# ---- multi_edge_detect ----
### Met2 routing, multi_edge_detect

Scale: 2 px per um. Cells faint in the background.
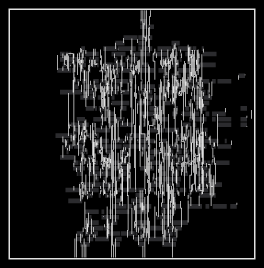

`config.mk`:
```
export PLATFORM = sky130hd
export DESIGN_NAME = multi_edge_detect
export DESIGN_NICKNAME = d
export VERILOG_FILES = /design/src/rtl/multi_edge_detect.sv
export SDC_FILE = /design/constraint.sdc
export NUM_CORES = 1
export LEC_CHECK = 0
export CAP_MARGIN = 20
export CORE_AREA = 3 3 119 121
export CTS_CLUSTER_DIAMETER = 40
export DETAILED_ROUTE_END_ITERATION = 10
export DIE_AREA = 0 0 122 124
export GPL_ROUTABILITY_DRIVEN = 0
export GPL_TIMING_DRIVEN = 0
export PLACE_DENSITY = 0.56
export SYNTH_ARGS = -nofsm -noshare
export SYNTH_HDL_FRONTEND = slang
export SYNTH_SLANG_ARGS = --single-unit
```
`constraint.sdc`:
```
create_clock -name clk -period 2.25 [get_ports clk]
set_input_delay 0.225 -clock clk [delete_from_list [all_inputs] [get_ports clk]]
set_output_delay 0.225 -clock clk [all_outputs]
set_load 0.01 [all_outputs]
```
`src/rtl/multi_edge_detect.sv`:
```
// rtl/multi_edge_detect.sv - multi-channel edge detector with pulse stretch and holdoff
//
// Each channel synchronises its input, qualifies edges by the shared mode,
// emits a PULSE_LEN-cycle pulse and then ignores the channel for a latched
// holdoff period. Edges seen while busy raise a one-cycle missed flag.
//
// Ports:
//   clk      - system clock, all logic on rising edge
//   reset    - synchronous, active-high reset
//   in       - [CHANNELS] channel inputs, asynchronous unless SYNC_STAGES = 0
//   mode     - 00 rising, 01 falling, 10 both, 11 disabled (shared by all channels)
//   holdoff  - [HOLD_WIDTH] holdoff length in cycles, latched per channel at detection
//   out      - [CHANNELS] per-channel detection pulse, registered
//   missed   - [CHANNELS] one-cycle flag: qualifying edge while channel busy
//   any_out  - OR of out, registered alongside out
module multi_edge_detect #(
   parameter int CHANNELS    = 4,
   parameter int SYNC_STAGES = 2,
   parameter int PULSE_LEN   = 1,
   parameter int HOLD_WIDTH  = 5
) (
   input  logic                  clk,
   input  logic                  reset,
   input  logic [CHANNELS-1:0]   in,
   input  logic [1:0]            mode,
   input  logic [HOLD_WIDTH-1:0] holdoff,
   output logic [CHANNELS-1:0]   out,
   output logic [CHANNELS-1:0]   missed,
   output logic                  any_out
);

   localparam int PW = $clog2(PULSE_LEN + 1);
   localparam int CW = (HOLD_WIDTH > PW) ? HOLD_WIDTH : PW;
   localparam logic [CW-1:0] PULSE_LAST = CW'(PULSE_LEN - 1);

   typedef enum logic [1:0] {
      ST_WAIT,
      ST_ASSERT,
      ST_HOLDOFF
   } state_t;

   logic [CHANNELS-1:0] s;
   logic [CHANNELS-1:0] p_q;
   logic [CHANNELS-1:0] qual;
   logic [CHANNELS-1:0] out_d;
   logic [CHANNELS-1:0] missed_d;
   logic                disabled;

   assign disabled = (mode == 2'b11);

   generate
      if (SYNC_STAGES == 0) begin : g_nosync
         assign s = in;
      end else begin : g_sync
         logic [CHANNELS-1:0] sync_q [SYNC_STAGES];
         always_ff @(posedge clk) begin
            if (reset) begin
               for (int k = 0; k < SYNC_STAGES; k++) sync_q[k] <= '0;
            end else begin
               sync_q[0] <= in;
               for (int k = 1; k < SYNC_STAGES; k++) sync_q[k] <= sync_q[k-1];
            end
         end
         assign s = sync_q[SYNC_STAGES-1];
      end
   endgenerate

   // p follows s unconditionally so a level that persists through a busy
   // period never looks like a fresh edge when the channel returns to WAIT.
   always_ff @(posedge clk) begin
      if (reset) p_q <= '0;
      else       p_q <= s;
   end

   always_comb begin
      qual = '0;
      case (mode)
         2'b00:   qual = s & ~p_q;
         2'b01:   qual = ~s & p_q;
         2'b10:   qual = s ^ p_q;
         default: qual = '0;
      endcase
   end

   genvar i;
   generate
      for (i = 0; i < CHANNELS; i++) begin : g_ch
         state_t                state;
         logic [CW-1:0]         cnt;
         logic [HOLD_WIDTH-1:0] h_q;
         logic                  miss_q;
         logic [CW-1:0]         h_last;

         assign h_last = CW'(h_q) - CW'(1);

         // Outputs lag the FSM by one register; disable forces them low at
         // the same edge the FSM is forced back to WAIT.
         assign out_d[i]    = (state == ST_ASSERT) && !disabled;
         assign missed_d[i] = miss_q && !disabled;

         always_ff @(posedge clk) begin
            if (reset) begin
               state  <= ST_WAIT;
               cnt    <= '0;
               h_q    <= '0;
               miss_q <= 1'b0;
            end else begin
               miss_q <= qual[i] && (state != ST_WAIT);
               if (disabled) begin
                  state <= ST_WAIT;
                  cnt   <= '0;
               end else begin
                  case (state)
                     ST_WAIT: begin
                        if (qual[i]) begin
                           state <= ST_ASSERT;
                           cnt   <= '0;
                           h_q   <= holdoff;
                        end
                     end
                     ST_ASSERT: begin
                        if (cnt == PULSE_LAST) begin
                           cnt   <= '0;
                           state <= (h_q == '0) ? ST_WAIT : ST_HOLDOFF;
                        end else begin
                           cnt <= cnt + CW'(1);
                        end
                     end
                     ST_HOLDOFF: begin
                        if (cnt == h_last) begin
                           cnt   <= '0;
                           state <= ST_WAIT;
                        end else begin
                           cnt <= cnt + CW'(1);
                        end
                     end
                     default: begin
                        state <= ST_WAIT;
                        cnt   <= '0;
                     end
                  endcase
               end
            end
         end
      end
   endgenerate

   always_ff @(posedge clk) begin
      if (reset) begin
         out     <= '0;
         missed  <= '0;
         any_out <= 1'b0;
      end else begin
         out     <= out_d;
         missed  <= missed_d;
         any_out <= |out_d;
      end
   end

endmodule

```
# ---- lcd_cmd_driver_flat ----
$ cat config.mk
export PLATFORM = sky130hd
export DESIGN_NAME = lcd_cmd_driver_flat
export DESIGN_NICKNAME = d
export VERILOG_FILES = /design/src/rtl/lcd_pkg.sv /design/src/rtl/lcd_cmd_driver_if.sv /design/src/rtl/lcd_cmd_fifo.sv /design/src/rtl/lcd_cmd_driver.sv /design/src/flat_wrapper.sv
export SDC_FILE = /design/constraint.sdc
export NUM_CORES = 1
export LEC_CHECK = 0
export ABC_AREA = 1
export ABC_CLOCK_PERIOD_IN_PS = 2100
export CAP_MARGIN = 30
export CORE_MARGIN = 2
export CORE_UTILIZATION = 30
export DETAILED_ROUTE_END_ITERATION = 8
export SYNTH_ARGS = -nofsm -noshare
export SYNTH_HDL_FRONTEND = slang
export SYNTH_SLANG_ARGS = --single-unit
$ cat constraint.sdc
create_clock -name clk_i -period 2.1 [get_ports clk_i]
set_clock_uncertainty 0.15 [all_clocks]
set_input_delay 0.42 -clock clk_i [delete_from_list [all_inputs] [get_ports clk_i]]
set_output_delay 0.42 -clock clk_i [all_outputs]
set_load 0.03 [all_outputs]
$ cat src/rtl/lcd_pkg.sv
// Shared types, command constants and power-up init ROM for the LCD command driver.
package lcd_pkg;

    typedef enum logic [2:0] {
        INIT_WAIT,
        IDLE,
        SETUP,
        PULSE,
        HOLD,
        WAIT
    } lcd_state_e;

    typedef struct packed {
        logic       rs;
        logic [7:0] data;
    } lcd_cmd_t;

    localparam logic [7:0] LCD_CMD_CLEAR = 8'h01;
    localparam logic [7:0] LCD_CMD_HOME  = 8'h02;

    localparam int         LCD_INIT_LEN = 6;
    localparam logic [7:0] LCD_INIT_ROM [0:LCD_INIT_LEN-1] = '{8'h38, 8'h38, 8'h38, 8'h0C, 8'h01, 8'h06};

    // Clear and return-home (02/03, bit 0 is don't-care) need the long settle time.
    function automatic logic is_slow_cmd(input lcd_cmd_t c);
        return !c.rs && ((c.data == LCD_CMD_CLEAR) || (c.data[7:1] == LCD_CMD_HOME[7:1]));
    endfunction

    function automatic int max2(input int a, input int b);
        return (a > b) ? a : b;
    endfunction

endpackage

$ cat src/rtl/lcd_cmd_driver_if.sv
// LSU-to-LCD command handshake: valid/ready transfer of one {rs, byte} command.
interface lcd_cmd_driver_if;

    logic       cmd_valid;
    logic       cmd_ready;
    logic       cmd_rs;
    logic [7:0] cmd_data;

    modport master (output cmd_valid, cmd_rs, cmd_data, input cmd_ready);
    modport slave  (input cmd_valid, cmd_rs, cmd_data, output cmd_ready);

endinterface

$ cat src/rtl/lcd_cmd_fifo.sv
// Synchronous command FIFO with full/empty flags; DEPTH must be a power of two.
module lcd_cmd_fifo
    import lcd_pkg::*;
#(
    parameter int DEPTH = 4
) (
    input  logic     clk_i,
    input  logic     rst_i,
    input  logic     push_i,
    input  lcd_cmd_t wdata_i,
    input  logic     pop_i,
    output lcd_cmd_t rdata_o,
    output logic     full_o,
    output logic     empty_o
);

    localparam int AW = $clog2(DEPTH);

    lcd_cmd_t    r_mem [DEPTH];
    logic [AW:0] r_wptr;
    logic [AW:0] r_rptr;
    logic        w_push;
    logic        w_pop;

    assign w_push = push_i && !full_o;
    assign w_pop  = pop_i && !empty_o;

    always_ff @(posedge clk_i) begin
        if (rst_i) begin
            r_wptr <= '0;
            r_rptr <= '0;
        end else begin
            if (w_push) r_wptr <= r_wptr + 1'b1;
            if (w_pop)  r_rptr <= r_rptr + 1'b1;
        end
    end

    always_ff @(posedge clk_i) begin
        if (w_push) r_mem[r_wptr[AW-1:0]] <= wdata_i;
    end

    // Extra pointer bit distinguishes full from empty when the indices match.
    assign rdata_o = r_mem[r_rptr[AW-1:0]];
    assign empty_o = (r_wptr == r_rptr);
    assign full_o  = (r_wptr[AW] != r_rptr[AW]) && (r_wptr[AW-1:0] == r_rptr[AW-1:0]);

endmodule

$ cat src/rtl/lcd_cmd_driver.sv
// Queues LSU LCD commands and replays them as HD44780 8-bit write cycles.
// Optional LCD_INIT_SEQ_EN: power-up delay plus built-in init sequence before accepting commands.
module lcd_cmd_driver
    import lcd_pkg::*;
#(
    parameter int FIFO_DEPTH    = 4,
    parameter int SETUP_CYC     = 2,
    parameter int PULSE_CYC     = 25,
    parameter int HOLD_CYC      = 2,
    parameter int CMD_WAIT_CYC  = 2000,
    parameter int CLR_WAIT_CYC  = 82000,
    parameter int INIT_WAIT_CYC = 750000
) (
    input  logic             clk_i,
    input  logic             rst_i,
    lcd_cmd_driver_if.slave  cmd_if,
    output logic             busy_o,
    output logic             lcd_on_o,
    output logic             lcd_en_o,
    output logic             lcd_rs_o,
    output logic             lcd_rw_o,
    output logic [7:0]       lcd_data_o
);

    localparam int MAX_CYC = max2(max2(max2(SETUP_CYC, PULSE_CYC), max2(HOLD_CYC, CMD_WAIT_CYC)),
                                  max2(CLR_WAIT_CYC, INIT_WAIT_CYC));
    localparam int CNT_W   = $clog2(MAX_CYC + 1);

    localparam logic [CNT_W-1:0] SETUP_LD = CNT_W'(SETUP_CYC - 1);
    localparam logic [CNT_W-1:0] PULSE_LD = CNT_W'(PULSE_CYC - 1);
    localparam logic [CNT_W-1:0] HOLD_LD  = CNT_W'(HOLD_CYC - 1);
    localparam logic [CNT_W-1:0] CMD_LD   = CNT_W'(CMD_WAIT_CYC - 1);
    localparam logic [CNT_W-1:0] CLR_LD   = CNT_W'(CLR_WAIT_CYC - 1);
`ifdef LCD_INIT_SEQ_EN
    localparam logic [CNT_W-1:0] INIT_LD  = CNT_W'(INIT_WAIT_CYC - 1);
`endif

    lcd_state_e       r_state;
    logic [CNT_W-1:0] r_cnt;
    logic             r_en;
    lcd_cmd_t         r_cmd;
    lcd_cmd_t         w_head;
    lcd_cmd_t         w_wdata;
    logic             w_full;
    logic             w_empty;
    logic             w_push;
    logic             w_pop;
    logic             w_init_busy;

`ifdef LCD_INIT_SEQ_EN
    logic             r_init_active;
    logic [2:0]       r_init_idx;

    assign w_init_busy = r_init_active;
`else
    assign w_init_busy = 1'b0;
`endif

    assign cmd_if.cmd_ready = !w_full && !w_init_busy;
    assign w_push           = cmd_if.cmd_valid && cmd_if.cmd_ready;
    assign w_wdata          = '{rs: cmd_if.cmd_rs, data: cmd_if.cmd_data};
    assign w_pop            = (r_state == IDLE) && !w_empty && !w_init_busy;

    lcd_cmd_fifo #(
        .DEPTH (FIFO_DEPTH)
    ) u_fifo (
        .clk_i   (clk_i),
        .rst_i   (rst_i),
        .push_i  (w_push),
        .wdata_i (w_wdata),
        .pop_i   (w_pop),
        .rdata_o (w_head),
        .full_o  (w_full),
        .empty_o (w_empty)
    );

    // Each state loads the counter on entry and leaves when it reaches zero.
    always_ff @(posedge clk_i) begin
        if (rst_i) begin
            r_en  <= 1'b0;
            r_cmd <= '0;
`ifdef LCD_INIT_SEQ_EN
            r_state       <= INIT_WAIT;
            r_cnt         <= INIT_LD;
            r_init_active <= 1'b1;
            r_init_idx    <= '0;
`else
            r_state <= IDLE;
            r_cnt   <= '0;
`endif
        end else begin
            case (r_state)
`ifdef LCD_INIT_SEQ_EN
                INIT_WAIT: begin
                    if (r_cnt == '0) begin
                        r_cmd      <= '{rs: 1'b0, data: LCD_INIT_ROM[0]};
                        r_init_idx <= 3'd1;
                        r_state    <= SETUP;
                        r_cnt      <= SETUP_LD;
                    end else begin
                        r_cnt <= r_cnt - 1'b1;
                    end
                end
`endif
                IDLE: begin
`ifdef LCD_INIT_SEQ_EN
                    if (r_init_active) begin
                        r_cmd      <= '{rs: 1'b0, data: LCD_INIT_ROM[r_init_idx]};
                        r_init_idx <= r_init_idx + 1'b1;
                        r_state    <= SETUP;
                        r_cnt      <= SETUP_LD;
                    end else
`endif
                    if (w_pop) begin
                        r_cmd   <= w_head;
                        r_state <= SETUP;
                        r_cnt   <= SETUP_LD;
                    end
                end
                SETUP: begin
                    if (r_cnt == '0) begin
                        r_en    <= 1'b1;
                        r_state <= PULSE;
                        r_cnt   <= PULSE_LD;
                    end else begin
                        r_cnt <= r_cnt - 1'b1;
                    end
                end
                PULSE: begin
                    if (r_cnt == '0) begin
                        r_en    <= 1'b0;
                        r_state <= HOLD;
                        r_cnt   <= HOLD_LD;
                    end else begin
                        r_cnt <= r_cnt - 1'b1;
                    end
                end
                HOLD: begin
                    if (r_cnt == '0) begin
                        r_state <= WAIT;
                        r_cnt   <= is_slow_cmd(r_cmd) ? CLR_LD : CMD_LD;
                    end else begin
                        r_cnt <= r_cnt - 1'b1;
                    end
                end
                WAIT: begin
                    if (r_cnt == '0) begin
                        r_state <= IDLE;
`ifdef LCD_INIT_SEQ_EN
                        if (r_init_active && (r_init_idx == 3'(LCD_INIT_LEN))) r_init_active <= 1'b0;
`endif
                    end else begin
                        r_cnt <= r_cnt - 1'b1;
                    end
                end
                default: r_state <= IDLE;
            endcase
        end
    end

    assign busy_o     = w_init_busy || (r_state != IDLE) || !w_empty;
    assign lcd_on_o   = 1'b1;
    assign lcd_en_o   = r_en;
    assign lcd_rs_o   = r_cmd.rs;
    assign lcd_rw_o   = 1'b0;
    assign lcd_data_o = r_cmd.data;

endmodule

$ cat src/flat_wrapper.sv
// flat-port wrapper written by rule: the top's interface ports become plain ports
module lcd_cmd_driver_flat import lcd_pkg::*;
#(
    parameter int FIFO_DEPTH    = 4,
    parameter int SETUP_CYC     = 2,
    parameter int PULSE_CYC     = 25,
    parameter int HOLD_CYC      = 2,
    parameter int CMD_WAIT_CYC  = 2000,
    parameter int CLR_WAIT_CYC  = 82000,
    parameter int INIT_WAIT_CYC = 750000
)
  (clk_i, rst_i, busy_o, lcd_on_o, lcd_en_o, lcd_rs_o, lcd_rw_o, lcd_data_o, cmd_if_cmd_valid, cmd_if_cmd_rs, cmd_if_cmd_data, cmd_if_cmd_ready);
  lcd_cmd_driver_if cmd_if_i ();
  input  logic clk_i;
  input  logic rst_i;
  output logic busy_o;
  output logic lcd_on_o;
  output logic lcd_en_o;
  output logic lcd_rs_o;
  output logic lcd_rw_o;
  output logic [7:0] lcd_data_o;
  input wire logic [$bits(cmd_if_i.cmd_valid)-1:0] cmd_if_cmd_valid;
  input wire logic [$bits(cmd_if_i.cmd_rs)-1:0] cmd_if_cmd_rs;
  input wire logic [$bits(cmd_if_i.cmd_data)-1:0] cmd_if_cmd_data;
  output wire logic [$bits(cmd_if_i.cmd_ready)-1:0] cmd_if_cmd_ready;
  assign cmd_if_i.cmd_valid = cmd_if_cmd_valid;
  assign cmd_if_i.cmd_rs = cmd_if_cmd_rs;
  assign cmd_if_i.cmd_data = cmd_if_cmd_data;
  assign cmd_if_cmd_ready = cmd_if_i.cmd_ready;
  lcd_cmd_driver #(.FIFO_DEPTH(FIFO_DEPTH), .SETUP_CYC(SETUP_CYC), .PULSE_CYC(PULSE_CYC), .HOLD_CYC(HOLD_CYC), .CMD_WAIT_CYC(CMD_WAIT_CYC), .CLR_WAIT_CYC(CLR_WAIT_CYC), .INIT_WAIT_CYC(INIT_WAIT_CYC)) u_core (.clk_i(clk_i), .rst_i(rst_i), .cmd_if(cmd_if_i), .busy_o(busy_o), .lcd_on_o(lcd_on_o), .lcd_en_o(lcd_en_o), .lcd_rs_o(lcd_rs_o), .lcd_rw_o(lcd_rw_o), .lcd_data_o(lcd_data_o));
endmodule
# ---- ltc_frame_align ----
File: config.mk
export PLATFORM = sky130hd
export DESIGN_NAME = ltc_frame_align
export DESIGN_NICKNAME = d
export VERILOG_FILES = /design/src/rtl/ltc_frame_align.sv
export SDC_FILE = /design/constraint.sdc
export NUM_CORES = 1
export LEC_CHECK = 0
export ABC_CLOCK_PERIOD_IN_PS = 2400
export CAP_MARGIN = 20
export CORE_MARGIN = 4
export CORE_UTILIZATION = 55
export CTS_BUF_LIST = sky130_fd_sc_hd__clkbuf_8
export CTS_CLUSTER_SIZE = 16
export DETAILED_ROUTE_END_ITERATION = 16
export GPL_ROUTABILITY_DRIVEN = 1
export PLACE_DENSITY = 0.75
export SYNTH_ARGS = -nofsm -noshare
export SYNTH_HDL_FRONTEND = slang
export SYNTH_SLANG_ARGS = --single-unit
File: constraint.sdc
create_clock -name sample_clk -period 2.4 [get_ports sample_clk]
set_input_delay 0.48 -clock sample_clk [delete_from_list [all_inputs] [get_ports sample_clk]]
set_output_delay 0.48 -clock sample_clk [all_outputs]
set_load 0.1 [all_outputs]
File: src/rtl/ltc_frame_align.sv
// ltc_frame_align
//   Frame-alignment controller for the LTC ADC LVDS receiver, running in the
//   sample clock domain beside the deserializer. It pulses bitslip until the
//   deserialized frame-clock word equals FRAME_PATTERN, declares lock, and
//   keeps watching so that a sustained loss of frame triggers re-alignment.
//
// Ports
//   sample_clk  in   1  sample clock, rising edge
//   sample_rst  in   1  synchronous active-high reset, overrides enable
//   enable      in   1  level: 1 runs alignment, 0 returns to IDLE
//   frame_word  in   8  deserialized frame-clock word, one per cycle
//   bitslip     out  1  single-cycle pulse to the deserializer bitslip input
//   locked      out  1  frame aligned
//   fail        out  1  MAX_SLIPS exhausted without lock
//   slip_count  out  4  bitslips since the last (re)start of alignment
//   lost_count  out  8  loss-of-lock events, saturating at 255
//
// state  | meaning
// -------+------------------------------------------------------------
// IDLE   | disabled; outputs cleared except lost_count
// SETTLE | down-counting while the deserializer pipeline flushes
// CHECK  | comparing frame_word, counting consecutive matches
// SLIP   | issuing one bitslip pulse
// LOCKED | aligned; counting consecutive misses for loss detection
// FAIL   | slips exhausted; held until enable drops

module ltc_frame_align #(
    parameter logic [7:0] FRAME_PATTERN = 8'hF0,
    parameter int         SETTLE_CYCLES = 16,
    parameter int         CHECK_CYCLES  = 8,
    parameter int         MAX_SLIPS     = 8,
    parameter int         LOSS_THRESH   = 4
) (
    input  logic       sample_clk,
    input  logic       sample_rst,
    input  logic       enable,
    input  logic [7:0] frame_word,
    output logic       bitslip,
    output logic       locked,
    output logic       fail,
    output logic [3:0] slip_count,
    output logic [7:0] lost_count
);

    localparam logic [2:0] ST_IDLE   = 3'd0;
    localparam logic [2:0] ST_SETTLE = 3'd1;
    localparam logic [2:0] ST_CHECK  = 3'd2;
    localparam logic [2:0] ST_SLIP   = 3'd3;
    localparam logic [2:0] ST_LOCKED = 3'd4;
    localparam logic [2:0] ST_FAIL   = 3'd5;

    // The settle counter is loaded with SETTLE_CYCLES and leaves SETTLE one
    // edge after reaching zero, so SETTLE spans SETTLE_CYCLES+1 edges in total.
    localparam logic [7:0] SETTLE_LOAD = 8'(SETTLE_CYCLES);
    localparam logic [7:0] MATCH_LAST  = 8'(CHECK_CYCLES - 1);
    localparam logic [3:0] SLIP_MAX    = 4'(MAX_SLIPS);
    localparam logic [7:0] MISS_LIMIT  = 8'(LOSS_THRESH);

    logic [2:0] state;
    logic [7:0] settle_cnt;
    logic [7:0] match_cnt;
    logic [7:0] miss_cnt;
    logic       word_match;

    assign word_match = (frame_word == FRAME_PATTERN);

    always_ff @(posedge sample_clk) begin
        if (sample_rst) begin
            state      <= ST_IDLE;
            settle_cnt <= '0;
            match_cnt  <= '0;
            miss_cnt   <= '0;
            bitslip    <= 1'b0;
            locked     <= 1'b0;
            fail       <= 1'b0;
            slip_count <= '0;
            lost_count <= '0;
        end else begin
            bitslip <= 1'b0;
            if (!enable) begin
                state      <= ST_IDLE;
                settle_cnt <= '0;
                match_cnt  <= '0;
                miss_cnt   <= '0;
                locked     <= 1'b0;
                fail       <= 1'b0;
                slip_count <= '0;
            end else begin
                case (state)
                    ST_IDLE: begin
                        locked     <= 1'b0;
                        fail       <= 1'b0;
                        slip_count <= '0;
                        settle_cnt <= SETTLE_LOAD;
                        state      <= ST_SETTLE;
                    end
                    ST_SETTLE: begin
                        if (settle_cnt == 8'd0) begin
                            match_cnt <= '0;
                            state     <= ST_CHECK;
                        end else begin
                            settle_cnt <= settle_cnt - 8'd1;
                        end
                    end
                    ST_CHECK: begin
                        if (word_match) begin
                            if (match_cnt == MATCH_LAST) begin
                                locked   <= 1'b1;
                                miss_cnt <= '0;
                                state    <= ST_LOCKED;
                            end else begin
                                match_cnt <= match_cnt + 8'd1;
                            end
                        end else if (slip_count == SLIP_MAX) begin
                            state <= ST_FAIL;
                        end else begin
                            state <= ST_SLIP;
                        end
                    end
                    ST_SLIP: begin
                        bitslip    <= 1'b1;
                        slip_count <= slip_count + 4'd1;
                        settle_cnt <= SETTLE_LOAD;
                        state      <= ST_SETTLE;
                    end
                    ST_LOCKED: begin
                        // The miss counter reaching the limit is acted on one
                        // edge later, independent of the word then present.
                        if (miss_cnt == MISS_LIMIT) begin
                            locked     <= 1'b0;
                            slip_count <= '0;
                            miss_cnt   <= '0;
                            settle_cnt <= SETTLE_LOAD;
                            state      <= ST_SETTLE;
                            if (lost_count != 8'hFF) begin
                                lost_count <= lost_count + 8'd1;
                            end
                        end else if (word_match) begin
                            miss_cnt <= '0;
                        end else begin
                            miss_cnt <= miss_cnt + 8'd1;
                        end
                    end
                    ST_FAIL: begin
                        fail <= 1'b1;
                    end
                    default: begin
                        state <= ST_IDLE;
                    end
                endcase
            end
        end
    end

endmodule

# ---- atm_login_ctrl ----
`src/rtl/atm_login_ctrl.sv`:
```
// ATM login session controller: card capture, PIN entry, auth result handling, retry limits and lockout.
// Optional macro ADMIN_UNLOCK_EN adds an unlock_req/unlock_index port pair for clearing individual locks.
module atm_login_ctrl #(
    parameter int MAX_ATTEMPTS   = 3,
    parameter int TIMEOUT_CYCLES = 1000,
    parameter int NUM_ACCOUNTS   = 10,
    parameter int PIN_DIGITS     = 4
) (
    input  logic        clk,
    input  logic        rst,
    input  logic        card_in,
    input  logic [3:0]  acc_num_in,
    input  logic        digit_valid,
    input  logic [3:0]  digit,
    input  logic        cancel,
    input  logic        auth_found,
    input  logic        auth_ok,
    input  logic [3:0]  auth_index,
`ifdef ADMIN_UNLOCK_EN
    input  logic        unlock_req,
    input  logic [3:0]  unlock_index,
`endif
    output logic [3:0]  acc_num,
    output logic [15:0] pin,
    output logic        session_active,
    output logic [3:0]  session_index,
    output logic [1:0]  attempts_left,
    output logic [2:0]  status,
    output logic        status_valid
);

    localparam int CNT_W = $clog2(PIN_DIGITS + 1);
    localparam int TO_W  = (TIMEOUT_CYCLES > 1) ? $clog2(TIMEOUT_CYCLES) : 1;

    localparam logic [2:0] ST_NONE      = 3'd0;
    localparam logic [2:0] ST_GRANTED   = 3'd1;
    localparam logic [2:0] ST_BAD_PIN   = 3'd2;
    localparam logic [2:0] ST_NOT_FOUND = 3'd3;
    localparam logic [2:0] ST_LOCKED    = 3'd4;
    localparam logic [2:0] ST_TIMEOUT   = 3'd5;
    localparam logic [2:0] ST_CANCELLED = 3'd6;

    typedef enum logic [1:0] {
        S_IDLE,
        S_GET_PIN,
        S_CHECK,
        S_GRANTED
    } state_t;

    state_t                  state_reg;
    logic [CNT_W-1:0]        count_reg;
    logic [TO_W-1:0]         timer_reg;
    logic [NUM_ACCOUNTS-1:0] locks;
    logic [15:0]             lock_vec;

    logic        digit_ok;
    logic        last_digit;
    logic        timer_expired;
    logic [15:0] pin_acc;
    logic        index_in_range;
    logic        acct_found;
    logic        acct_locked;
    logic        lock_set;

    assign digit_ok      = digit_valid && (digit <= 4'd9);
    assign last_digit    = (count_reg == CNT_W'(PIN_DIGITS - 1));
    assign timer_expired = (timer_reg == TO_W'(TIMEOUT_CYCLES - 1));

    // pin*10 + digit as shift-and-add; four decimal digits never exceed 16 bits
    assign pin_acc = {pin[12:0], 3'b000} + {pin[14:0], 1'b0} + {12'b0, digit};

    // Indices past the bitmap are reported as unknown accounts
    assign index_in_range = int'(auth_index) < NUM_ACCOUNTS;
    assign acct_found     = auth_found && index_in_range;
    assign lock_vec       = 16'(locks);
    assign acct_locked    = lock_vec[auth_index];

    assign lock_set = (state_reg == S_CHECK) && !cancel && acct_found && !acct_locked
                      && !auth_ok && (attempts_left == 2'd1);

    genvar gi;
    generate
        for (gi = 0; gi < NUM_ACCOUNTS; gi++) begin : g_lock
            logic bit_reg;
            logic unlock_hit;
`ifdef ADMIN_UNLOCK_EN
            assign unlock_hit = unlock_req && (unlock_index == 4'(gi));
`else
            assign unlock_hit = 1'b0;
`endif
            // Unlock is checked first so it wins over a same-cycle lockout
            always_ff @(posedge clk) begin
                if (rst) begin
                    bit_reg <= 1'b0;
                end else if (unlock_hit) begin
                    bit_reg <= 1'b0;
                end else if (lock_set && (auth_index == 4'(gi))) begin
                    bit_reg <= 1'b1;
                end
            end
            assign locks[gi] = bit_reg;
        end
    endgenerate

    always_ff @(posedge clk) begin
        if (rst) begin
            state_reg      <= S_IDLE;
            count_reg      <= '0;
            timer_reg      <= '0;
            acc_num        <= 4'd0;
            pin            <= 16'd0;
            session_active <= 1'b0;
            session_index  <= 4'd0;
            attempts_left  <= 2'(MAX_ATTEMPTS);
            status         <= ST_NONE;
            status_valid   <= 1'b0;
        end else begin
            status_valid <= 1'b0;
            case (state_reg)
                S_IDLE: begin
                    timer_reg <= '0;
                    if (card_in) begin
                        acc_num       <= acc_num_in;
                        pin           <= 16'd0;
                        attempts_left <= 2'(MAX_ATTEMPTS);
                        count_reg     <= '0;
                        state_reg     <= S_GET_PIN;
                    end
                end

                S_GET_PIN: begin
                    if (cancel) begin
                        pin          <= 16'd0;
                        timer_reg    <= '0;
                        status       <= ST_CANCELLED;
                        status_valid <= 1'b1;
                        state_reg    <= S_IDLE;
                    end else if (digit_ok) begin
                        pin       <= pin_acc;
                        timer_reg <= '0;
                        if (last_digit) begin
                            count_reg <= '0;
                            state_reg <= S_CHECK;
                        end else begin
                            count_reg <= count_reg + CNT_W'(1);
                        end
                    end else if (timer_expired) begin
                        pin          <= 16'd0;
                        timer_reg    <= '0;
                        status       <= ST_TIMEOUT;
                        status_valid <= 1'b1;
                        state_reg    <= S_IDLE;
                    end else begin
                        timer_reg <= timer_reg + TO_W'(1);
                    end
                end

                // Authenticator is combinational on acc_num/pin, so its answer is valid here
                S_CHECK: begin
                    timer_reg    <= '0;
                    status_valid <= 1'b1;
                    if (cancel) begin
                        pin       <= 16'd0;
                        status    <= ST_CANCELLED;
                        state_reg <= S_IDLE;
                    end else if (!acct_found) begin
                        pin       <= 16'd0;
                        status    <= ST_NOT_FOUND;
                        state_reg <= S_IDLE;
                    end else if (acct_locked) begin
                        pin       <= 16'd0;
                        status    <= ST_LOCKED;
                        state_reg <= S_IDLE;
                    end else if (auth_ok) begin
                        session_index  <= auth_index;
                        session_active <= 1'b1;
                        status         <= ST_GRANTED;
                        state_reg      <= S_GRANTED;
                    end else begin
                        attempts_left <= attempts_left - 2'd1;
                        pin           <= 16'd0;
                        if (attempts_left == 2'd1) begin
                            status    <= ST_LOCKED;
                            state_reg <= S_IDLE;
                        end else begin
                            status    <= ST_BAD_PIN;
                            count_reg <= '0;
                            state_reg <= S_GET_PIN;
                        end
                    end
                end

                S_GRANTED: begin
                    if (cancel) begin
                        session_active <= 1'b0;
                        status         <= ST_CANCELLED;
                        status_valid   <= 1'b1;
                        state_reg      <= S_IDLE;
                    end
                end

                default: state_reg <= S_IDLE;
            endcase
        end
    end

endmodule

```
`config.mk`:
```
export PLATFORM = sky130hd
export DESIGN_NAME = atm_login_ctrl
export DESIGN_NICKNAME = d
export VERILOG_FILES = /design/src/rtl/atm_login_ctrl.sv
export SDC_FILE = /design/constraint.sdc
export NUM_CORES = 1
export LEC_CHECK = 0
export ABC_CLOCK_PERIOD_IN_PS = 8730
export CAP_MARGIN = 20
export CORE_ASPECT_RATIO = 0.7
export CORE_MARGIN = 4
export CORE_UTILIZATION = 58
export DETAILED_ROUTE_END_ITERATION = 8
export GPL_TIMING_DRIVEN = 0
export PLACE_DENSITY = 0.84
export SYNTH_ARGS = -nofsm -noshare
export SYNTH_HDL_FRONTEND = slang
export SYNTH_SLANG_ARGS = --single-unit
```
`constraint.sdc`:
```
create_clock -name clk -period 8.73 [get_ports clk]
set_clock_uncertainty 0.15 [all_clocks]
set_input_delay 2.619 -clock clk [delete_from_list [all_inputs] [get_ports clk]]
set_output_delay 2.619 -clock clk [all_outputs]
set_load 0.005 [all_outputs]
```
### Gate-type map, lcd_cmd_driver_flat

Scale: 4 px per um.
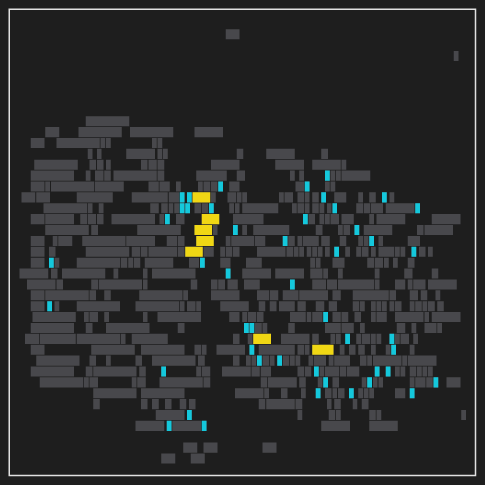
legend:
  inverters:
    colour: cyan
    cells: 47
  adder and majority cells:
    colour: yellow
    cells: 7
    where: centre
Finished Layout Cells: 663
most frequent logic cell in the layout: nand2_1

==> impl_metrics.ini, lcd_cmd_driver_flat <==
; generated from flow reports
[run_status]
status = completed

[synthesis]
syn_inst = 457
ys_sh_simple_pct = 26.7
synth_adder_area_share_pct = 2.32
numSynthFlops = 75
edf_count = 36
synthTopLogicFamily = simple AND/OR/NAND/NOR gates

[worst_setup_path]
critPathBufInv = 2
worst_ep_arrival_time_ns = 1.44
rr_startpoint = u_core.r_cnt[0]
crit_top_cell = nand2_1
cp.depth = 6

[cells_and_area]
nClkBuffers = 11
seq_cells = 75
drive_above_1_share_pct = 14.3
final_area_um2 = 4560

[worst_hold_path]
hold_class = reg2reg

[place]
dp_cells = 647
place_area_um2 = 4250

[floorplanning]
die_area_um2 = 13500
die_w_um = 116

[pwr]
vdd_drop_max_uv = 943
p_clk_w = 0.00152
p_seq_w = 0.00197

[drt]
wl_per_cell_um = 13.1

[clocking]
clock-sinks = 75
post-cts-setup-buffers = 0
clk_pin_slew_ns = 0.06
## lcd_cmd_driver_flat: repair_timing
action,in CTS,in global routing
hold buffers,0,0
resized,1,3
setup endpoints to repair,1,8
## lcd_cmd_driver_flat: cells in the final DEF, fill, tap and decap left out, types with 4 or more instances in the layout
| cell | instances |
|---|---|
| nand2_2 | 4 |
| nand2_1 | 86 |
| a31oi_1 | 6 |
| clkbuf_16 | 9 |
| inv_2 | 11 |
| nand4_1 | 4 |
| edfxtp_1 | 36 |
| dfxtp_1 | 38 |
| nor2_1 | 62 |
| nand2_4 | 4 |
| xor2_1 | 7 |
| buf_4 | 14 |
| o21ai_0 | 38 |
| ha_1 | 6 |
| nor2_4 | 5 |
| clkdlybuf4s50_1 | 21 |
| nand3_1 | 28 |
| o22ai_1 | 5 |
| nor2_2 | 8 |
| o21ai_1 | 7 |
| inv_1 | 36 |
| a21oi_1 | 30 |
## lcd_cmd_driver_flat: metal layers
layer	vias up	share of wire [%]
li1	1568	-
met2	74	47
met4	0	2.4
met5	-	0
met3	18	4.1
met1	1435	47
### Gate-type map, atm_login_ctrl

Scale: 4 px per um.
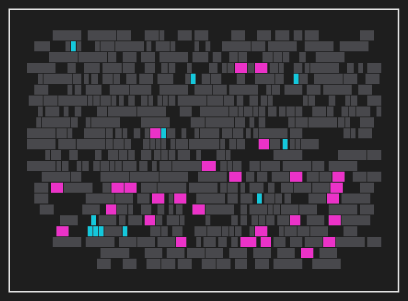
legend:
  inverters:
    colour: cyan
    cells: 11
  AND-OR and OR-AND gates:
    colour: magenta
    cells: 27

==> impl_metrics.ini, atm_login_ctrl <==
; generated from flow reports
[run_status]
status = completed

[place]
dp_cells = 477

[worst_setup_path]
worst_ep_arrival_time_ns = 5.68
cpMaxStageDelayCell = fa_1
worst_setup_path_start_kind = primary input
rrSetupSlack_ns = 5.52

[final_timing]
setup_viol = 0
grt_setup_unrepaired = no

[worst_hold_path]
hold_class = reg2reg

[clocking]
post-cts-setup-buffers = 0
cts_root_buf = clkbuf_8
ctsHoldBuffers = 0
cts_resized = 0

[cells_and_area]
antennaDiodeCount = 0
seq_cells = 56

[global_route]
grt_util_met1_pct = 32.1
grt_max_degree = 17

[floorplanning]
die_y_um = 70.3
-- atm_login_ctrl: power breakdown --
part	leakage, nW	total [W]	internal, W	switching (W)
Sequential	0.453	0.000262	0.000259	0.00000237
Combinational	1.14	0.0000506	0.0000232	0.0000274
Clock	0.0400	0.000138	0.0000546	0.0000835
Total	1.63	0.000450	0.000337	0.000113
-- atm_login_ctrl: logic make-up (layout without fill, tap and decap cells) --
kind of cell / after synthesis / count (layout) / synth area share, %
buffers and inverters: 27 / 78 / 3.97
muxes: 11 / 11 / 3.86
and+or+nand+nor: 119 / 119 / 19.1
DFF: 56 / 56 / 34.9
adders and majority gates: 31 / 31 / 12.5
xor gates and xnor gates: 12 / 12 / 3.27
AOI/OAI and AO/OA: 105 / 105 / 22.4
-- atm_login_ctrl: how the worst max path moves through the flow --
stage	start	cells after the start	end	slack (ns)
after floorplan	digit[3]	10	pin[12]	3.52
after global placement	digit[3]	11	pin[12]	2.84
after detailed placement	digit[3]	11	pin[12]	2.83
after CTS	digit[3]	11	pin[12]	3.13
after global routing	digit[3]	11	pin[15]	2.97
final	digit[3]	11	pin[12]	3.11
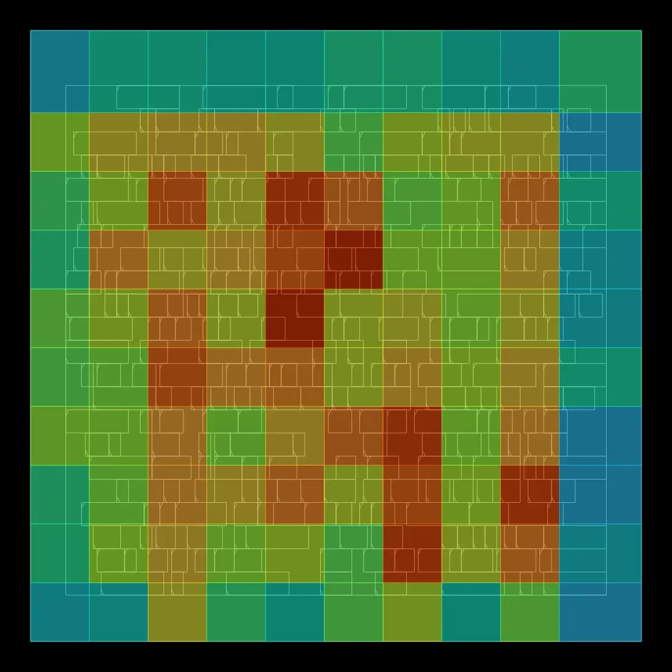
*Routing congestion, ltc_frame_align*
WL/cell: 13.7 um
grt peak-use layer: met2
met2 Use GR: 36.3%
GR Util met3: 4.49%

==> impl_metrics.ini, ltc_frame_align <==
; generated from flow reports
[cells_and_area]
syn_to_final_growth_pct = 19.1
fillers = 341
antennaDiodeCount = 0

[run_status]
status = completed

[worst_hold_path]
hold_class = reg2reg

[clocking]
cts_root_buf = clkbuf_8
post-cts-setup-buffers = 0
cts_buffers = 5

[drt]
wl_met3_um = 175
routed_via_density = 5.80
top_layer_used = met4
totalWireLength_mm = 4.91

[synthesis]
numSynthFlops = 42
most_common_cell = dfxtp_1
fp_nets = 291
synth_area_um2 = 2230
top_area_share_pct = 37.6

[floorplanning]
fp_util_pct = 58.8

[worst_setup_path]
worst_ep_arrival_time_ns = 2.34
crit_fanout = 7
cpMaxStageDelayCell = a21boi_1

[final_timing]
slew_headroom_pct = 52.6
fmax_mhz = 469
finalCritPeriodShare_pct = 88.9
grt_setup_unrepaired = no

[place]
place_area_um2 = 2570
hpwl_mm = 3.70

[global_route]
globalRouteTotalUtil_pct = 20.6

[pwr]
p_seq_w = 0.000714
swShare_pct = 24.6
pg_comb_w = 0.000142
ltc_frame_align: final cells by class:
cell class | instances | area, um^2 | area share, %
inverter | 11 | 41.3 | 1.55
timing repair buffer | 39 | 318 | 11.9
sequential | 42 | 841 | 31.6
clock buffer | 6 | 82.6 | 3.10
multi-input combinational | 210 | 1310 | 49.2
clock inverter | 2 | 8.76 | 0.329
tap | 48 | 60.1 | 2.26
ltc_frame_align: logic make-up (layout without fill, tap and decap cells):
family / count (synthesis) / after routing / synth area share, %
muxes: 3 / 3 / 1.40
and+or+nand+nor: 125 / 125 / 30.6
adders and majority gates: 8 / 8 / 4.48
AOI/OAI and AO/OA: 59 / 59 / 16.2
DFF: 42 / 42 / 37.6
buffers and inverters: 20 / 58 / 3.75
xor gates and xnor gates: 15 / 15 / 5.88
ltc_frame_align: flip-flops by register name, indices dropped and copies added (netlist names):
signal and flops:
lost_count 8, locked 1, fail 1, settle_cnt 8, bitslip 1, slip_count 4, match_cnt 8, miss_cnt 8
state 3
### Metal 3, multi_edge_detect

Scale: 2 px per um.
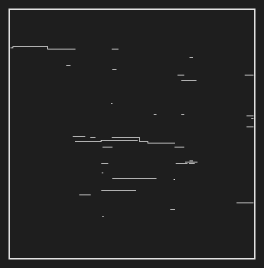
wire length on this layer: 224 um
longest straight run: 21.9 um
main direction: horizontal
nets with wire on the layer: 21

### Routing congestion, multi_edge_detect

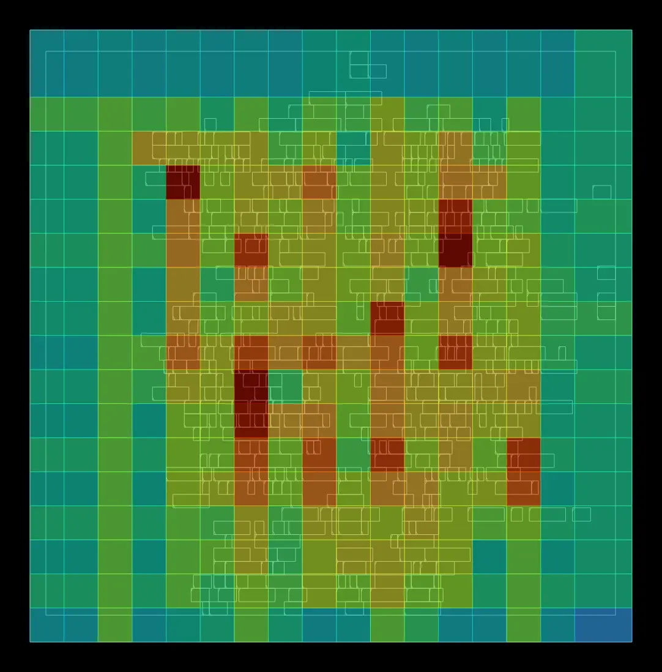
Global Route Usage Sum: 12.6%
WL/cell: 13.3 um
final core utilization: 35.0%
GR Util met3: 2.18%

Notes on 'Met2 routing' of multi_edge_detect above:
main direction: vertical
longest straight run: 57.1 um
wire length on this layer: 4240 um
nets with wire on the layer: 418
share of all routed wire: 48%

==> impl_metrics.ini, multi_edge_detect <==
; generated from flow reports
[final_timing]
setup_viol = 0
slew_headroom_pct = 53.2
fin_skew_ns = 0.00466
layout_min_cycle_time_ns = 2.06
fin_tns_setup_ns = 0

[synthesis]
fp_nets = 502
ys_sh_mux_pct = 5.13
yosysChipArea_um2 = 3900
yosysCellCount = 457

[floorplanning]
die_w_um = 122
core_um2 = 13200
die_y_um = 124

[cells_and_area]
logic_gate_count = 320
clkCellAreaFrac_pct = 6.42
nClkBuffers = 10
seq_area_um2 = 1460
fillers = 1335
seq_cells = 73
syn_to_final_growth_pct = 18.4

[drt]
drt_iter0_drc = 265
top_layer_used = met4
wl_met3_um = 223

[global_route]
first_global_vias = 3034
busiest_layer = met2
overflow = 0

[worst_setup_path]
crit_fanout = 4
cp_top_family = AND-OR/OR-AND gates
worst_setup_path_start_kind = register
cp-end-kind = register
cpMaxStageDelayCell = dfxtp_1

[clocking]
clk_pin_slew_ns = 0.06

[pwr]
vdd_drop_max_uv = 406
p_per_area_nw_per_um2 = 659

[run_status]
status = completed
-- multi_edge_detect: final timing paths --
| check | start | to | slack (ns) | cells past startpoint |
|---|---|---|---|---|
| max | g_ch[1].h_q[0] | g_ch[1].state[1] | 0.19 | 8 |
| min | reset | g_sync.sync_q[0][0] | 0.24 | 2 |
| min reg2reg | g_ch[2].miss_q | missed[2] | 0.43 | 1 |
| max reg2reg | g_ch[1].h_q[0] | g_ch[1].state[1] | 0.19 | 8 |
-- multi_edge_detect: cell families after synthesis --
family | count (synthesis)
buf+inv | 64
fa+ha+maj | 32
mux | 20
simple gates | 172
compound gates | 73
flops | 73
xor+xnor | 23
-- multi_edge_detect: registers in the layout, indices dropped and copies added, names as in the netlist --
| signal | cells |
|---|---|
| any_out | 1 |
| g_ch.cnt | 20 |
| g_ch.h_q | 20 |
| g_ch.miss_q | 4 |
| g_ch.state | 8 |
| g_sync.sync_q | 8 |
| missed | 4 |
| out | 4 |
| p_q | 4 |
-- multi_edge_detect: power by group --
part | internal [W] | leakage (nW) | switching (W)
combinational | 0.000105 | 1.13 | 0.000153
sequential | 0.00132 | 0.591 | 0.0000206
clock | 0.000880 | 0.148 | 0.000563

==> layout pictures side by side <==
Cells by drive strength.
picture 1
Scale: 4 px per um.
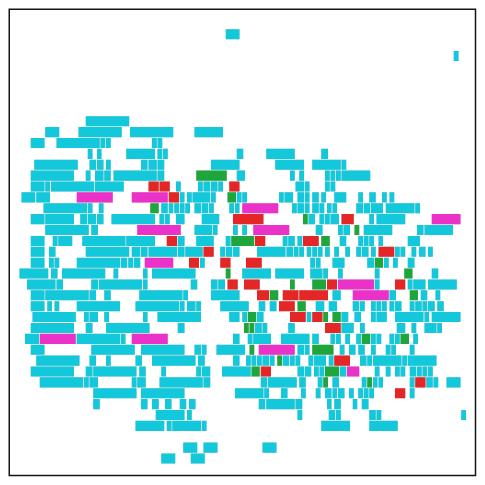
picture 2
Scale: 6 px per um.
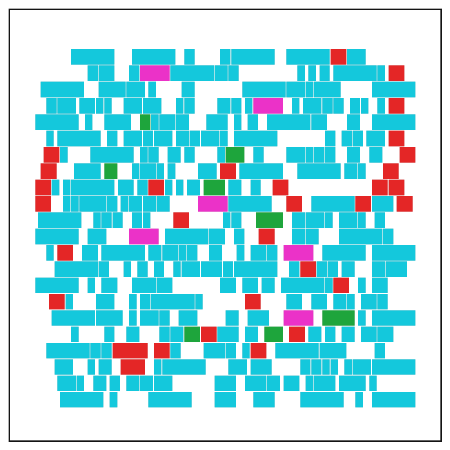
picture 3
Scale: 4 px per um.
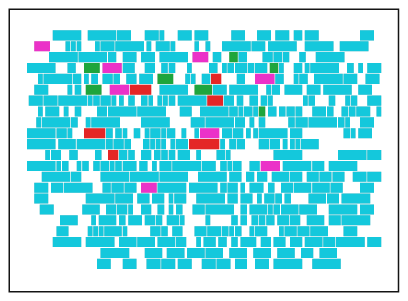
picture 4
Scale: 4 px per um.
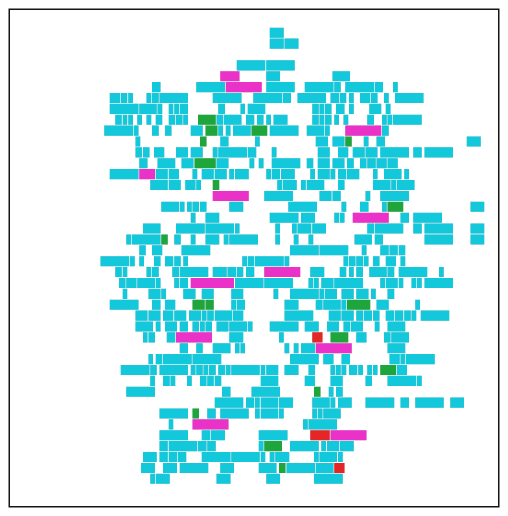
- fewest cells: picture 2
- smallest die: picture 2
For atm_login_ctrl, see picture 3.
For ltc_frame_align, see picture 2.
For lcd_cmd_driver_flat, see picture 1.
For multi_edge_detect, see picture 4.

Key to picture 1:
legend:
  _6 and larger:
    colour: magenta
    cells: 13
    share: 2.6%
  _2 cells:
    colour: green
    cells: 29
    share: 5.9%
  _0 and _1 cells:
    colour: cyan
    cells: 424
    share: 86%
  _3 and _4 cells:
    colour: red
    cells: 29
    share: 5.9%


# ---- key_spi_tx ----
### Routing congestion, key_spi_tx

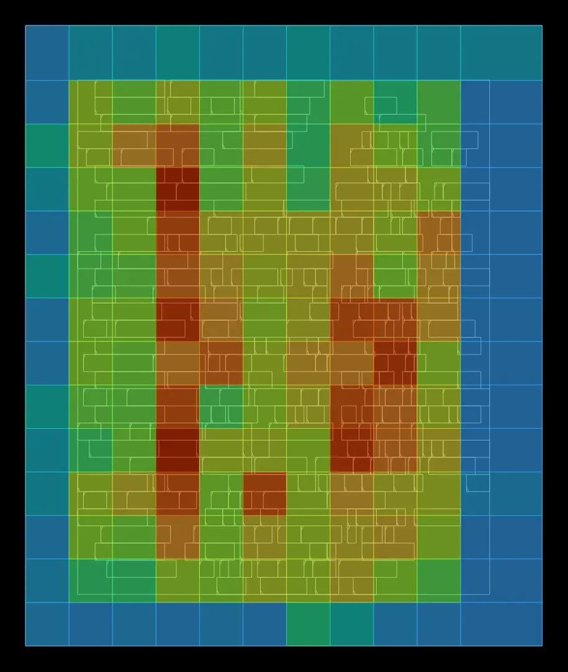

`src/rtl/key_spi_tx.sv`:
```
// SPI mode-0 transmitter for the keyboard link: key codes are queued in a small
// FIFO and each one is sent as a cs_n-framed byte, MSB first.
module key_spi_tx #(
  parameter int CLK_DIV = 4,
  parameter int GAP     = 4,
  parameter int DEPTH   = 4
) (
  input  logic                     clk,
  input  logic                     rst_n,
  input  logic [7:0]               key_in,
  input  logic                     key_valid,
  output logic                     key_ready,
  output logic                     busy,
  output logic [$clog2(DEPTH):0]   fifo_level,
  output logic                     key_sck,
  output logic                     key_mosi,
  output logic                     key_cs_n
);

  localparam int              AW         = $clog2(DEPTH);
  localparam logic [AW:0]     FULL_LEVEL = (AW+1)'(DEPTH);
  localparam logic [7:0]      DIV_LAST   = 8'(CLK_DIV - 1);
  localparam logic [7:0]      GAP_LAST   = 8'(GAP - 1);

  typedef enum logic [2:0] {S_IDLE, S_SETUP, S_HIGH, S_LOW, S_HOLD, S_GAP} state_t;

  state_t      state_reg, state_next;
  logic [7:0]  mem [DEPTH];
  logic [AW:0] wr_ptr_reg, rd_ptr_reg;
  logic [AW:0] level, level_next;
  logic [7:0]  head;
  logic        push, pop;
  logic [7:0]  div_reg, div_next;
  logic [2:0]  bit_reg, bit_next;
  logic [7:0]  shift_reg, shift_next;
  logic        sck_reg, sck_next;
  logic        mosi_reg, mosi_next;
  logic        cs_n_reg, cs_n_next;
  logic        busy_reg, busy_next;

  // Pointers carry one extra bit so full and empty are distinguishable.
  assign level      = wr_ptr_reg - rd_ptr_reg;
  assign key_ready  = (level != FULL_LEVEL);
  assign push       = key_valid & key_ready;
  assign head       = mem[rd_ptr_reg[AW-1:0]];
  assign level_next = level + (AW+1)'(push) - (AW+1)'(pop);

  assign fifo_level = level;
  assign busy       = busy_reg;
  assign key_sck    = sck_reg;
  assign key_mosi   = mosi_reg;
  assign key_cs_n   = cs_n_reg;

  always_ff @(posedge clk) begin
    if (push) mem[wr_ptr_reg[AW-1:0]] <= key_in;
  end

  always_ff @(posedge clk) begin
    if (!rst_n) begin
      state_reg  <= S_IDLE;
      wr_ptr_reg <= '0;
      rd_ptr_reg <= '0;
      div_reg    <= '0;
      bit_reg    <= '0;
      shift_reg  <= '0;
      sck_reg    <= 1'b0;
      mosi_reg   <= 1'b0;
      cs_n_reg   <= 1'b1;
      busy_reg   <= 1'b0;
    end else begin
      state_reg  <= state_next;
      wr_ptr_reg <= wr_ptr_reg + (AW+1)'(push);
      rd_ptr_reg <= rd_ptr_reg + (AW+1)'(pop);
      div_reg    <= div_next;
      bit_reg    <= bit_next;
      shift_reg  <= shift_next;
      sck_reg    <= sck_next;
      mosi_reg   <= mosi_next;
      cs_n_reg   <= cs_n_next;
      busy_reg   <= busy_next;
    end
  end

  always_comb begin
    state_next = state_reg;
    div_next   = div_reg + 8'd1;
    bit_next   = bit_reg;
    shift_next = shift_reg;
    sck_next   = sck_reg;
    mosi_next  = mosi_reg;
    cs_n_next  = cs_n_reg;
    pop        = 1'b0;
    case (state_reg)
      S_IDLE: begin
        div_next = '0;
        if (level != '0) begin
          pop        = 1'b1;
          shift_next = head;
          bit_next   = '0;
          cs_n_next  = 1'b0;
          mosi_next  = head[7];
          state_next = S_SETUP;
        end
      end
      S_SETUP, S_LOW: begin
        if (div_reg == DIV_LAST) begin
          div_next   = '0;
          sck_next   = 1'b1;
          state_next = S_HIGH;
        end
      end
      S_HIGH: begin
        if (div_reg == DIV_LAST) begin
          div_next = '0;
          sck_next = 1'b0;
          if (bit_reg == 3'd7) begin
            state_next = S_HOLD;
          end else begin
            // Rotate so the next bit sits at [7]; mosi changes only on the falling sck edge.
            bit_next   = bit_reg + 3'd1;
            shift_next = {shift_reg[6:0], shift_reg[7]};
            mosi_next  = shift_reg[6];
            state_next = S_LOW;
          end
        end
      end
      S_HOLD: begin
        if (div_reg == DIV_LAST) begin
          div_next   = '0;
          cs_n_next  = 1'b1;
          mosi_next  = 1'b0;
          state_next = S_GAP;
        end
      end
      S_GAP: begin
        if (div_reg == GAP_LAST) begin
          div_next   = '0;
          state_next = S_IDLE;
        end
      end
      default: state_next = S_IDLE;
    endcase
    busy_next = (state_next != S_IDLE) || (level_next != '0);
  end

endmodule

```
`config.mk`:
```
export PLATFORM = sky130hd
export DESIGN_NAME = key_spi_tx
export DESIGN_NICKNAME = d
export VERILOG_FILES = /design/src/rtl/key_spi_tx.sv
export SDC_FILE = /design/constraint.sdc
export NUM_CORES = 1
export LEC_CHECK = 0
export CAP_MARGIN = 10
export CORE_ASPECT_RATIO = 1.25
export CORE_MARGIN = 8
export CORE_UTILIZATION = 52
export DETAILED_ROUTE_END_ITERATION = 10
export PLACE_DENSITY_LB_ADDON = 0.15
export SLEW_MARGIN = 20
export SYNTH_ARGS = -nofsm -noshare
export SYNTH_HDL_FRONTEND = slang
export SYNTH_SLANG_ARGS = --single-unit
```
`constraint.sdc`:
```
create_clock -name clk -period 3.23 [get_ports clk]
set_clock_uncertainty 0.1 [all_clocks]
set_input_delay 0.323 -clock clk [delete_from_list [all_inputs] [get_ports clk]]
set_output_delay 0.323 -clock clk [all_outputs]
set_load 0.05 [all_outputs]
```
# ---- fsqrt_share_arb ----
<file path="config.mk">
export PLATFORM = sky130hd
export DESIGN_NAME = fsqrt_share_arb
export DESIGN_NICKNAME = d
export VERILOG_FILES = /design/src/rtl/fsqrt_share_arb.sv
export SDC_FILE = /design/constraint.sdc
export NUM_CORES = 1
export LEC_CHECK = 0
export CAP_MARGIN = 20
export CORE_MARGIN = 4
export CORE_UTILIZATION = 31
export DETAILED_ROUTE_END_ITERATION = 6
export GPL_TIMING_DRIVEN = 0
export PLACE_DENSITY = 0.51
export SLEW_MARGIN = 10
export SYNTH_ARGS = -nofsm -noshare
export SYNTH_HDL_FRONTEND = slang
export SYNTH_SLANG_ARGS = --single-unit
export TNS_END_PERCENT = 1
</file>
<file path="constraint.sdc">
create_clock -name clk -period 6.8 [get_ports clk]
set_clock_uncertainty 0.2 [all_clocks]
set_input_delay 1.02 -clock clk [delete_from_list [all_inputs] [get_ports clk]]
set_output_delay 1.02 -clock clk [all_outputs]
set_load 0.05 [all_outputs]
</file>
<file path="src/rtl/fsqrt_share_arb.sv">
// Round-robin sharing wrapper for one pipelined fsqrt core: tags each issued operand and
// returns results in issue order through a show-ahead FIFO. Optional FSQRT_SHARE_ARB_STATS_EN adds issue/stall counters.
module fsqrt_share_arb #(
    parameter int NREQ  = 4,
    parameter int W     = 9,
    parameter int LAT   = 1,
    parameter int DEPTH = 4,
    localparam int TW   = $clog2(NREQ)
) (
    input  logic              clk,
    input  logic              rst_n,
    input  logic [NREQ-1:0]   req_valid,
    input  logic [NREQ*W-1:0] req_data,
    output logic [NREQ-1:0]   req_ready,
    output logic [W-1:0]      sq_x,
    input  logic [W-1:0]      sq_r,
    output logic              rsp_valid,
    output logic [TW-1:0]     rsp_tag,
    output logic [W-1:0]      rsp_data,
`ifdef FSQRT_SHARE_ARB_STATS_EN
    output logic [15:0]       stat_issue,
    output logic [15:0]       stat_stall,
`endif
    input  logic              rsp_ready
);

    localparam int PW = (DEPTH > 1) ? $clog2(DEPTH) : 1;
    localparam int CW = $clog2(DEPTH + LAT + 2);

    logic [TW-1:0] last_q, last_d;
    logic [W-1:0]  sq_x_q, sq_x_d;
    logic [LAT:0]  vld_q;
    logic [TW-1:0] tag_q [LAT+1];

    logic [W-1:0]  mem_data [DEPTH];
    logic [TW-1:0] mem_tag  [DEPTH];
    logic [PW-1:0] wr_ptr_q, rd_ptr_q;
    logic [CW-1:0] count_q, count_d;

    logic [CW-1:0] inflight, credit;
    logic          issue_ok, found, push, pop;
    logic [TW-1:0] win;

    function automatic logic [PW-1:0] ptr_inc(input logic [PW-1:0] p);
        return (p == PW'(DEPTH - 1)) ? '0 : p + 1'b1;
    endfunction

    // Credit counts every op already accepted but not yet popped; pops in this cycle do not free credit.
    always_comb begin
        inflight = '0;
        for (int i = 0; i <= LAT; i++) inflight = inflight + CW'(vld_q[i]);
        credit   = count_q + inflight;
        issue_ok = rst_n && (credit < CW'(DEPTH));
    end

    // NOTE: every variable in a combinational block gets a default first, otherwise a latch is inferred.
    always_comb begin
        found = 1'b0;
        win   = last_q;
        if (issue_ok) begin
            for (int k = 1; k <= NREQ; k++) begin
                if (!found && req_valid[(int'(last_q) + k) % NREQ]) begin
                    found = 1'b1;
                    win   = TW'((int'(last_q) + k) % NREQ);
                end
            end
        end
        req_ready = found ? (NREQ'(1) << win) : '0;
        last_d    = win;
        sq_x_d    = found ? req_data[int'(win)*W +: W] : sq_x_q;
    end

    assign sq_x = sq_x_q;

    // NOTE: state registers use non-blocking assignments so every flop samples pre-edge values.
    always_ff @(posedge clk or negedge rst_n) begin
        if (!rst_n) begin
            last_q <= TW'(NREQ - 1);
            sq_x_q <= '0;
            vld_q  <= '0;
            for (int i = 0; i <= LAT; i++) tag_q[i] <= '0;
        end else begin
            last_q   <= last_d;
            sq_x_q   <= sq_x_d;
            vld_q    <= {vld_q[LAT-1:0], found};
            tag_q[0] <= win;
            for (int i = 1; i <= LAT; i++) tag_q[i] <= tag_q[i-1];
        end
    end

    // Stage LAT is valid exactly when the core output belongs to a live op.
    assign push      = vld_q[LAT];
    assign rsp_valid = (count_q != '0);
    assign pop       = rsp_valid && rsp_ready;
    assign rsp_data  = rsp_valid ? mem_data[rd_ptr_q] : '0;
    assign rsp_tag   = rsp_valid ? mem_tag[rd_ptr_q]  : '0;
    assign count_d   = count_q + CW'(push) - CW'(pop);

    // NOTE: storage is not reset; outputs are gated by rsp_valid so stale entries never show.
    always_ff @(posedge clk) begin
        if (push) begin
            mem_data[wr_ptr_q] <= sq_r;
            mem_tag[wr_ptr_q]  <= tag_q[LAT];
        end
    end

    always_ff @(posedge clk or negedge rst_n) begin
        if (!rst_n) begin
            wr_ptr_q <= '0;
            rd_ptr_q <= '0;
            count_q  <= '0;
        end else begin
            if (push) wr_ptr_q <= ptr_inc(wr_ptr_q);
            if (pop)  rd_ptr_q <= ptr_inc(rd_ptr_q);
            count_q <= count_d;
        end
    end

    always_ff @(posedge clk) begin
        if (rst_n && push) assert (count_q != CW'(DEPTH));
    end

`ifdef FSQRT_SHARE_ARB_STATS_EN
    logic [15:0] stat_issue_q, stat_stall_q;

    always_ff @(posedge clk or negedge rst_n) begin
        if (!rst_n) begin
            stat_issue_q <= '0;
            stat_stall_q <= '0;
        end else begin
            if (found && stat_issue_q != 16'hFFFF) stat_issue_q <= stat_issue_q + 16'd1;
            if ((|req_valid) && !found && stat_stall_q != 16'hFFFF) stat_stall_q <= stat_stall_q + 16'd1;
        end
    end

    assign stat_issue = stat_issue_q;
    assign stat_stall = stat_stall_q;
`endif

endmodule

</file>
# ---- irq_priority_ctrl ----
`src/rtl/irq_priority_ctrl.sv`:
```
// Eight-line priority interrupt controller: captures requests into pending bits, presents the
// highest unmasked one, and tracks it through acknowledge and end-of-interrupt.
module irq_priority_ctrl #(
  parameter int unsigned EDGE = 1
) (
  input  logic       clk,
  input  logic       rst_n,
  input  logic [7:0] irq,
  input  logic [7:0] mask,
  input  logic       en,
  input  logic       ack,
  input  logic       eoi,
  input  logic       clr_ovr,
  output logic       irq_valid,
  output logic [2:0] irq_id,
  output logic [7:0] pending,
  output logic       in_service,
  output logic [7:0] ovr
);

  typedef enum logic [1:0] {StIdle, StPresent, StService} state_e;

  state_e     state_q, state_d;
  logic [7:0] irq_q;
  logic [7:0] pending_q, pending_d;
  logic [7:0] ovr_q, ovr_d;
  logic [2:0] id_q, id_d;
  logic [7:0] cap;
  logic [7:0] eligible;
  logic [2:0] top_id;
  logic       ack_take;

  assign cap      = (EDGE != 0) ? (irq & ~irq_q) : irq;
  assign eligible = pending_q & ~mask;
  assign ack_take = (state_q == StPresent) && ack;

  // Ascending scan so the highest set index is the last one written.
  always_comb begin
    top_id = '0;
    for (int i = 0; i < 8; i++) begin
      if (eligible[i]) top_id = 3'(i);
    end
  end

  // State register
  always_ff @(posedge clk or negedge rst_n) begin
    if (!rst_n) state_q <= StIdle;
    else        state_q <= state_d;
  end

  // Next-state logic; ack outranks a dropped enable while presenting.
  always_comb begin
    state_d = state_q;
    case (state_q)
      StIdle:    if (en && (eligible != '0)) state_d = StPresent;
      StPresent: begin
        if (ack)      state_d = StService;
        else if (!en) state_d = StIdle;
      end
      StService: if (eoi) state_d = StIdle;
      default:   state_d = StIdle;
    endcase
  end

  // Outputs
  always_comb begin
    irq_valid  = (state_q == StPresent);
    in_service = (state_q == StService);
    irq_id     = id_q;
    pending    = pending_q;
    ovr        = ovr_q;
  end

  // Datapath next state; a fresh capture beats both the ack clear and clr_ovr.
  always_comb begin
    pending_d = pending_q;
    if (ack_take) pending_d[id_q] = 1'b0;
    pending_d = pending_d | cap;

    ovr_d = clr_ovr ? 8'h00 : ovr_q;
    if (EDGE != 0) ovr_d = ovr_d | (cap & pending_q);

    id_d = id_q;
    if ((state_q == StIdle) && en && (eligible != '0)) id_d = top_id;
  end

  always_ff @(posedge clk or negedge rst_n) begin
    if (!rst_n) begin
      irq_q     <= '0;
      pending_q <= '0;
      ovr_q     <= '0;
      id_q      <= '0;
    end else begin
      irq_q     <= irq;
      pending_q <= pending_d;
      ovr_q     <= ovr_d;
      id_q      <= id_d;
    end
  end

endmodule

```
`config.mk`:
```
export PLATFORM = sky130hd
export DESIGN_NAME = irq_priority_ctrl
export DESIGN_NICKNAME = d
export VERILOG_FILES = /design/src/rtl/irq_priority_ctrl.sv
export SDC_FILE = /design/constraint.sdc
export NUM_CORES = 1
export LEC_CHECK = 0
export CORE_UTILIZATION = 40
export DETAILED_ROUTE_END_ITERATION = 12
export PLACE_DENSITY = 0.75
export SYNTH_ARGS = -nofsm -noshare
export SYNTH_HDL_FRONTEND = slang
export SYNTH_SLANG_ARGS = --single-unit
```
`constraint.sdc`:
```
create_clock -name clk -period 1.45 [get_ports clk]
set_clock_uncertainty 0.1 [all_clocks]
set_input_delay 0.2175 -clock clk [delete_from_list [all_inputs] [get_ports clk]]
set_output_delay 0.2175 -clock clk [all_outputs]
set_load 0.01 [all_outputs]
```
# ---- divider_request_arbiter ----
## src/rtl/divider_arb_pkg.sv

```systemverilog
// divider_arb_pkg: FSM encoding, divider width and bypass quotient shared by the arbiter.
package divider_arb_pkg;
  localparam int DIV_WIDTH = 128;
  localparam logic [DIV_WIDTH-1:0] QUOT_ONES = '1;
  typedef enum logic [1:0] {IDLE = 2'd0, ISSUE = 2'd1, WAIT = 2'd2, RESP = 2'd3} state_t;
endpackage

```

## src/rtl/divider_request_arbiter_rr_arbiter.sv

```systemverilog
// rr_arbiter: combinational round-robin pick of the first set request at or after ptr.
module rr_arbiter #(
  parameter int NUM_REQ = 4,
  parameter int ID_W    = 3
) (
  input  logic [NUM_REQ-1:0] req,
  input  logic [ID_W-1:0]    ptr,
  output logic [NUM_REQ-1:0] grant,
  output logic [ID_W-1:0]    idx,
  output logic               any
);
  logic [NUM_REQ-1:0] rot;
  assign rot = NUM_REQ'({req, req} >> ptr);
  always_comb begin
    idx = '0;
    for (int k = NUM_REQ - 1; k >= 0; k--)
      if (rot[k]) idx = ID_W'((int'(ptr) + k) % NUM_REQ);
    any = |req;
    grant = any ? NUM_REQ'(1) << idx : '0;
  end
endmodule

```

## src/rtl/divider_request_arbiter.sv

```systemverilog
// divider_request_arbiter: round-robin sharing of one sequential divider between requesters.
// Optional DIV_ZERO_BYPASS_EN answers zero divisors locally without starting the divider.
import divider_arb_pkg::*;
module divider_request_arbiter #(
  parameter int NUM_REQ = 4,
  parameter int WIDTH   = DIV_WIDTH,
  parameter int ID_W    = 3
) (
  input  logic                       clk,
  input  logic                       reset,
  input  logic [NUM_REQ-1:0]         req_valid,
  input  logic [NUM_REQ*WIDTH-1:0]   req_dividend,
  input  logic [NUM_REQ*WIDTH-1:0]   req_divisor,
  output logic [NUM_REQ-1:0]         req_ready,
  output logic [NUM_REQ-1:0]         rsp_valid,
  output logic [WIDTH-1:0]           rsp_quotient,
  output logic [WIDTH-1:0]           rsp_remainder,
  output logic                       rsp_err,
  output logic                       div_start,
  output logic [WIDTH-1:0]           div_dividend,
  output logic [WIDTH-1:0]           div_divisor,
  input  logic                       div_done,
  input  logic [WIDTH-1:0]           div_quotient,
  input  logic [WIDTH-1:0]           div_remainder,
  output logic                       busy,
  output logic [ID_W-1:0]            grant_id
);
  state_t state, next;
  logic [ID_W-1:0] rr_ptr, win;
  logic [NUM_REQ-1:0] gnt;
  logic any, byp, err;
  logic [WIDTH-1:0] sel_dvd, sel_dvs;
  rr_arbiter #(.NUM_REQ(NUM_REQ), .ID_W(ID_W)) u_rr (
    .req(req_valid), .ptr(rr_ptr), .grant(gnt), .idx(win), .any(any)
  );
  assign sel_dvd = req_dividend[int'(win)*WIDTH +: WIDTH];
  assign sel_dvs = req_divisor[int'(win)*WIDTH +: WIDTH];
`ifdef DIV_ZERO_BYPASS_EN
  assign byp = sel_dvs == '0;
`else
  assign byp = 1'b0;
`endif
  assign rsp_err = err;
  always_comb begin
    next = state;
    unique case (state)
      IDLE:    next = any ? (byp ? RESP : ISSUE) : IDLE;
      ISSUE:   next = WAIT;
      WAIT:    next = div_done ? RESP : WAIT;
      default: next = IDLE;
    endcase
    req_ready = state == IDLE ? gnt : '0;
    rsp_valid = state == RESP ? NUM_REQ'(1) << grant_id : '0;
    div_start = state == ISSUE;
    busy = state != IDLE;
  end
  always_ff @(posedge clk) begin
    if (reset) begin
      state <= IDLE;
      rr_ptr <= '0;
      grant_id <= '0;
      div_dividend <= '0;
      div_divisor <= '0;
      rsp_quotient <= '0;
      rsp_remainder <= '0;
      err <= 1'b0;
    end else begin
      state <= next;
      if (state == IDLE && any) begin
        grant_id <= win;
        rr_ptr <= win == ID_W'(NUM_REQ - 1) ? '0 : win + ID_W'(1);
        div_dividend <= sel_dvd;
        div_divisor <= sel_dvs;
        err <= byp;
        if (byp) begin
          rsp_quotient <= WIDTH'(QUOT_ONES);
          rsp_remainder <= sel_dvd;
        end
      end
      if (state == WAIT && div_done) begin
        rsp_quotient <= div_quotient;
        rsp_remainder <= div_remainder;
      end
    end
  end
endmodule
```

## config.mk

```make
export PLATFORM = sky130hd
export DESIGN_NAME = divider_request_arbiter
export DESIGN_NICKNAME = d
export VERILOG_FILES = /design/src/rtl/divider_arb_pkg.sv /design/src/rtl/divider_request_arbiter_rr_arbiter.sv /design/src/rtl/divider_request_arbiter.sv
export SDC_FILE = /design/constraint.sdc
export NUM_CORES = 1
export LEC_CHECK = 0
export CORE_AREA = 8 8 708 710
export DETAILED_ROUTE_END_ITERATION = 10
export DIE_AREA = 0 0 716 718
export GPL_ROUTABILITY_DRIVEN = 0
export HOLD_SLACK_MARGIN = 0.08
export SLEW_MARGIN = 20
export SYNTH_ARGS = -nofsm -noshare
export SYNTH_HDL_FRONTEND = slang
export SYNTH_SLANG_ARGS = --single-unit
export TNS_END_PERCENT = 30
```

## constraint.sdc

```tcl
create_clock -name clk -period 2 [get_ports clk]
set_input_delay 0.3 -clock clk [delete_from_list [all_inputs] [get_ports clk]]
set_output_delay 0.3 -clock clk [all_outputs]
set_load 0.02 [all_outputs]
```

# ---- msi_coherence_fsm ----
$ cat config.mk
export PLATFORM = sky130hd
export DESIGN_NAME = msi_coherence_fsm
export DESIGN_NICKNAME = d
export VERILOG_FILES = /design/src/rtl/msi_coherence_fsm.sv
export SDC_FILE = /design/constraint.sdc
export NUM_CORES = 1
export LEC_CHECK = 0
export CORE_MARGIN = 10
export CORE_UTILIZATION = 25
export CTS_CLUSTER_SIZE = 30
export DETAILED_ROUTE_END_ITERATION = 10
export GPL_TIMING_DRIVEN = 1
export PLACE_DENSITY = 0.56
export SYNTH_ARGS = -nofsm -noshare
export SYNTH_HDL_FRONTEND = slang
export SYNTH_SLANG_ARGS = --single-unit
$ cat constraint.sdc
create_clock -name clock -period 1.3 [get_ports clock]
set_input_delay 0.195 -clock clock [delete_from_list [all_inputs] [get_ports clock]]
set_output_delay 0.195 -clock clock [all_outputs]
set_load 0.05 [all_outputs]
$ cat src/rtl/msi_coherence_fsm.sv
// Per-cache-block MSI snooping coherence controller: a requester FSM for local CPU
// actions and an independent snooper FSM for bus traffic, each with registered results.
module msi_coherence_fsm #(
    parameter int ID_W   = 2,
    parameter int DATA_W = 8
) (
    input  logic              clock,
    input  logic              reset,

    input  logic              req_active,
    input  logic [2:0]        cpu_action,
    input  logic [1:0]        req_state_in,
    input  logic [ID_W-1:0]   proc_id,
    output logic              req_wb,
    output logic [1:0]        req_state_out,
    output logic [2:0]        bus_msg_out,
    output logic [ID_W-1:0]   req_proc,

    input  logic              snp_active,
    input  logic              snp_hit_in,
    input  logic [1:0]        snp_state_in,
    input  logic [2:0]        bus_msg_in,
    input  logic [DATA_W-1:0] snp_data_in,
    output logic              snp_wb,
    output logic              abort_mem,
    output logic              snp_hit,
    output logic [1:0]        snp_state_out,
    output logic [ID_W-1:0]   snp_proc,
    output logic [DATA_W-1:0] snp_data_out
);

    typedef enum logic [1:0] {
        BLK_I = 2'b00,
        BLK_S = 2'b01,
        BLK_M = 2'b10
    } blk_state_t;

    typedef enum logic [2:0] {
        MSG_NONE       = 3'b000,
        MSG_READ_MISS  = 3'b001,
        MSG_WRITE_MISS = 3'b010,
        MSG_INVALIDATE = 3'b011
    } bus_msg_t;

    typedef enum logic [2:0] {
        ACT_READ_HIT   = 3'b001,
        ACT_READ_MISS  = 3'b010,
        ACT_WRITE_HIT  = 3'b011,
        ACT_WRITE_MISS = 3'b100
    } cpu_action_t;

    // Encoding 11 is not a legal block state; it is folded onto I everywhere.
    function automatic blk_state_t decode_state(input logic [1:0] raw);
        case (raw)
            2'b01:   return BLK_S;
            2'b10:   return BLK_M;
            default: return BLK_I;
        endcase
    endfunction

    blk_state_t req_cur;
    blk_state_t req_next;
    bus_msg_t   req_msg_next;
    logic       req_wb_next;

    always_comb begin
        req_cur      = decode_state(req_state_in);
        req_next     = req_cur;
        req_msg_next = MSG_NONE;
        req_wb_next  = 1'b0;
        case (req_cur)
            BLK_I: begin
                // A hit on an invalid block cannot be serviced locally; treat as a miss.
                case (cpu_action)
                    ACT_READ_HIT, ACT_READ_MISS: begin
                        req_next     = BLK_S;
                        req_msg_next = MSG_READ_MISS;
                    end
                    ACT_WRITE_HIT, ACT_WRITE_MISS: begin
                        req_next     = BLK_M;
                        req_msg_next = MSG_WRITE_MISS;
                    end
                    default: ;
                endcase
            end
            BLK_S: begin
                case (cpu_action)
                    ACT_READ_MISS: begin
                        req_msg_next = MSG_READ_MISS;
                    end
                    ACT_WRITE_HIT: begin
                        req_next     = BLK_M;
                        req_msg_next = MSG_INVALIDATE;
                    end
                    ACT_WRITE_MISS: begin
                        req_next     = BLK_M;
                        req_msg_next = MSG_WRITE_MISS;
                    end
                    default: ;
                endcase
            end
            BLK_M: begin
                case (cpu_action)
                    ACT_READ_MISS: begin
                        req_next     = BLK_S;
                        req_msg_next = MSG_READ_MISS;
                        req_wb_next  = 1'b1;
                    end
                    ACT_WRITE_MISS: begin
                        req_msg_next = MSG_WRITE_MISS;
                        req_wb_next  = 1'b1;
                    end
                    default: ;
                endcase
            end
            default: ;
        endcase
    end

    blk_state_t        snp_cur;
    blk_state_t        snp_next;
    logic              snp_hit_next;
    logic              snp_supply;

    always_comb begin
        snp_cur      = decode_state(snp_state_in);
        snp_next     = snp_cur;
        snp_hit_next = 1'b0;
        snp_supply   = 1'b0;
        if (snp_hit_in && (snp_cur != BLK_I)) begin
            snp_hit_next = 1'b1;
            case (bus_msg_in)
                MSG_READ_MISS: begin
                    snp_next   = BLK_S;
                    snp_supply = (snp_cur == BLK_M);
                end
                MSG_WRITE_MISS: begin
                    snp_next   = BLK_I;
                    snp_supply = (snp_cur == BLK_M);
                end
                MSG_INVALIDATE: begin
                    snp_next = BLK_I;
                end
                default: ;
            endcase
        end
    end

    always_ff @(posedge clock or posedge reset) begin
        if (reset) begin
            req_wb        <= 1'b0;
            req_state_out <= '0;
            bus_msg_out   <= '0;
            req_proc      <= '0;
            snp_wb        <= 1'b0;
            abort_mem     <= 1'b0;
            snp_hit       <= 1'b0;
            snp_state_out <= '0;
            snp_proc      <= '0;
            snp_data_out  <= '0;
        end else begin
            if (req_active) begin
                req_wb        <= req_wb_next;
                req_state_out <= req_next;
                bus_msg_out   <= req_msg_next;
                req_proc      <= proc_id;
            end
            if (snp_active) begin
                snp_wb        <= snp_supply;
                abort_mem     <= snp_supply;
                snp_hit       <= snp_hit_next;
                snp_state_out <= snp_next;
                snp_proc      <= proc_id;
                snp_data_out  <= snp_supply ? snp_data_in : '0;
            end
        end
    end

endmodule

### Met2 routing, fsqrt_share_arb

Scale: 2 px per um. Cells faint in the background.
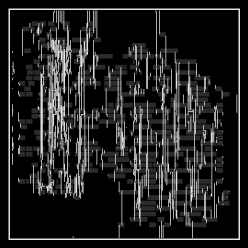
wire length on this layer: 3660 um
main direction: vertical
nets with wire on the layer: 332
longest straight run: 48.6 um
share of all routed wire: 47%
Vias: 2454
met2 Use GR: 20.2%
final wirelength: 7.71 mm

==> impl_metrics.ini, fsqrt_share_arb <==
; generated from flow reports
[run_status]
status = completed

[floorplanning]
die_y_um = 114
die_area_um2 = 13000
fp_util_pct = 32.0

[worst_setup_path]
cp-end-kind = output port
cp.depth = 9

[global_route]
use_met3_pct = 4.12
overflow = 0
busiest_layer = met2
grt_max_degree = 17

[final_timing]
grt_setup_unrepaired = no
fin_tns_setup_ns = 0
worst_pin_slew_ns = 0.762

[synthesis]
ys_sh_aoi_pct = 12.7

[pwr]
power_w = 0.00235

[worst_hold_path]
hold_class = reg2reg

[cells_and_area]
final_common_cell = clkdlybuf4s50_1

[drt]
drcViolationCount = 0

[place]
place_area_um2 = 4430
fsqrt_share_arb: final cells by class:
type | instances | area, um^2 | share of cell area (%)
Sequential cell | 68 | 1920 | 40.5
Multi-Input combinational cell | 166 | 1390 | 29.1
Timing Repair Buffer | 75 | 756 | 15.9
Clock buffer | 9 | 225 | 4.74
Tap cell | 140 | 175 | 3.68
Buffer | 24 | 155 | 3.26
Clock inverter | 7 | 100 | 2.11
Inverter | 9 | 33.8 | 0.711
fsqrt_share_arb: cells in the mapped netlist, drive strengths merged, types with 5 or more instances:
library cell	count
nand4	18
a31oi	18
nor2	5
nand2	8
inv	9
o31ai	18
a21oi	16
buf	16
mux4	11
and2	17
mux2	10
ha	8
clkbuf	8
dfrtp	22
edfxtp	44
fsqrt_share_arb: report_power, final:
part,switching (W),internal (W)
clock,0.000170,0.000322
combinational,0.000704,0.000510
sequential,0.0000662,0.000577
fsqrt_share_arb: metal layers:
layer	part of all wire, %	routed length [um]
met4	1.4	111
met5	0	0
met3	7.4	568
met1	44	3380
met2	47	3660
### Met2 routing, msi_coherence_fsm

Scale: 3 px per um. Cells faint in the background.
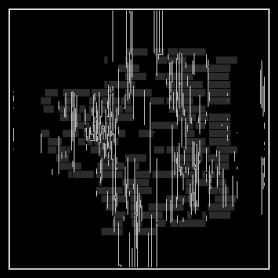
share of all routed wire: 49%
wire length on this layer: 1510 um
main direction: vertical
met2 Use GR: 14.5%
final wirelength: 3.05 mm

==> impl_metrics.ini, msi_coherence_fsm <==
; generated from flow reports
[run_status]
status = completed

[place]
place_area_um2 = 1930

[synthesis]
ff_type = dfrtp_1
top_area_share_pct = 48.2
syn_inst = 102
fp_nets = 133
synth_area_um2 = 1090
avgSynthCellArea_um2 = 10.7

[final_timing]
fin_tns_setup_ns = 0
fmax_mhz = 798
finalCritPeriodShare_pct = 96.4
slew_viol_final = 0
hold_viol = 0

[clocking]
htree_levels = 1

[global_route]
use_met3_pct = 3.03
grt_max_degree = 22
grt_util_met1_pct = 9.05

[drt]
wl_met2_mm = 1.51
first_pass_iters = 4
wl_met3_um = 243
drcViolationCount = 0
wl_per_cell_um = 14.2

[cells_and_area]
top_area_cell_class = non-clock buffers
logic_gate_count = 61
final_cells = 214
post-route-util_pct = 49.3
bufAreaShareNonClock_pct = 41.0
antennaDiodeCount = 0

[worst_setup_path]
crit_path_start = cpu_action[0]

[job]
warning_count = 30

[pwr]
vdd_drop_max_uv = 354
-- msi_coherence_fsm: power breakdown --
part	total (W)	switching, W	internal (W)	leakage (nW)
logic	0.000604	0.000287	0.000317	0.621
clock network	0.000402	0.000185	0.000217	0.0228
registers	0.000736	0.0000441	0.000692	0.276
total	0.00174	0.000516	0.00123	0.920
-- msi_coherence_fsm: registers in the layout (all words and copies together), names as in the netlist --
| name | cells |
|---|---|
| snp_proc | 2 |
| snp_hit | 1 |
| req_wb | 1 |
| req_proc | 2 |
| snp_state_out | 2 |
| snp_data_out | 8 |
| req_state_out | 2 |
| abort_mem | 1 |
| bus_msg_out | 2 |
-- msi_coherence_fsm: worst paths after layout --
path	cells past startpoint	slack, ns	to
worst max-delay path	5	0.05	req_state_out[0]
worst min-delay path	3	0.28	req_state_out[1]
worst max register to register	1	0.50	snp_proc[1]
worst min register to register	2	0.57	snp_state_out[1]
max in group asynchronous	3	0.81	snp_data_out[3]
min in group clock	5	0.51	req_wb
-- msi_coherence_fsm: critical path, delay by kind of cell --
kind	cells	cell delay (ns)
buffers and inverters	1	0.47
and+or+nand+nor	1	0.41
AOI/OAI and AO/OA	3	0.32
### Cells by drive strength, irq_priority_ctrl

Scale: 8 px per um.
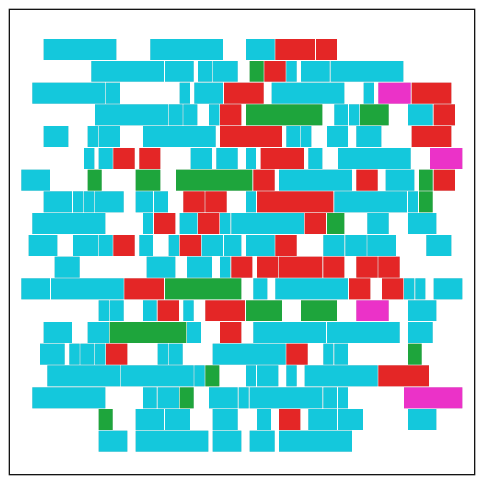
legend:
  _3 and _4 cells:
    colour: red
    cells: 40
    share: 21%
  _6 and larger:
    colour: magenta
    cells: 4
    share: 2.1%
  _0 and _1 cells:
    colour: cyan
    cells: 127
    share: 68%
  _2 cells:
    colour: green
    cells: 17
    share: 9.0%

### Metal 3, irq_priority_ctrl

Scale: 4 px per um.
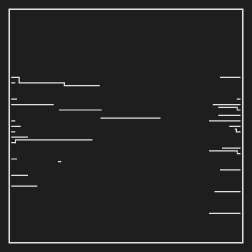
nets with wire on the layer: 26
longest straight run: 19.1 um
share of all routed wire: 5.3%
main direction: horizontal
wire length on this layer: 167 um
GR Util met3: 5.36%
final wirelength: 3.13 mm
Vias: 1080

==> impl_metrics.ini, irq_priority_ctrl <==
; generated from flow reports
[run_status]
status = complete, but fails checks
violations = DRC, setup timing

[final_timing]
setup_viol = 3
setup_slack_ns = -0.133

[floorplanning]
rows = 19
die_w_um = 58.0
taps = 31

[drt]
drcViolationCount = 3

[clocking]
cts_tree = done
htree_levels = 2

[worst_setup_path]
r2r_cells = 4
cp_top_family = flip-flops

[cells_and_area]
clkCellAreaFrac_pct = 2.46
layout.cells.most_common_list = 25 x dfrtp_1, 24 x buf_4, 22 x inv_1, 21 x clkdlybuf4s50_1, 14 x o21ai_0

[global_route]
first_global_vias = 1169

[pwr]
swShare_pct = 32.1

[synthesis]
netlist_top_cells_count = 29 x dfrtp_1, 22 x inv_1, 21 x o21ai_0
## irq_priority_ctrl: per-stage QoR
stage                     setup slack, ns  cell area [um^2]  instances  utilization (%)  TNS, ns
after floorplan                    -0.113              1260        111                -   -0.225
after global routing               -0.170              1980        219             69.4   -0.543
after detailed placement           -0.444              1890        205             66.2    -1.67
final                              -0.133              1980        219             69.4   -0.332
after global placement             -0.403              1890        205             66.2    -1.47
after CTS                          -0.147              1960        216             68.7   -0.403
## irq_priority_ctrl: kinds of logic after synthesis
kind of cell / share of synthesized area (%)
AND-OR/OR-AND: 16.1
flip-flops: 57.9
AND/OR/NAND/NOR: 16.3
buffers and inverters: 6.59
multiplexers: 3.19
## irq_priority_ctrl: power groups by stage
| stage | Combinational, W | Clock (W) | Sequential, W |
|---|---|---|---|
| finish | 0.000943 | 0.000447 | 0.00103 |
| global route | 0.00102 | 0.000493 | 0.00105 |
| CTS | 0.000889 | 0.000467 | 0.00103 |
| detailed placement | 0.000904 | 0 | 0.00105 |
| global placement | 0.000881 | 0 | 0.00104 |
| floorplan | 0.000292 | 0 | 0.00111 |
## irq_priority_ctrl: flip-flops by register name, indices dropped and copies added, names as in the netlist
signal	flops
irq_id	3
ovr	8
irq_q	8
state_q	2
pending	8
### Routing congestion, divider_request_arbiter

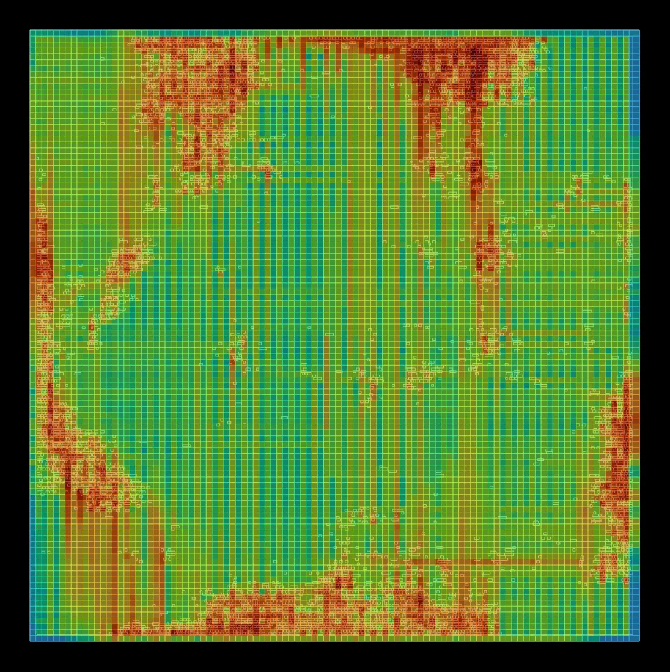
Global Route Usage Sum: 17.1%
met2 Use GR: 29.4%
GR Util met3: 11.1%

==> impl_metrics.ini, divider_request_arbiter <==
; generated from flow reports
[worst_setup_path]
crit_path_start = rr_ptr[1]
cp_top_family = buffers and inverters
cp_slowest_stage_delay_ns = 0.37
cp-endpoint = div_divisor[113]

[synthesis]
top_area_share_pct = 36.8
syn_inst = 2932
yosysCellCount = 2932
ys_sh_mux_pct = 9.14

[cells_and_area]
seq_area_um2 = 10400
combGateArea_um2 = 18300

[global_route]
grt_pass1_wl_mm = 541
antenna_found_initial = 476
first_global_vias = 36198

[pwr]
p_clk_w = 0.0158
power_leader = combinational logic
swShare_pct = 46.4

[drt]
drcViolationCount = 0
wl_met2_mm = 225
totalWireLength_mm = 471

[final_timing]
hold_viol = 0
setup_slack_ns = -0.489
setup_viol = 486

[run_status]
status = complete, but fails checks
violations = setup timing

[job]
warning_count = 33

[floorplanning]
die_y_um = 718
## divider_request_arbiter: per-stage QoR
step	hold slack (ns)	TNS (ns)	instance area, um^2	utilization, %
floorplan	0.436	-0.0870	28200	-
global placement	0.443	-196.12	55700	11.3
detailed placement	0.447	-185.91	55700	11.3
CTS	0.0807	-154.50	64000	13.0
global route	0.0984	-161.46	68000	13.8
finish	0.170	-116.56	68200	13.9
## divider_request_arbiter: registers in the layout (all words and copies together), names as in the netlist
register       cells
rsp_quotient     128
rsp_remainder    128
grant_id           2
state              2
rr_ptr             2
div_dividend     128
div_divisor      128
## divider_request_arbiter: Yosys cell counts (15+ instances only)
| library cell | number |
|---|---|
| buf_4 | 21 |
| mux2i_1 | 256 |
| a211oi_1 | 133 |
| a221oi_1 | 31 |
| a21oi_1 | 261 |
| nand2_1 | 519 |
| dfxtp_1 | 518 |
| o21bai_1 | 256 |
| a221oi_2 | 225 |
| and2_1 | 259 |
| a211oi_2 | 125 |
| buf_1 | 15 |
| buf_2 | 37 |
| buf_6 | 62 |
| clkbuf_1 | 163 |
### Metal 3, key_spi_tx

Scale: 3 px per um.
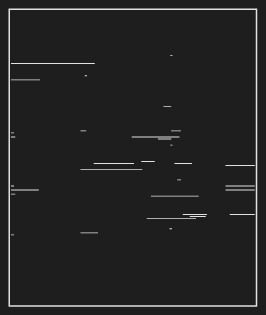
share of all routed wire: 4.3%
wire length on this layer: 208 um
longest straight run: 27.6 um
GR Util met3: 2.91%
Vias: 1824
final wirelength: 4.89 mm

About 'Routing congestion' of key_spi_tx:
WL/cell: 15.2 um
M1 GR Usage: 15.2%
grt peak-use layer: met2
met2 Use GR: 22.0%
final core utilization: 63.3%

==> impl_metrics.ini, key_spi_tx <==
; generated from flow reports
[synthesis]
synth_adder_area_share_pct = 5.84
yosys_warnings = 0
synth_area_um2 = 2830
ys_sh_aoi_pct = 9.47

[global_route]
first_global_vias = 1825
globalRouteTotalUtil_pct = 13.5

[clocking]
cts_tree = done
htree_levels = 3

[cells_and_area]
layout.cells.most_common_list = 32 x edfxtp_1, 31 x dfxtp_1, 17 x clkdlybuf4s50_1, 17 x buf_4, 13 x nor2_1
final_cells = 322

[worst_setup_path]
crit_path_start = wr_ptr_reg[0]
critPathBufInv = 3
worst_setup_path_start_kind = register

[final_timing]
fin_tns_setup_ns = 0
slew_headroom_pct = 52.0

[floorplanning]
core_um2 = 5330

[run_status]
status = completed

[drt]
routed_via_density = 5.66
key_spi_tx: per-stage QoR:
step | instance area (um^2) | utilization (%)
after floorplan | 2890 | -
after global placement | 3200 | 60.0
after detailed placement | 3200 | 60.0
after CTS | 3380 | 63.3
after global routing | 3380 | 63.3
final | 3380 | 63.3
key_spi_tx: Yosys cell counts (2+ instances only):
cell	number	share of area [%]
o311a_1	3	1.1
xnor2_1	6	1.9
dfxtp_1	32	23
o311a_2	4	1.6
mux4_2	8	6.4
inv_1	13	1.7
buf_2	6	1.1
nor3_1	5	0.89
ha_1	10	4.4
o21ai_1	7	1.2
nor2_1	13	1.7
and2_1	4	0.89
nand4_1	7	1.5
mux2i_1	8	2.8
and3_1	2	0.44
fa_1	2	1.4
a21oi_1	8	1.4
and4_1	3	0.93
nor2b_1	3	0.66
nand2_1	6	0.80
o21ai_0	2	0.35
nand3_1	7	1.2
xor2_1	4	1.2
edfxtp_1	32	34
nor3b_1	3	0.80
a311o_1	2	0.71
clkbuf_1	5	0.66
o211ai_1	2	0.53
key_spi_tx: power by group:
group	internal, W	switching, W
sequential	0.00102	0.0000701
clock	0.000284	0.000330
combinational	0.000682	0.000813
total	0.00198	0.00121

==> notes/layouts.md <==
Pictures saved along the way, in no particular order.

Gate-type map.
Plate I
Scale: 4 px per um.
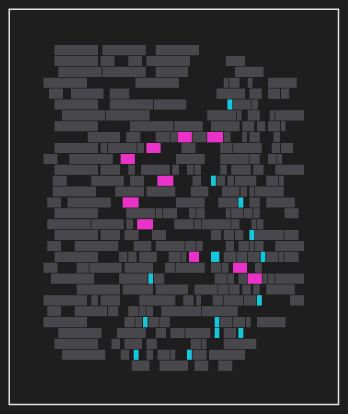
Plate II
Scale: 6 px per um.
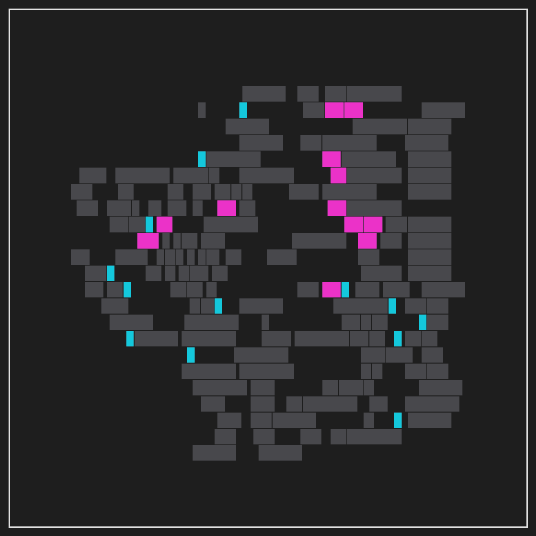
Plate III
Scale: 8 px per um.
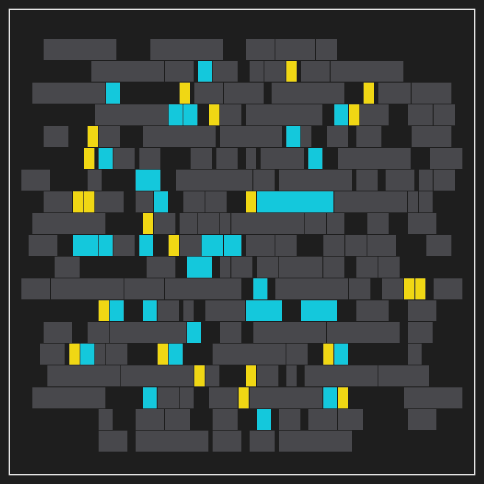
Plate IV
Scale: 4 px per um.
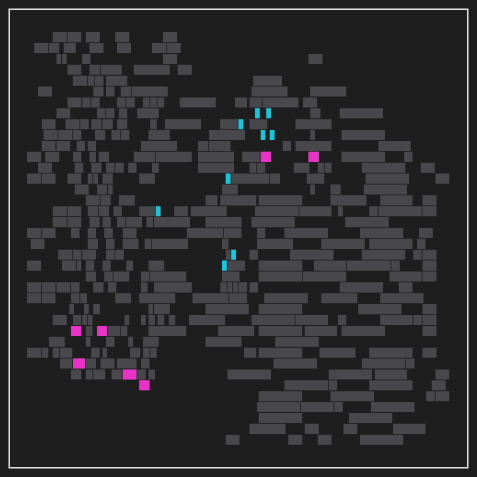
The one with the largest die is Plate IV.
Plate II comes from msi_coherence_fsm.
Plate IV comes from fsqrt_share_arb.
Plate I comes from key_spi_tx.
Plate III comes from irq_priority_ctrl.


# ---- div_sequencer ----
### Gate-type map, div_sequencer

Scale: 4 px per um.
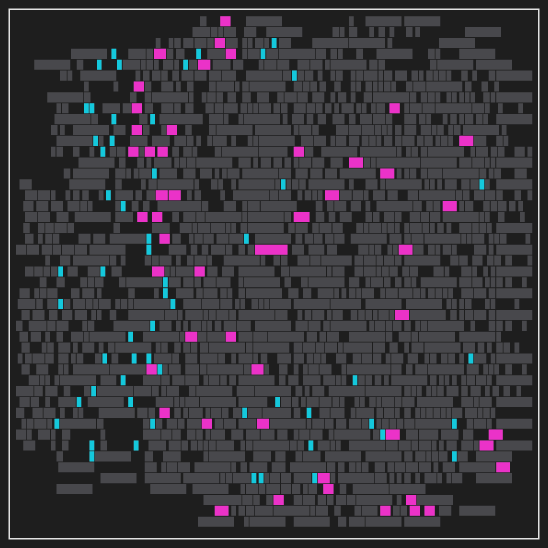

## src/rtl/div_sequencer.sv

```systemverilog
// Iterative restoring divider for RV32M DIV/DIVU/REM/REMU with valid/ready handshakes.
// Division by zero and signed overflow bypass the iteration and respond on the next edge.
module div_sequencer #(
    parameter int XLEN = 32
) (
    input  logic            clk,
    input  logic            rst_n,
    input  logic            flush,
    input  logic            in_valid,
    output logic            in_ready,
    input  logic [1:0]      op,
    input  logic [XLEN-1:0] a,
    input  logic [XLEN-1:0] b,
    output logic            out_valid,
    input  logic            out_ready,
    output logic [XLEN-1:0] result,
    output logic            busy
);

    localparam int CW = $clog2(XLEN + 1);

    typedef enum logic [1:0] {
        IDLE,
        CALC,
        FIX,
        DONE
    } state_t;

    state_t          state;
    logic [CW-1:0]   count;
    logic [XLEN-1:0] rem;
    logic [XLEN-1:0] quot;
    logic [XLEN-1:0] dmag;
    logic            neg_quot;
    logic            neg_rem;
    logic            want_rem;

    logic            is_signed;
    logic            a_neg;
    logic            b_neg;
    logic [XLEN-1:0] a_mag;
    logic [XLEN-1:0] b_mag;
    logic            b_zero;
    logic            ovf;
    logic [XLEN-1:0] special_res;
    logic [XLEN:0]   shifted;
    logic [XLEN:0]   diff;
    logic [XLEN-1:0] q_next;
    logic [XLEN-1:0] r_next;
    logic [XLEN-1:0] q_fix;
    logic [XLEN-1:0] r_fix;

    // Negating the most negative value wraps back to itself, which is its correct unsigned magnitude.
    always_comb begin
        is_signed   = ~op[0];
        a_neg       = is_signed & a[XLEN-1];
        b_neg       = is_signed & b[XLEN-1];
        a_mag       = a_neg ? (~a + 1'b1) : a;
        b_mag       = b_neg ? (~b + 1'b1) : b;
        b_zero      = (b == '0);
        ovf         = is_signed && (a == {1'b1, {(XLEN-1){1'b0}}}) && (b == '1);
        special_res = '0;
        if (b_zero) begin
            special_res = op[1] ? a : '1;
        end else if (ovf) begin
            special_res = op[1] ? '0 : a;
        end
    end

    // One XLEN+1 bit wide trial subtraction per step so a shifted remainder never overflows.
    always_comb begin
        shifted = {rem, quot[XLEN-1]};
        diff    = shifted - {1'b0, dmag};
        q_next  = {quot[XLEN-2:0], ~diff[XLEN]};
        r_next  = diff[XLEN] ? shifted[XLEN-1:0] : diff[XLEN-1:0];
        q_fix   = neg_quot ? (~quot + 1'b1) : quot;
        r_fix   = neg_rem ? (~rem + 1'b1) : rem;
    end

    always_ff @(posedge clk or negedge rst_n) begin
        if (!rst_n) begin
            state     <= IDLE;
            in_ready  <= 1'b1;
            out_valid <= 1'b0;
            result    <= '0;
            busy      <= 1'b0;
            count     <= '0;
            rem       <= '0;
            quot      <= '0;
            dmag      <= '0;
            neg_quot  <= 1'b0;
            neg_rem   <= 1'b0;
            want_rem  <= 1'b0;
        end else if (flush) begin
            state     <= IDLE;
            in_ready  <= 1'b1;
            out_valid <= 1'b0;
            busy      <= 1'b0;
        end else begin
            case (state)
                IDLE: begin
                    if (in_valid && in_ready) begin
                        busy     <= 1'b1;
                        in_ready <= 1'b0;
                        if (b_zero || ovf) begin
                            result    <= special_res;
                            out_valid <= 1'b1;
                            state     <= DONE;
                        end else begin
                            rem      <= '0;
                            quot     <= a_mag;
                            dmag     <= b_mag;
                            neg_quot <= a_neg ^ b_neg;
                            neg_rem  <= a_neg;
                            want_rem <= op[1];
                            count    <= CW'(XLEN);
                            state    <= CALC;
                        end
                    end
                end
                CALC: begin
                    rem   <= r_next;
                    quot  <= q_next;
                    count <= count - CW'(1);
                    if (count == CW'(1)) begin
                        state <= FIX;
                    end
                end
                FIX: begin
                    result    <= want_rem ? r_fix : q_fix;
                    out_valid <= 1'b1;
                    state     <= DONE;
                end
                DONE: begin
                    if (out_ready) begin
                        out_valid <= 1'b0;
                        in_ready  <= 1'b1;
                        busy      <= 1'b0;
                        state     <= IDLE;
                    end
                end
                default: begin
                    state <= IDLE;
                end
            endcase
        end
    end

endmodule

```

## config.mk

```make
export PLATFORM = sky130hd
export DESIGN_NAME = div_sequencer
export DESIGN_NICKNAME = d
export VERILOG_FILES = /design/src/rtl/div_sequencer.sv
export SDC_FILE = /design/constraint.sdc
export NUM_CORES = 1
export LEC_CHECK = 0
export CAP_MARGIN = 20
export CORE_MARGIN = 1
export CORE_UTILIZATION = 66
export CTS_CLUSTER_SIZE = 28
export DETAILED_ROUTE_END_ITERATION = 10
export DONT_BUFFER_PORTS = 1
export PLACE_DENSITY = 0.92
export SLEW_MARGIN = 20
export SYNTH_ARGS = -nofsm -noshare
export SYNTH_HDL_FRONTEND = slang
export SYNTH_SLANG_ARGS = --single-unit
```

## constraint.sdc

```tcl
create_clock -name clk -period 4.4 [get_ports clk]
set_input_delay 1.32 -clock clk [delete_from_list [all_inputs] [get_ports clk]]
set_output_delay 1.32 -clock clk [all_outputs]
set_load 0.02 [all_outputs]
```

# ---- lsu_ctrl ----
==> config.mk <==
export PLATFORM = sky130hd
export DESIGN_NAME = lsu_ctrl
export DESIGN_NICKNAME = d
export VERILOG_FILES = /design/src/rtl/lsu_ctrl_pkg.sv /design/src/rtl/lsu_lane_fmt.sv /design/src/rtl/lsu_ctrl.sv
export SDC_FILE = /design/constraint.sdc
export NUM_CORES = 1
export LEC_CHECK = 0
export CORE_AREA = 2 2 138 100
export CTS_BUF_LIST = sky130_fd_sc_hd__clkbuf_4 sky130_fd_sc_hd__clkbuf_8
export DETAILED_ROUTE_END_ITERATION = 6
export DIE_AREA = 0 0 140 102
export PLACE_DENSITY = 0.78
export SETUP_SLACK_MARGIN = 0.5
export SKIP_LAST_GASP = 1
export SLEW_MARGIN = 20
export SYNTH_ARGS = -nofsm -noshare
export SYNTH_HDL_FRONTEND = slang
export SYNTH_SLANG_ARGS = --single-unit
==> constraint.sdc <==
create_clock -name clk -period 3.05 [get_ports clk]
set_clock_uncertainty 0.05 [all_clocks]
set_input_delay 0.4575 -clock clk [delete_from_list [all_inputs] [get_ports clk]]
set_output_delay 0.4575 -clock clk [all_outputs]
set_load 0.01 [all_outputs]
==> src/rtl/lsu_ctrl_pkg.sv <==
// Shared op codes, state encoding and decode helpers for the load/store unit.
// Optional feature macro (top level): LSU_BOUNDS_CHECK_EN.
package lsu_ctrl_pkg;

    localparam int DM_OP_BIT = 3;

    localparam logic [DM_OP_BIT-1:0] DM_OP_WD = 3'd0;
    localparam logic [DM_OP_BIT-1:0] DM_OP_UH = 3'd1;
    localparam logic [DM_OP_BIT-1:0] DM_OP_UB = 3'd2;
    localparam logic [DM_OP_BIT-1:0] DM_OP_SH = 3'd3;
    localparam logic [DM_OP_BIT-1:0] DM_OP_SB = 3'd4;

    typedef enum logic [1:0] {
        ST_IDLE   = 2'd0,
        ST_ACCESS = 2'd1,
        ST_RESP   = 2'd2,
        ST_ERR    = 2'd3
    } lsu_state_e;

    function automatic logic dm_op_known(input logic [DM_OP_BIT-1:0] op);
        return (op == DM_OP_WD) || (op == DM_OP_UH) || (op == DM_OP_UB) ||
               (op == DM_OP_SH) || (op == DM_OP_SB);
    endfunction

    function automatic logic dm_misaligned(input logic [DM_OP_BIT-1:0] op,
                                           input logic [1:0] lo);
        logic mis;
        mis = 1'b0;
        if (op == DM_OP_WD)
            mis = (lo != 2'b00);
        else if ((op == DM_OP_UH) || (op == DM_OP_SH))
            mis = lo[0];
        return mis;
    endfunction

endpackage

==> src/rtl/lsu_lane_fmt.sv <==
// Byte-lane formatter: store lane enables / replication and load extraction.
// Purely combinational; undefined ops produce all-zero outputs.
module lsu_lane_fmt
    import lsu_ctrl_pkg::*;
(
    input  logic [DM_OP_BIT-1:0] op_i,
    input  logic [1:0]           addr_i,
    input  logic                 we_i,
    input  logic [31:0]          wdata_i,
    input  logic [31:0]          rdata_i,
    output logic [3:0]           be_o,
    output logic [31:0]          wdata_o,
    output logic [31:0]          rdata_o
);

    logic [7:0]  rd_byte;
    logic [15:0] rd_half;

    assign rd_byte = rdata_i[{addr_i, 3'b000} +: 8];
    assign rd_half = addr_i[1] ? rdata_i[31:16] : rdata_i[15:0];

    always_comb begin
        be_o    = 4'b0000;
        wdata_o = 32'h0;
        rdata_o = 32'h0;
        unique case (op_i)
            DM_OP_WD: begin
                be_o    = we_i ? 4'b1111 : 4'b0000;
                wdata_o = wdata_i;
                rdata_o = rdata_i;
            end
            DM_OP_SH: begin
                be_o    = !we_i ? 4'b0000 : (addr_i[1] ? 4'b1100 : 4'b0011);
                wdata_o = {2{wdata_i[15:0]}};
                rdata_o = {{16{rd_half[15]}}, rd_half};
            end
            DM_OP_UH: begin
                wdata_o = {2{wdata_i[15:0]}};
                rdata_o = {16'h0, rd_half};
            end
            DM_OP_SB: begin
                be_o    = we_i ? (4'b0001 << addr_i) : 4'b0000;
                wdata_o = {4{wdata_i[7:0]}};
                rdata_o = {{24{rd_byte[7]}}, rd_byte};
            end
            DM_OP_UB: begin
                wdata_o = {4{wdata_i[7:0]}};
                rdata_o = {24'h0, rd_byte};
            end
            default: begin
                be_o    = 4'b0000;
                wdata_o = 32'h0;
                rdata_o = 32'h0;
            end
        endcase
    end

endmodule

==> src/rtl/lsu_ctrl.sv <==
// Multi-cycle load/store initiator toward a fixed-latency byte-laned memory.
// Define LSU_BOUNDS_CHECK_EN to fault accesses outside the 2^ADDR_W window.
module lsu_ctrl
    import lsu_ctrl_pkg::*;
#(
    parameter int MEM_LAT = 1,
    parameter int ADDR_W  = 12
) (
    input  logic                 clk,
    input  logic                 rst,
    input  logic                 req_valid,
    output logic                 req_ready,
    input  logic                 req_we,
    input  logic [DM_OP_BIT-1:0] req_op,
    input  logic [31:0]          req_addr,
    input  logic [31:0]          req_wdata,
    output logic                 resp_valid,
    output logic [31:0]          resp_rdata,
    output logic                 stall,
    output logic                 addr_err,
    output logic [31:0]          err_badvaddr,
    output logic                 err_is_store,
    output logic                 mem_en,
    output logic [3:0]           mem_be,
    output logic [ADDR_W-3:0]    mem_addr,
    output logic [31:0]          mem_wdata,
    input  logic [31:0]          mem_rdata
);

    localparam int CW = (MEM_LAT > 1) ? $clog2(MEM_LAT) : 1;

    lsu_state_e           state_q, state_d;
    logic                 we_q, we_d;
    logic [DM_OP_BIT-1:0] op_q, op_d;
    logic [31:0]          addr_q, addr_d;
    logic [31:0]          wdata_q, wdata_d;
    logic [CW-1:0]        cnt_q, cnt_d;
    logic [31:0]          rdata_q, rdata_d;

    logic [3:0]  fmt_be;
    logic [31:0] fmt_wdata;
    logic [31:0] fmt_rdata;
    logic [31:0] resp_data;
    logic        req_mis;
    logic        req_oob;

    lsu_lane_fmt u_fmt (
        .op_i    (op_q),
        .addr_i  (addr_q[1:0]),
        .we_i    (we_q),
        .wdata_i (wdata_q),
        .rdata_i (mem_rdata),
        .be_o    (fmt_be),
        .wdata_o (fmt_wdata),
        .rdata_o (fmt_rdata)
    );

    assign req_mis = dm_misaligned(req_op, req_addr[1:0]);
`ifdef LSU_BOUNDS_CHECK_EN
    assign req_oob = |req_addr[31:ADDR_W];
`else
    assign req_oob = 1'b0;
`endif

    // Read word arrives in the RESP cycle; it is latched there for holding.
    assign resp_data = (we_q || !dm_op_known(op_q)) ? 32'h0 : fmt_rdata;

    always_comb begin
        state_d = state_q;
        we_d    = we_q;
        op_d    = op_q;
        addr_d  = addr_q;
        wdata_d = wdata_q;
        cnt_d   = cnt_q;
        rdata_d = rdata_q;
        unique case (state_q)
            ST_IDLE: begin
                if (req_valid) begin
                    we_d    = req_we;
                    op_d    = req_op;
                    addr_d  = req_addr;
                    wdata_d = req_wdata;
                    cnt_d   = '0;
                    if (req_mis || req_oob)
                        state_d = ST_ERR;
                    else if (!dm_op_known(req_op))
                        state_d = ST_RESP;
                    else
                        state_d = ST_ACCESS;
                end
            end
            ST_ACCESS: begin
                if (cnt_q == CW'(MEM_LAT - 1))
                    state_d = ST_RESP;
                else
                    cnt_d = cnt_q + 1'b1;
            end
            ST_RESP: begin
                rdata_d = resp_data;
                state_d = ST_IDLE;
            end
            ST_ERR: begin
                state_d = ST_IDLE;
            end
            default: begin
                state_d = ST_IDLE;
            end
        endcase
    end

    always_ff @(posedge clk or posedge rst) begin
        if (rst) begin
            state_q <= ST_IDLE;
            we_q    <= 1'b0;
            op_q    <= DM_OP_WD;
            addr_q  <= 32'h0;
            wdata_q <= 32'h0;
            cnt_q   <= '0;
            rdata_q <= 32'h0;
        end else begin
            state_q <= state_d;
            we_q    <= we_d;
            op_q    <= op_d;
            addr_q  <= addr_d;
            wdata_q <= wdata_d;
            cnt_q   <= cnt_d;
            rdata_q <= rdata_d;
        end
    end

    assign req_ready    = (state_q == ST_IDLE);
    assign stall        = ((state_q == ST_IDLE) && req_valid) ||
                          (state_q == ST_ACCESS);
    assign mem_en       = (state_q == ST_ACCESS);
    assign mem_be       = mem_en ? fmt_be : 4'b0000;
    assign mem_addr     = addr_q[ADDR_W-1:2];
    assign mem_wdata    = fmt_wdata;
    assign resp_valid   = (state_q == ST_RESP);
    assign resp_rdata   = (state_q == ST_RESP) ? resp_data : rdata_q;
    assign addr_err     = (state_q == ST_ERR);
    assign err_badvaddr = addr_q;
    assign err_is_store = we_q;

endmodule

# ---- uart_cmd_ctrl ----
$ cat src/rtl/uart_cmd_ctrl_pkg.sv
// uart_cmd_ctrl_pkg: shared state encoding and command/reply byte constants
package uart_cmd_ctrl_pkg;
    typedef enum logic [2:0] {IDLE, WR_ADDR, WR_DATA, RD_ADDR, RD_WAIT, TX_SEND} state_t;
    localparam logic [7:0] CMD_WR = 8'hAA;
    localparam logic [7:0] CMD_RD = 8'hBB;
    localparam logic [7:0] RD_ERR = 8'hEE;
endpackage

$ cat src/rtl/uart_cmd_ctrl.sv
// uart_cmd_ctrl: decodes UART byte commands into register-file writes/reads
// and returns read data (or a timeout marker) over the UART transmitter.
module uart_cmd_ctrl
    import uart_cmd_ctrl_pkg::*;
#(
    parameter int DATA_WIDTH = 8,
    parameter int ADDR_WIDTH = 4,
    parameter int RD_TIMEOUT = 8
) (
    input  logic                  CLK,
    input  logic                  RST,
    input  logic [DATA_WIDTH-1:0] RX_P_DATA,
    input  logic                  RX_D_VLD,
    output logic [DATA_WIDTH-1:0] TX_P_DATA,
    output logic                  TX_D_VLD,
    input  logic                  TX_Busy,
    output logic [ADDR_WIDTH-1:0] RF_Address,
    output logic                  RF_WrEn,
    output logic [DATA_WIDTH-1:0] RF_WrData,
    output logic                  RF_RdEn,
    input  logic [DATA_WIDTH-1:0] RF_RdData,
    input  logic                  RF_RdData_Valid
);
    localparam int CW = $clog2(RD_TIMEOUT + 1);

    state_t state, state_nxt;
    logic [CW-1:0] cnt;
    logic timeout, rd_done;

    assign timeout = cnt == CW'(RD_TIMEOUT - 1);
    assign rd_done = state == RD_WAIT && (RF_RdData_Valid || timeout);

    always_ff @(posedge CLK or negedge RST) begin
        if (!RST) state <= IDLE;
        else      state <= state_nxt;
    end

    always_comb begin
        state_nxt = state;
        case (state)
            IDLE:    state_nxt = !RX_D_VLD ? IDLE :
                                 RX_P_DATA == DATA_WIDTH'(CMD_WR) ? WR_ADDR :
                                 RX_P_DATA == DATA_WIDTH'(CMD_RD) ? RD_ADDR : IDLE;
            WR_ADDR: state_nxt = RX_D_VLD ? WR_DATA : WR_ADDR;
            WR_DATA: state_nxt = RX_D_VLD ? IDLE : WR_DATA;
            RD_ADDR: state_nxt = RX_D_VLD ? RD_WAIT : RD_ADDR;
            RD_WAIT: state_nxt = rd_done ? TX_SEND : RD_WAIT;
            TX_SEND: state_nxt = TX_D_VLD ? IDLE : TX_SEND;
            default: state_nxt = IDLE;
        endcase
    end

    // TX_P_DATA doubles as the reply register; the send fires on entry to
    // TX_SEND when the transmitter is free, otherwise once it frees up.
    always_ff @(posedge CLK or negedge RST) begin
        if (!RST) begin
            TX_P_DATA  <= '0;
            TX_D_VLD   <= 1'b0;
            RF_Address <= '0;
            RF_WrEn    <= 1'b0;
            RF_WrData  <= '0;
            RF_RdEn    <= 1'b0;
            cnt        <= '0;
        end else begin
            RF_WrEn <= state == WR_DATA && RX_D_VLD;
            RF_RdEn <= state == RD_ADDR && RX_D_VLD;
            if ((state == WR_ADDR || state == RD_ADDR) && RX_D_VLD)
                RF_Address <= RX_P_DATA[ADDR_WIDTH-1:0];
            if (state == WR_DATA && RX_D_VLD)
                RF_WrData <= RX_P_DATA;
            cnt <= state != RD_WAIT ? '0 : cnt < CW'(RD_TIMEOUT) ? cnt + 1'b1 : cnt;
            if (rd_done)
                TX_P_DATA <= RF_RdData_Valid ? RF_RdData : DATA_WIDTH'(RD_ERR);
            TX_D_VLD <= rd_done ? !TX_Busy : state == TX_SEND && !TX_D_VLD && !TX_Busy;
        end
    end
endmodule

$ cat config.mk
export PLATFORM = sky130hd
export DESIGN_NAME = uart_cmd_ctrl
export DESIGN_NICKNAME = d
export VERILOG_FILES = /design/src/rtl/uart_cmd_ctrl_pkg.sv /design/src/rtl/uart_cmd_ctrl.sv
export SDC_FILE = /design/constraint.sdc
export NUM_CORES = 1
export LEC_CHECK = 0
export CORE_MARGIN = 1.5
export CORE_UTILIZATION = 40
export CTS_BUF_LIST = sky130_fd_sc_hd__clkbuf_8
export DETAILED_ROUTE_END_ITERATION = 10
export GPL_TIMING_DRIVEN = 0
export HOLD_SLACK_MARGIN = 0.1
export PLACE_DENSITY = 0.76
export SLEW_MARGIN = 20
export SYNTH_ARGS = -nofsm -noshare
export SYNTH_HDL_FRONTEND = slang
export SYNTH_SLANG_ARGS = --single-unit
$ cat constraint.sdc
create_clock -name CLK -period 1.9 [get_ports CLK]
set_input_delay 0.285 -clock CLK [delete_from_list [all_inputs] [get_ports CLK]]
set_output_delay 0.285 -clock CLK [all_outputs]
set_load 0.005 [all_outputs]
### Cells by drive strength, uart_cmd_ctrl

Scale: 8 px per um.
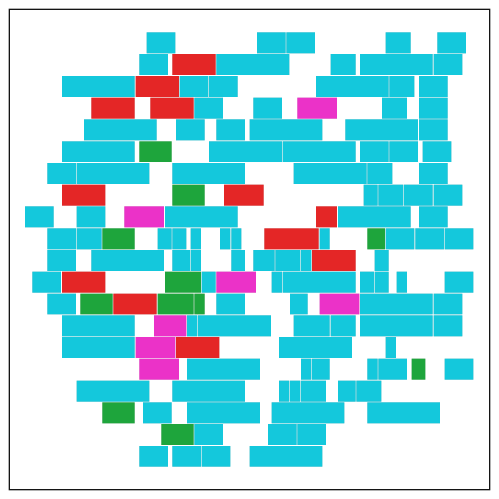
legend:
  _2 cells:
    colour: green
    cells: 11
    share: 7.6%
  _0 and _1 cells:
    colour: cyan
    cells: 114
    share: 79%
  _3 and _4 cells:
    colour: red
    cells: 12
    share: 8.3%
  _6 and larger:
    colour: magenta
    cells: 7
    share: 4.9%

==> impl_metrics.ini, uart_cmd_ctrl <==
; generated from flow reports
[run_status]
status = completed

[drt]
wl_met2_mm = 1.31
first_pass_iters = 4
wl_per_cell_um = 13.8
final_antenna_net_count = 0

[cells_and_area]
n_all_buffers = 46
logic_gate_count = 59
drive_above_1_share_pct = 20.8
final_cells = 188
inverters_excl_clock = 3

[floorplanning]
die_area_um2 = 3580
pin_count = 44

[final_timing]
setup_viol = 0

[global_route]
grt_max_degree = 31
use_met3_pct = 4.11
busiest_layer = met2

[synthesis]
numSynthFlops = 30
avgSynthCellArea_um2 = 13.8
yosys_warnings = 0
yosysTopAreaCell = dfrtp_1
yosysCellCount = 94

[pwr]
power_w = 0.00264

[worst_setup_path]
crit_fanout = 9
cpMaxStageDelayCell = clkdlybuf4s50_1
worst_setup_path_start_kind = primary input
path_cells = clkdlybuf4s50_1 -> nor2b_4 -> nor3b_2 -> buf_6 -> mux2_4

[place]
hpwl_mm = 1.99
numPortBuffers = 43

[worst_hold_path]
min_from = TX_P_DATA[2]

[clocking]
cts_buffers = 5
htree_levels = 2
[uart_cmd_ctrl: worst reg2reg max path, stage by stage, from the launching register on]
cell and delay, ns:
dfrtp_1 0.40, ha_1 0.21, and3b_1 0.21, o311ai_1 0.31
nand3_1 0.14
[uart_cmd_ctrl: cells in the mapped netlist (all sizes together), types with 2 or more instances]
cell and instances:
buf 2, dfrtp 30, inv 3, mux2 13
nand2 6, nand3 4, nor2 7, nor2b 2
nor3b 2, o21ai 3, o22a 6, xnor2 2
[uart_cmd_ctrl: kinds of logic after synthesis]
| kind of cell | after synthesis | share of synthesized area [%] |
|---|---|---|
| AOI/OAI and AO/OA | 13 | 7.93 |
| xor gates and xnor gates | 3 | 2.03 |
| buffers and inverters | 5 | 2.32 |
| DFF | 30 | 58.0 |
| muxes | 14 | 14.4 |
| adders and majority gates | 1 | 0.967 |
| and+or+nand+nor | 28 | 14.3 |
[uart_cmd_ctrl: report_power, final]
| part | switching, W | internal [W] | leakage [nW] |
|---|---|---|---|
| sequential | 0.000167 | 0.000896 | 0.377 |
| clock | 0.000198 | 0.000278 | 0.0431 |
| combinational | 0.000356 | 0.000747 | 0.378 |
### Cells by drive strength, div_sequencer

Scale: 4 px per um.
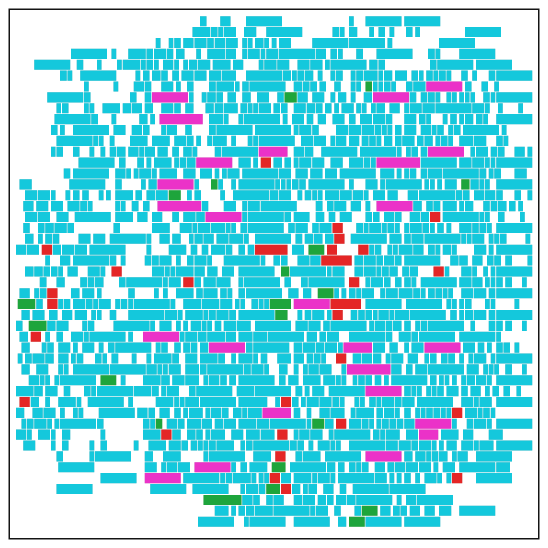
legend:
  _3 and _4 cells:
    colour: red
    cells: 29
    share: 2.1%
  _2 cells:
    colour: green
    cells: 20
    share: 1.4%
  _0 and _1 cells:
    colour: cyan
    cells: 1327
    share: 95%
  _6 and larger:
    colour: magenta
    cells: 25
    share: 1.8%

## Picture notes: 'Gate-type map' of div_sequencer
legend:
  inverters:
    colour: cyan
    cells: 57
  AND-OR and OR-AND gates:
    colour: magenta
    cells: 49

==> impl_metrics.ini, div_sequencer <==
; generated from flow reports
[pwr]
pwr-share-comb_pct = 43.1

[clocking]
clk_pin_slew_ns = 0.06
post-cts-setup-buffers = 0
clock_latency_ns = 0.44

[worst_setup_path]
cp_slowest_stage_delay_ns = 0.63
rrSetupSlack_ns = 0.66

[synthesis]
synthArstFlopShare_pct = 100
most_common_cell = nand2_1
yosysTopAreaCell = dfrtp_1

[global_route]
grt_util_met1_pct = 45.7

[cells_and_area]
seq-cell-share_pct = 29.7
fillers = 1243

[drt]
totalWireLength_mm = 31.5
final_antenna_net_count = 0
routed_via_density = 6.73

[run_status]
status = completed

[floorplanning]
taps = 220

[final_timing]
setup_viol = 0
==> div_sequencer: cell families after synthesis <==
kind of cell / count (synthesis) / share of synthesized area, %
buffers and inverters: 139 / 4.96
XOR/XNOR: 142 / 11.1
multiplexers: 32 / 2.93
AND-OR/OR-AND: 432 / 23.7
flip-flops: 142 / 31.9
adder cells (fa/ha/maj): 44 / 5.00
AND/OR/NAND/NOR: 491 / 20.4
==> div_sequencer: routing by layer <==
metal / vias up / routed length, um
li1: 4975 / -
met1: 5097 / 12300
met2: 668 / 14400
met3: 162 / 3110
met4: 0 / 1640
met5: - / 0
==> div_sequencer: through the flow <==
| stage | util [%] | instance area, um^2 | hold slack (ns) | cells | setup slack (ns) |
|---|---|---|---|---|---|
| 2_1_floorplan | - | 11200 | 0.456 | 1422 | 0.594 |
| 3_3_place_gp | 68.7 | 11400 | 0.468 | 1589 | 0.207 |
| 3_5_place_dp | 68.7 | 11400 | 0.492 | 1589 | 0.125 |
| 4_1_cts | 72.3 | 12000 | 0.506 | 1621 | 0.541 |
| 5_1_grt | 72.3 | 12000 | 0.555 | 1621 | 0.285 |
| 6_report | 72.3 | 12000 | 0.506 | 1621 | 0.450 |
### Routing congestion, lsu_ctrl

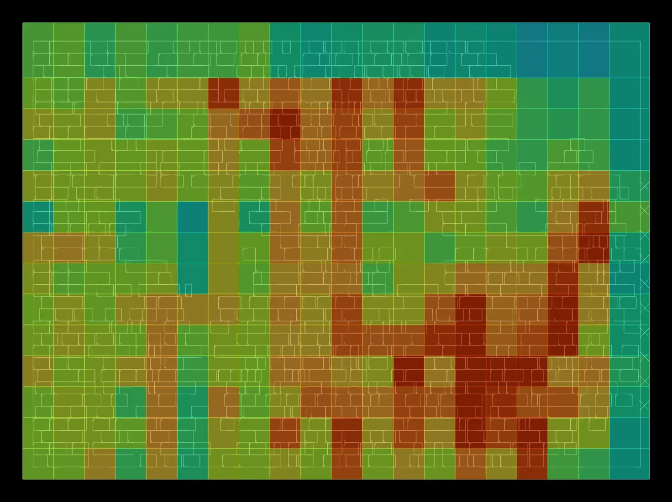
WL/cell: 20.7 um
Global Route Usage Sum: 23.7%

==> impl_metrics.ini, lsu_ctrl <==
; generated from flow reports
[synthesis]
netlist_top_cells_count = 102 x dfrtp_1, 75 x mux2_2, 27 x nand2_1
area_leaders = dfrtp_1 50%, mux2_2 17%, a22o_1 4.0%
fp_nets = 531

[worst_setup_path]
cp-end-kind = output port
crit_path_start = err_badvaddr[0]
worst_r2r_endpoint = rdata_q[16]
cpMaxStageDelayCell = mux4_2
critPathRequiredTime_ns = 2.54
worst_setup_path_start_kind = register

[place]
routabilityCongestion = 0.875
hpwl_mm = 11.8

[drt]
num_vias = 4773
drcViolationCount = 10

[cells_and_area]
n_all_buffers = 292
syn_to_final_growth_pct = 64.9
final_area_um2 = 8340
comb-cell-share_pct = 31.7
logic_gate_count = 278

[run_status]
status = complete, but fails checks
violations = DRC

[clocking]
cts_resized = 248
clockBufferDepth = 2

[floorplanning]
fp_util_pct = 39.1
die_w_um = 140

[pwr]
power_w = 0.00584
vdd_drop_max_uv = 279

[final_timing]
fmax_mhz = 355

[global_route]
overflow = 0
==> lsu_ctrl: through the flow <==
stage | utilization [%] | setup slack [ns]
after floorplan | - | 0.853
after global placement | 57.6 | -0.0544
after detailed placement | 57.6 | -0.115
after CTS | 63.0 | 0.268
after global routing | 64.6 | 0.166
final | 64.6 | 0.234
==> lsu_ctrl: sequential cells by signal, summed over array words and instances, names as in the netlist <==
name          flops
err_badvaddr     32
err_is_store      1
op_q              3
rdata_q          32
state_q           2
wdata_q          32
==> lsu_ctrl: worst min-delay path: stages, from the launching register on <==
cell and delay, ns:
dfrtp_1 0.34, nand2_1 0.05, o21ai_2 0.06
==> lsu_ctrl: power by group through the flow <==
stage | Combinational, W | Clock, W | Sequential [W]
after floorplan | 0.00130 | 0 | 0.00193
after global placement | 0.00260 | 0 | 0.00194
after detailed placement | 0.00264 | 0 | 0.00196
after CTS | 0.00287 | 0.000870 | 0.00193
after global routing | 0.00323 | 0.000920 | 0.00198
final | 0.00305 | 0.000844 | 0.00194
==> lsu_ctrl: per-layer routing <==
metal / vias up / wire length (um)
met3: 37 / 1660
li1: 2102 / -
met1: 2385 / 7390
met5: - / 0
met2: 249 / 8280
met4: 0 / 417

## Gallery

Met2 routing.
shot_01.png
Scale: 4 px per um. Cells faint in the background.
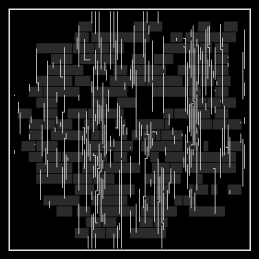
shot_02.png
Scale: 2 px per um. Cells faint in the background.
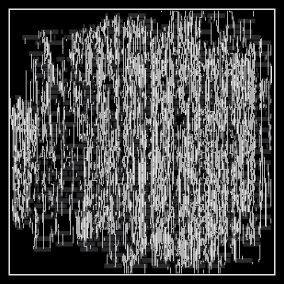
shot_03.png
Scale: 2 px per um. Cells faint in the background.
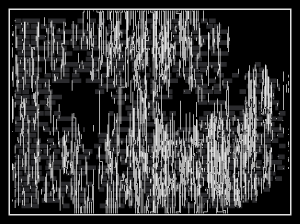
shot_02.png -> div_sequencer
shot_01.png -> uart_cmd_ctrl
shot_03.png -> lsu_ctrl
The one with the largest die is shot_02.png.
The one with the smallest die is shot_01.png.



==> layout pictures side by side <==
Metal 3.
(a)
Scale: 4 px per um.
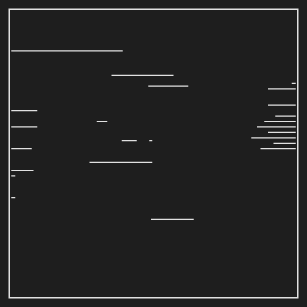
(b)
Scale: 2 px per um.
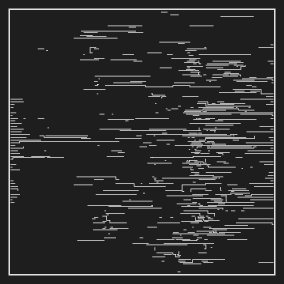
(c)
Scale: 2 px per um.
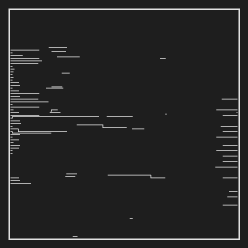
(d)
Scale: 1 px per um.
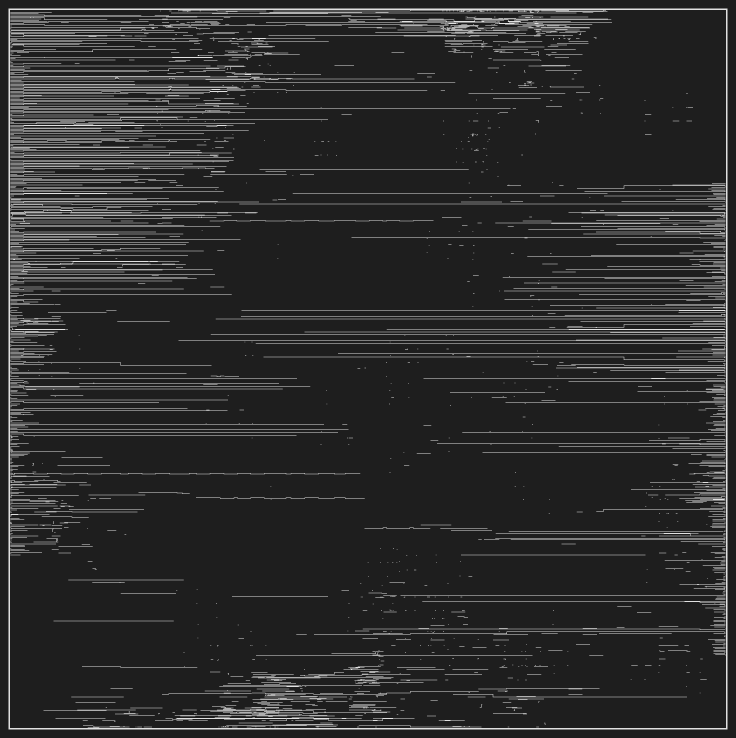
(e)
Scale: 3 px per um.
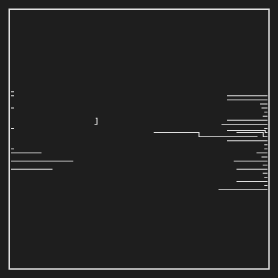
(f)
Scale: 3 px per um.
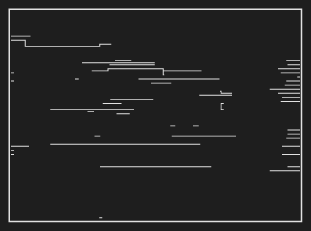
- div_sequencer = (b)
- atm_login_ctrl = (f)
- fsqrt_share_arb = (c)
- divider_request_arbiter = (d)
- msi_coherence_fsm = (e)
- ltc_frame_align = (a)

Key to (b):
share of all routed wire: 9.9%
wire length on this layer: 3110 um
nets with wire on the layer: 264


## Gallery

Metal 3.
image #1
Scale: 2 px per um.
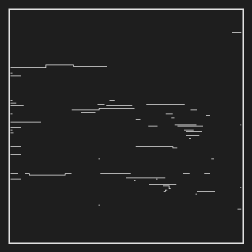
image #2
Scale: 4 px per um.
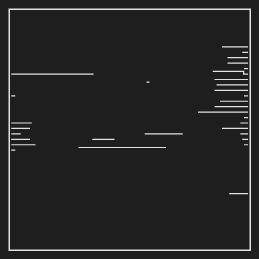
image #3
Scale: 2 px per um.
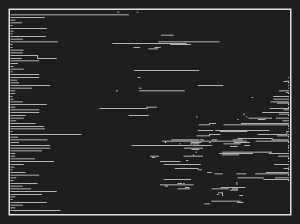
Of these, smallest die: image #2
| picture | from |
|---|---|
| image #3 | lsu_ctrl |
| image #2 | uart_cmd_ctrl |
| image #1 | lcd_cmd_driver_flat |

Key to image #2:
longest straight run: 21.6 um
main direction: horizontal
share of all routed wire: 6.7%

Power figures rest on the tool's default switching activity, not on a simulated workload.
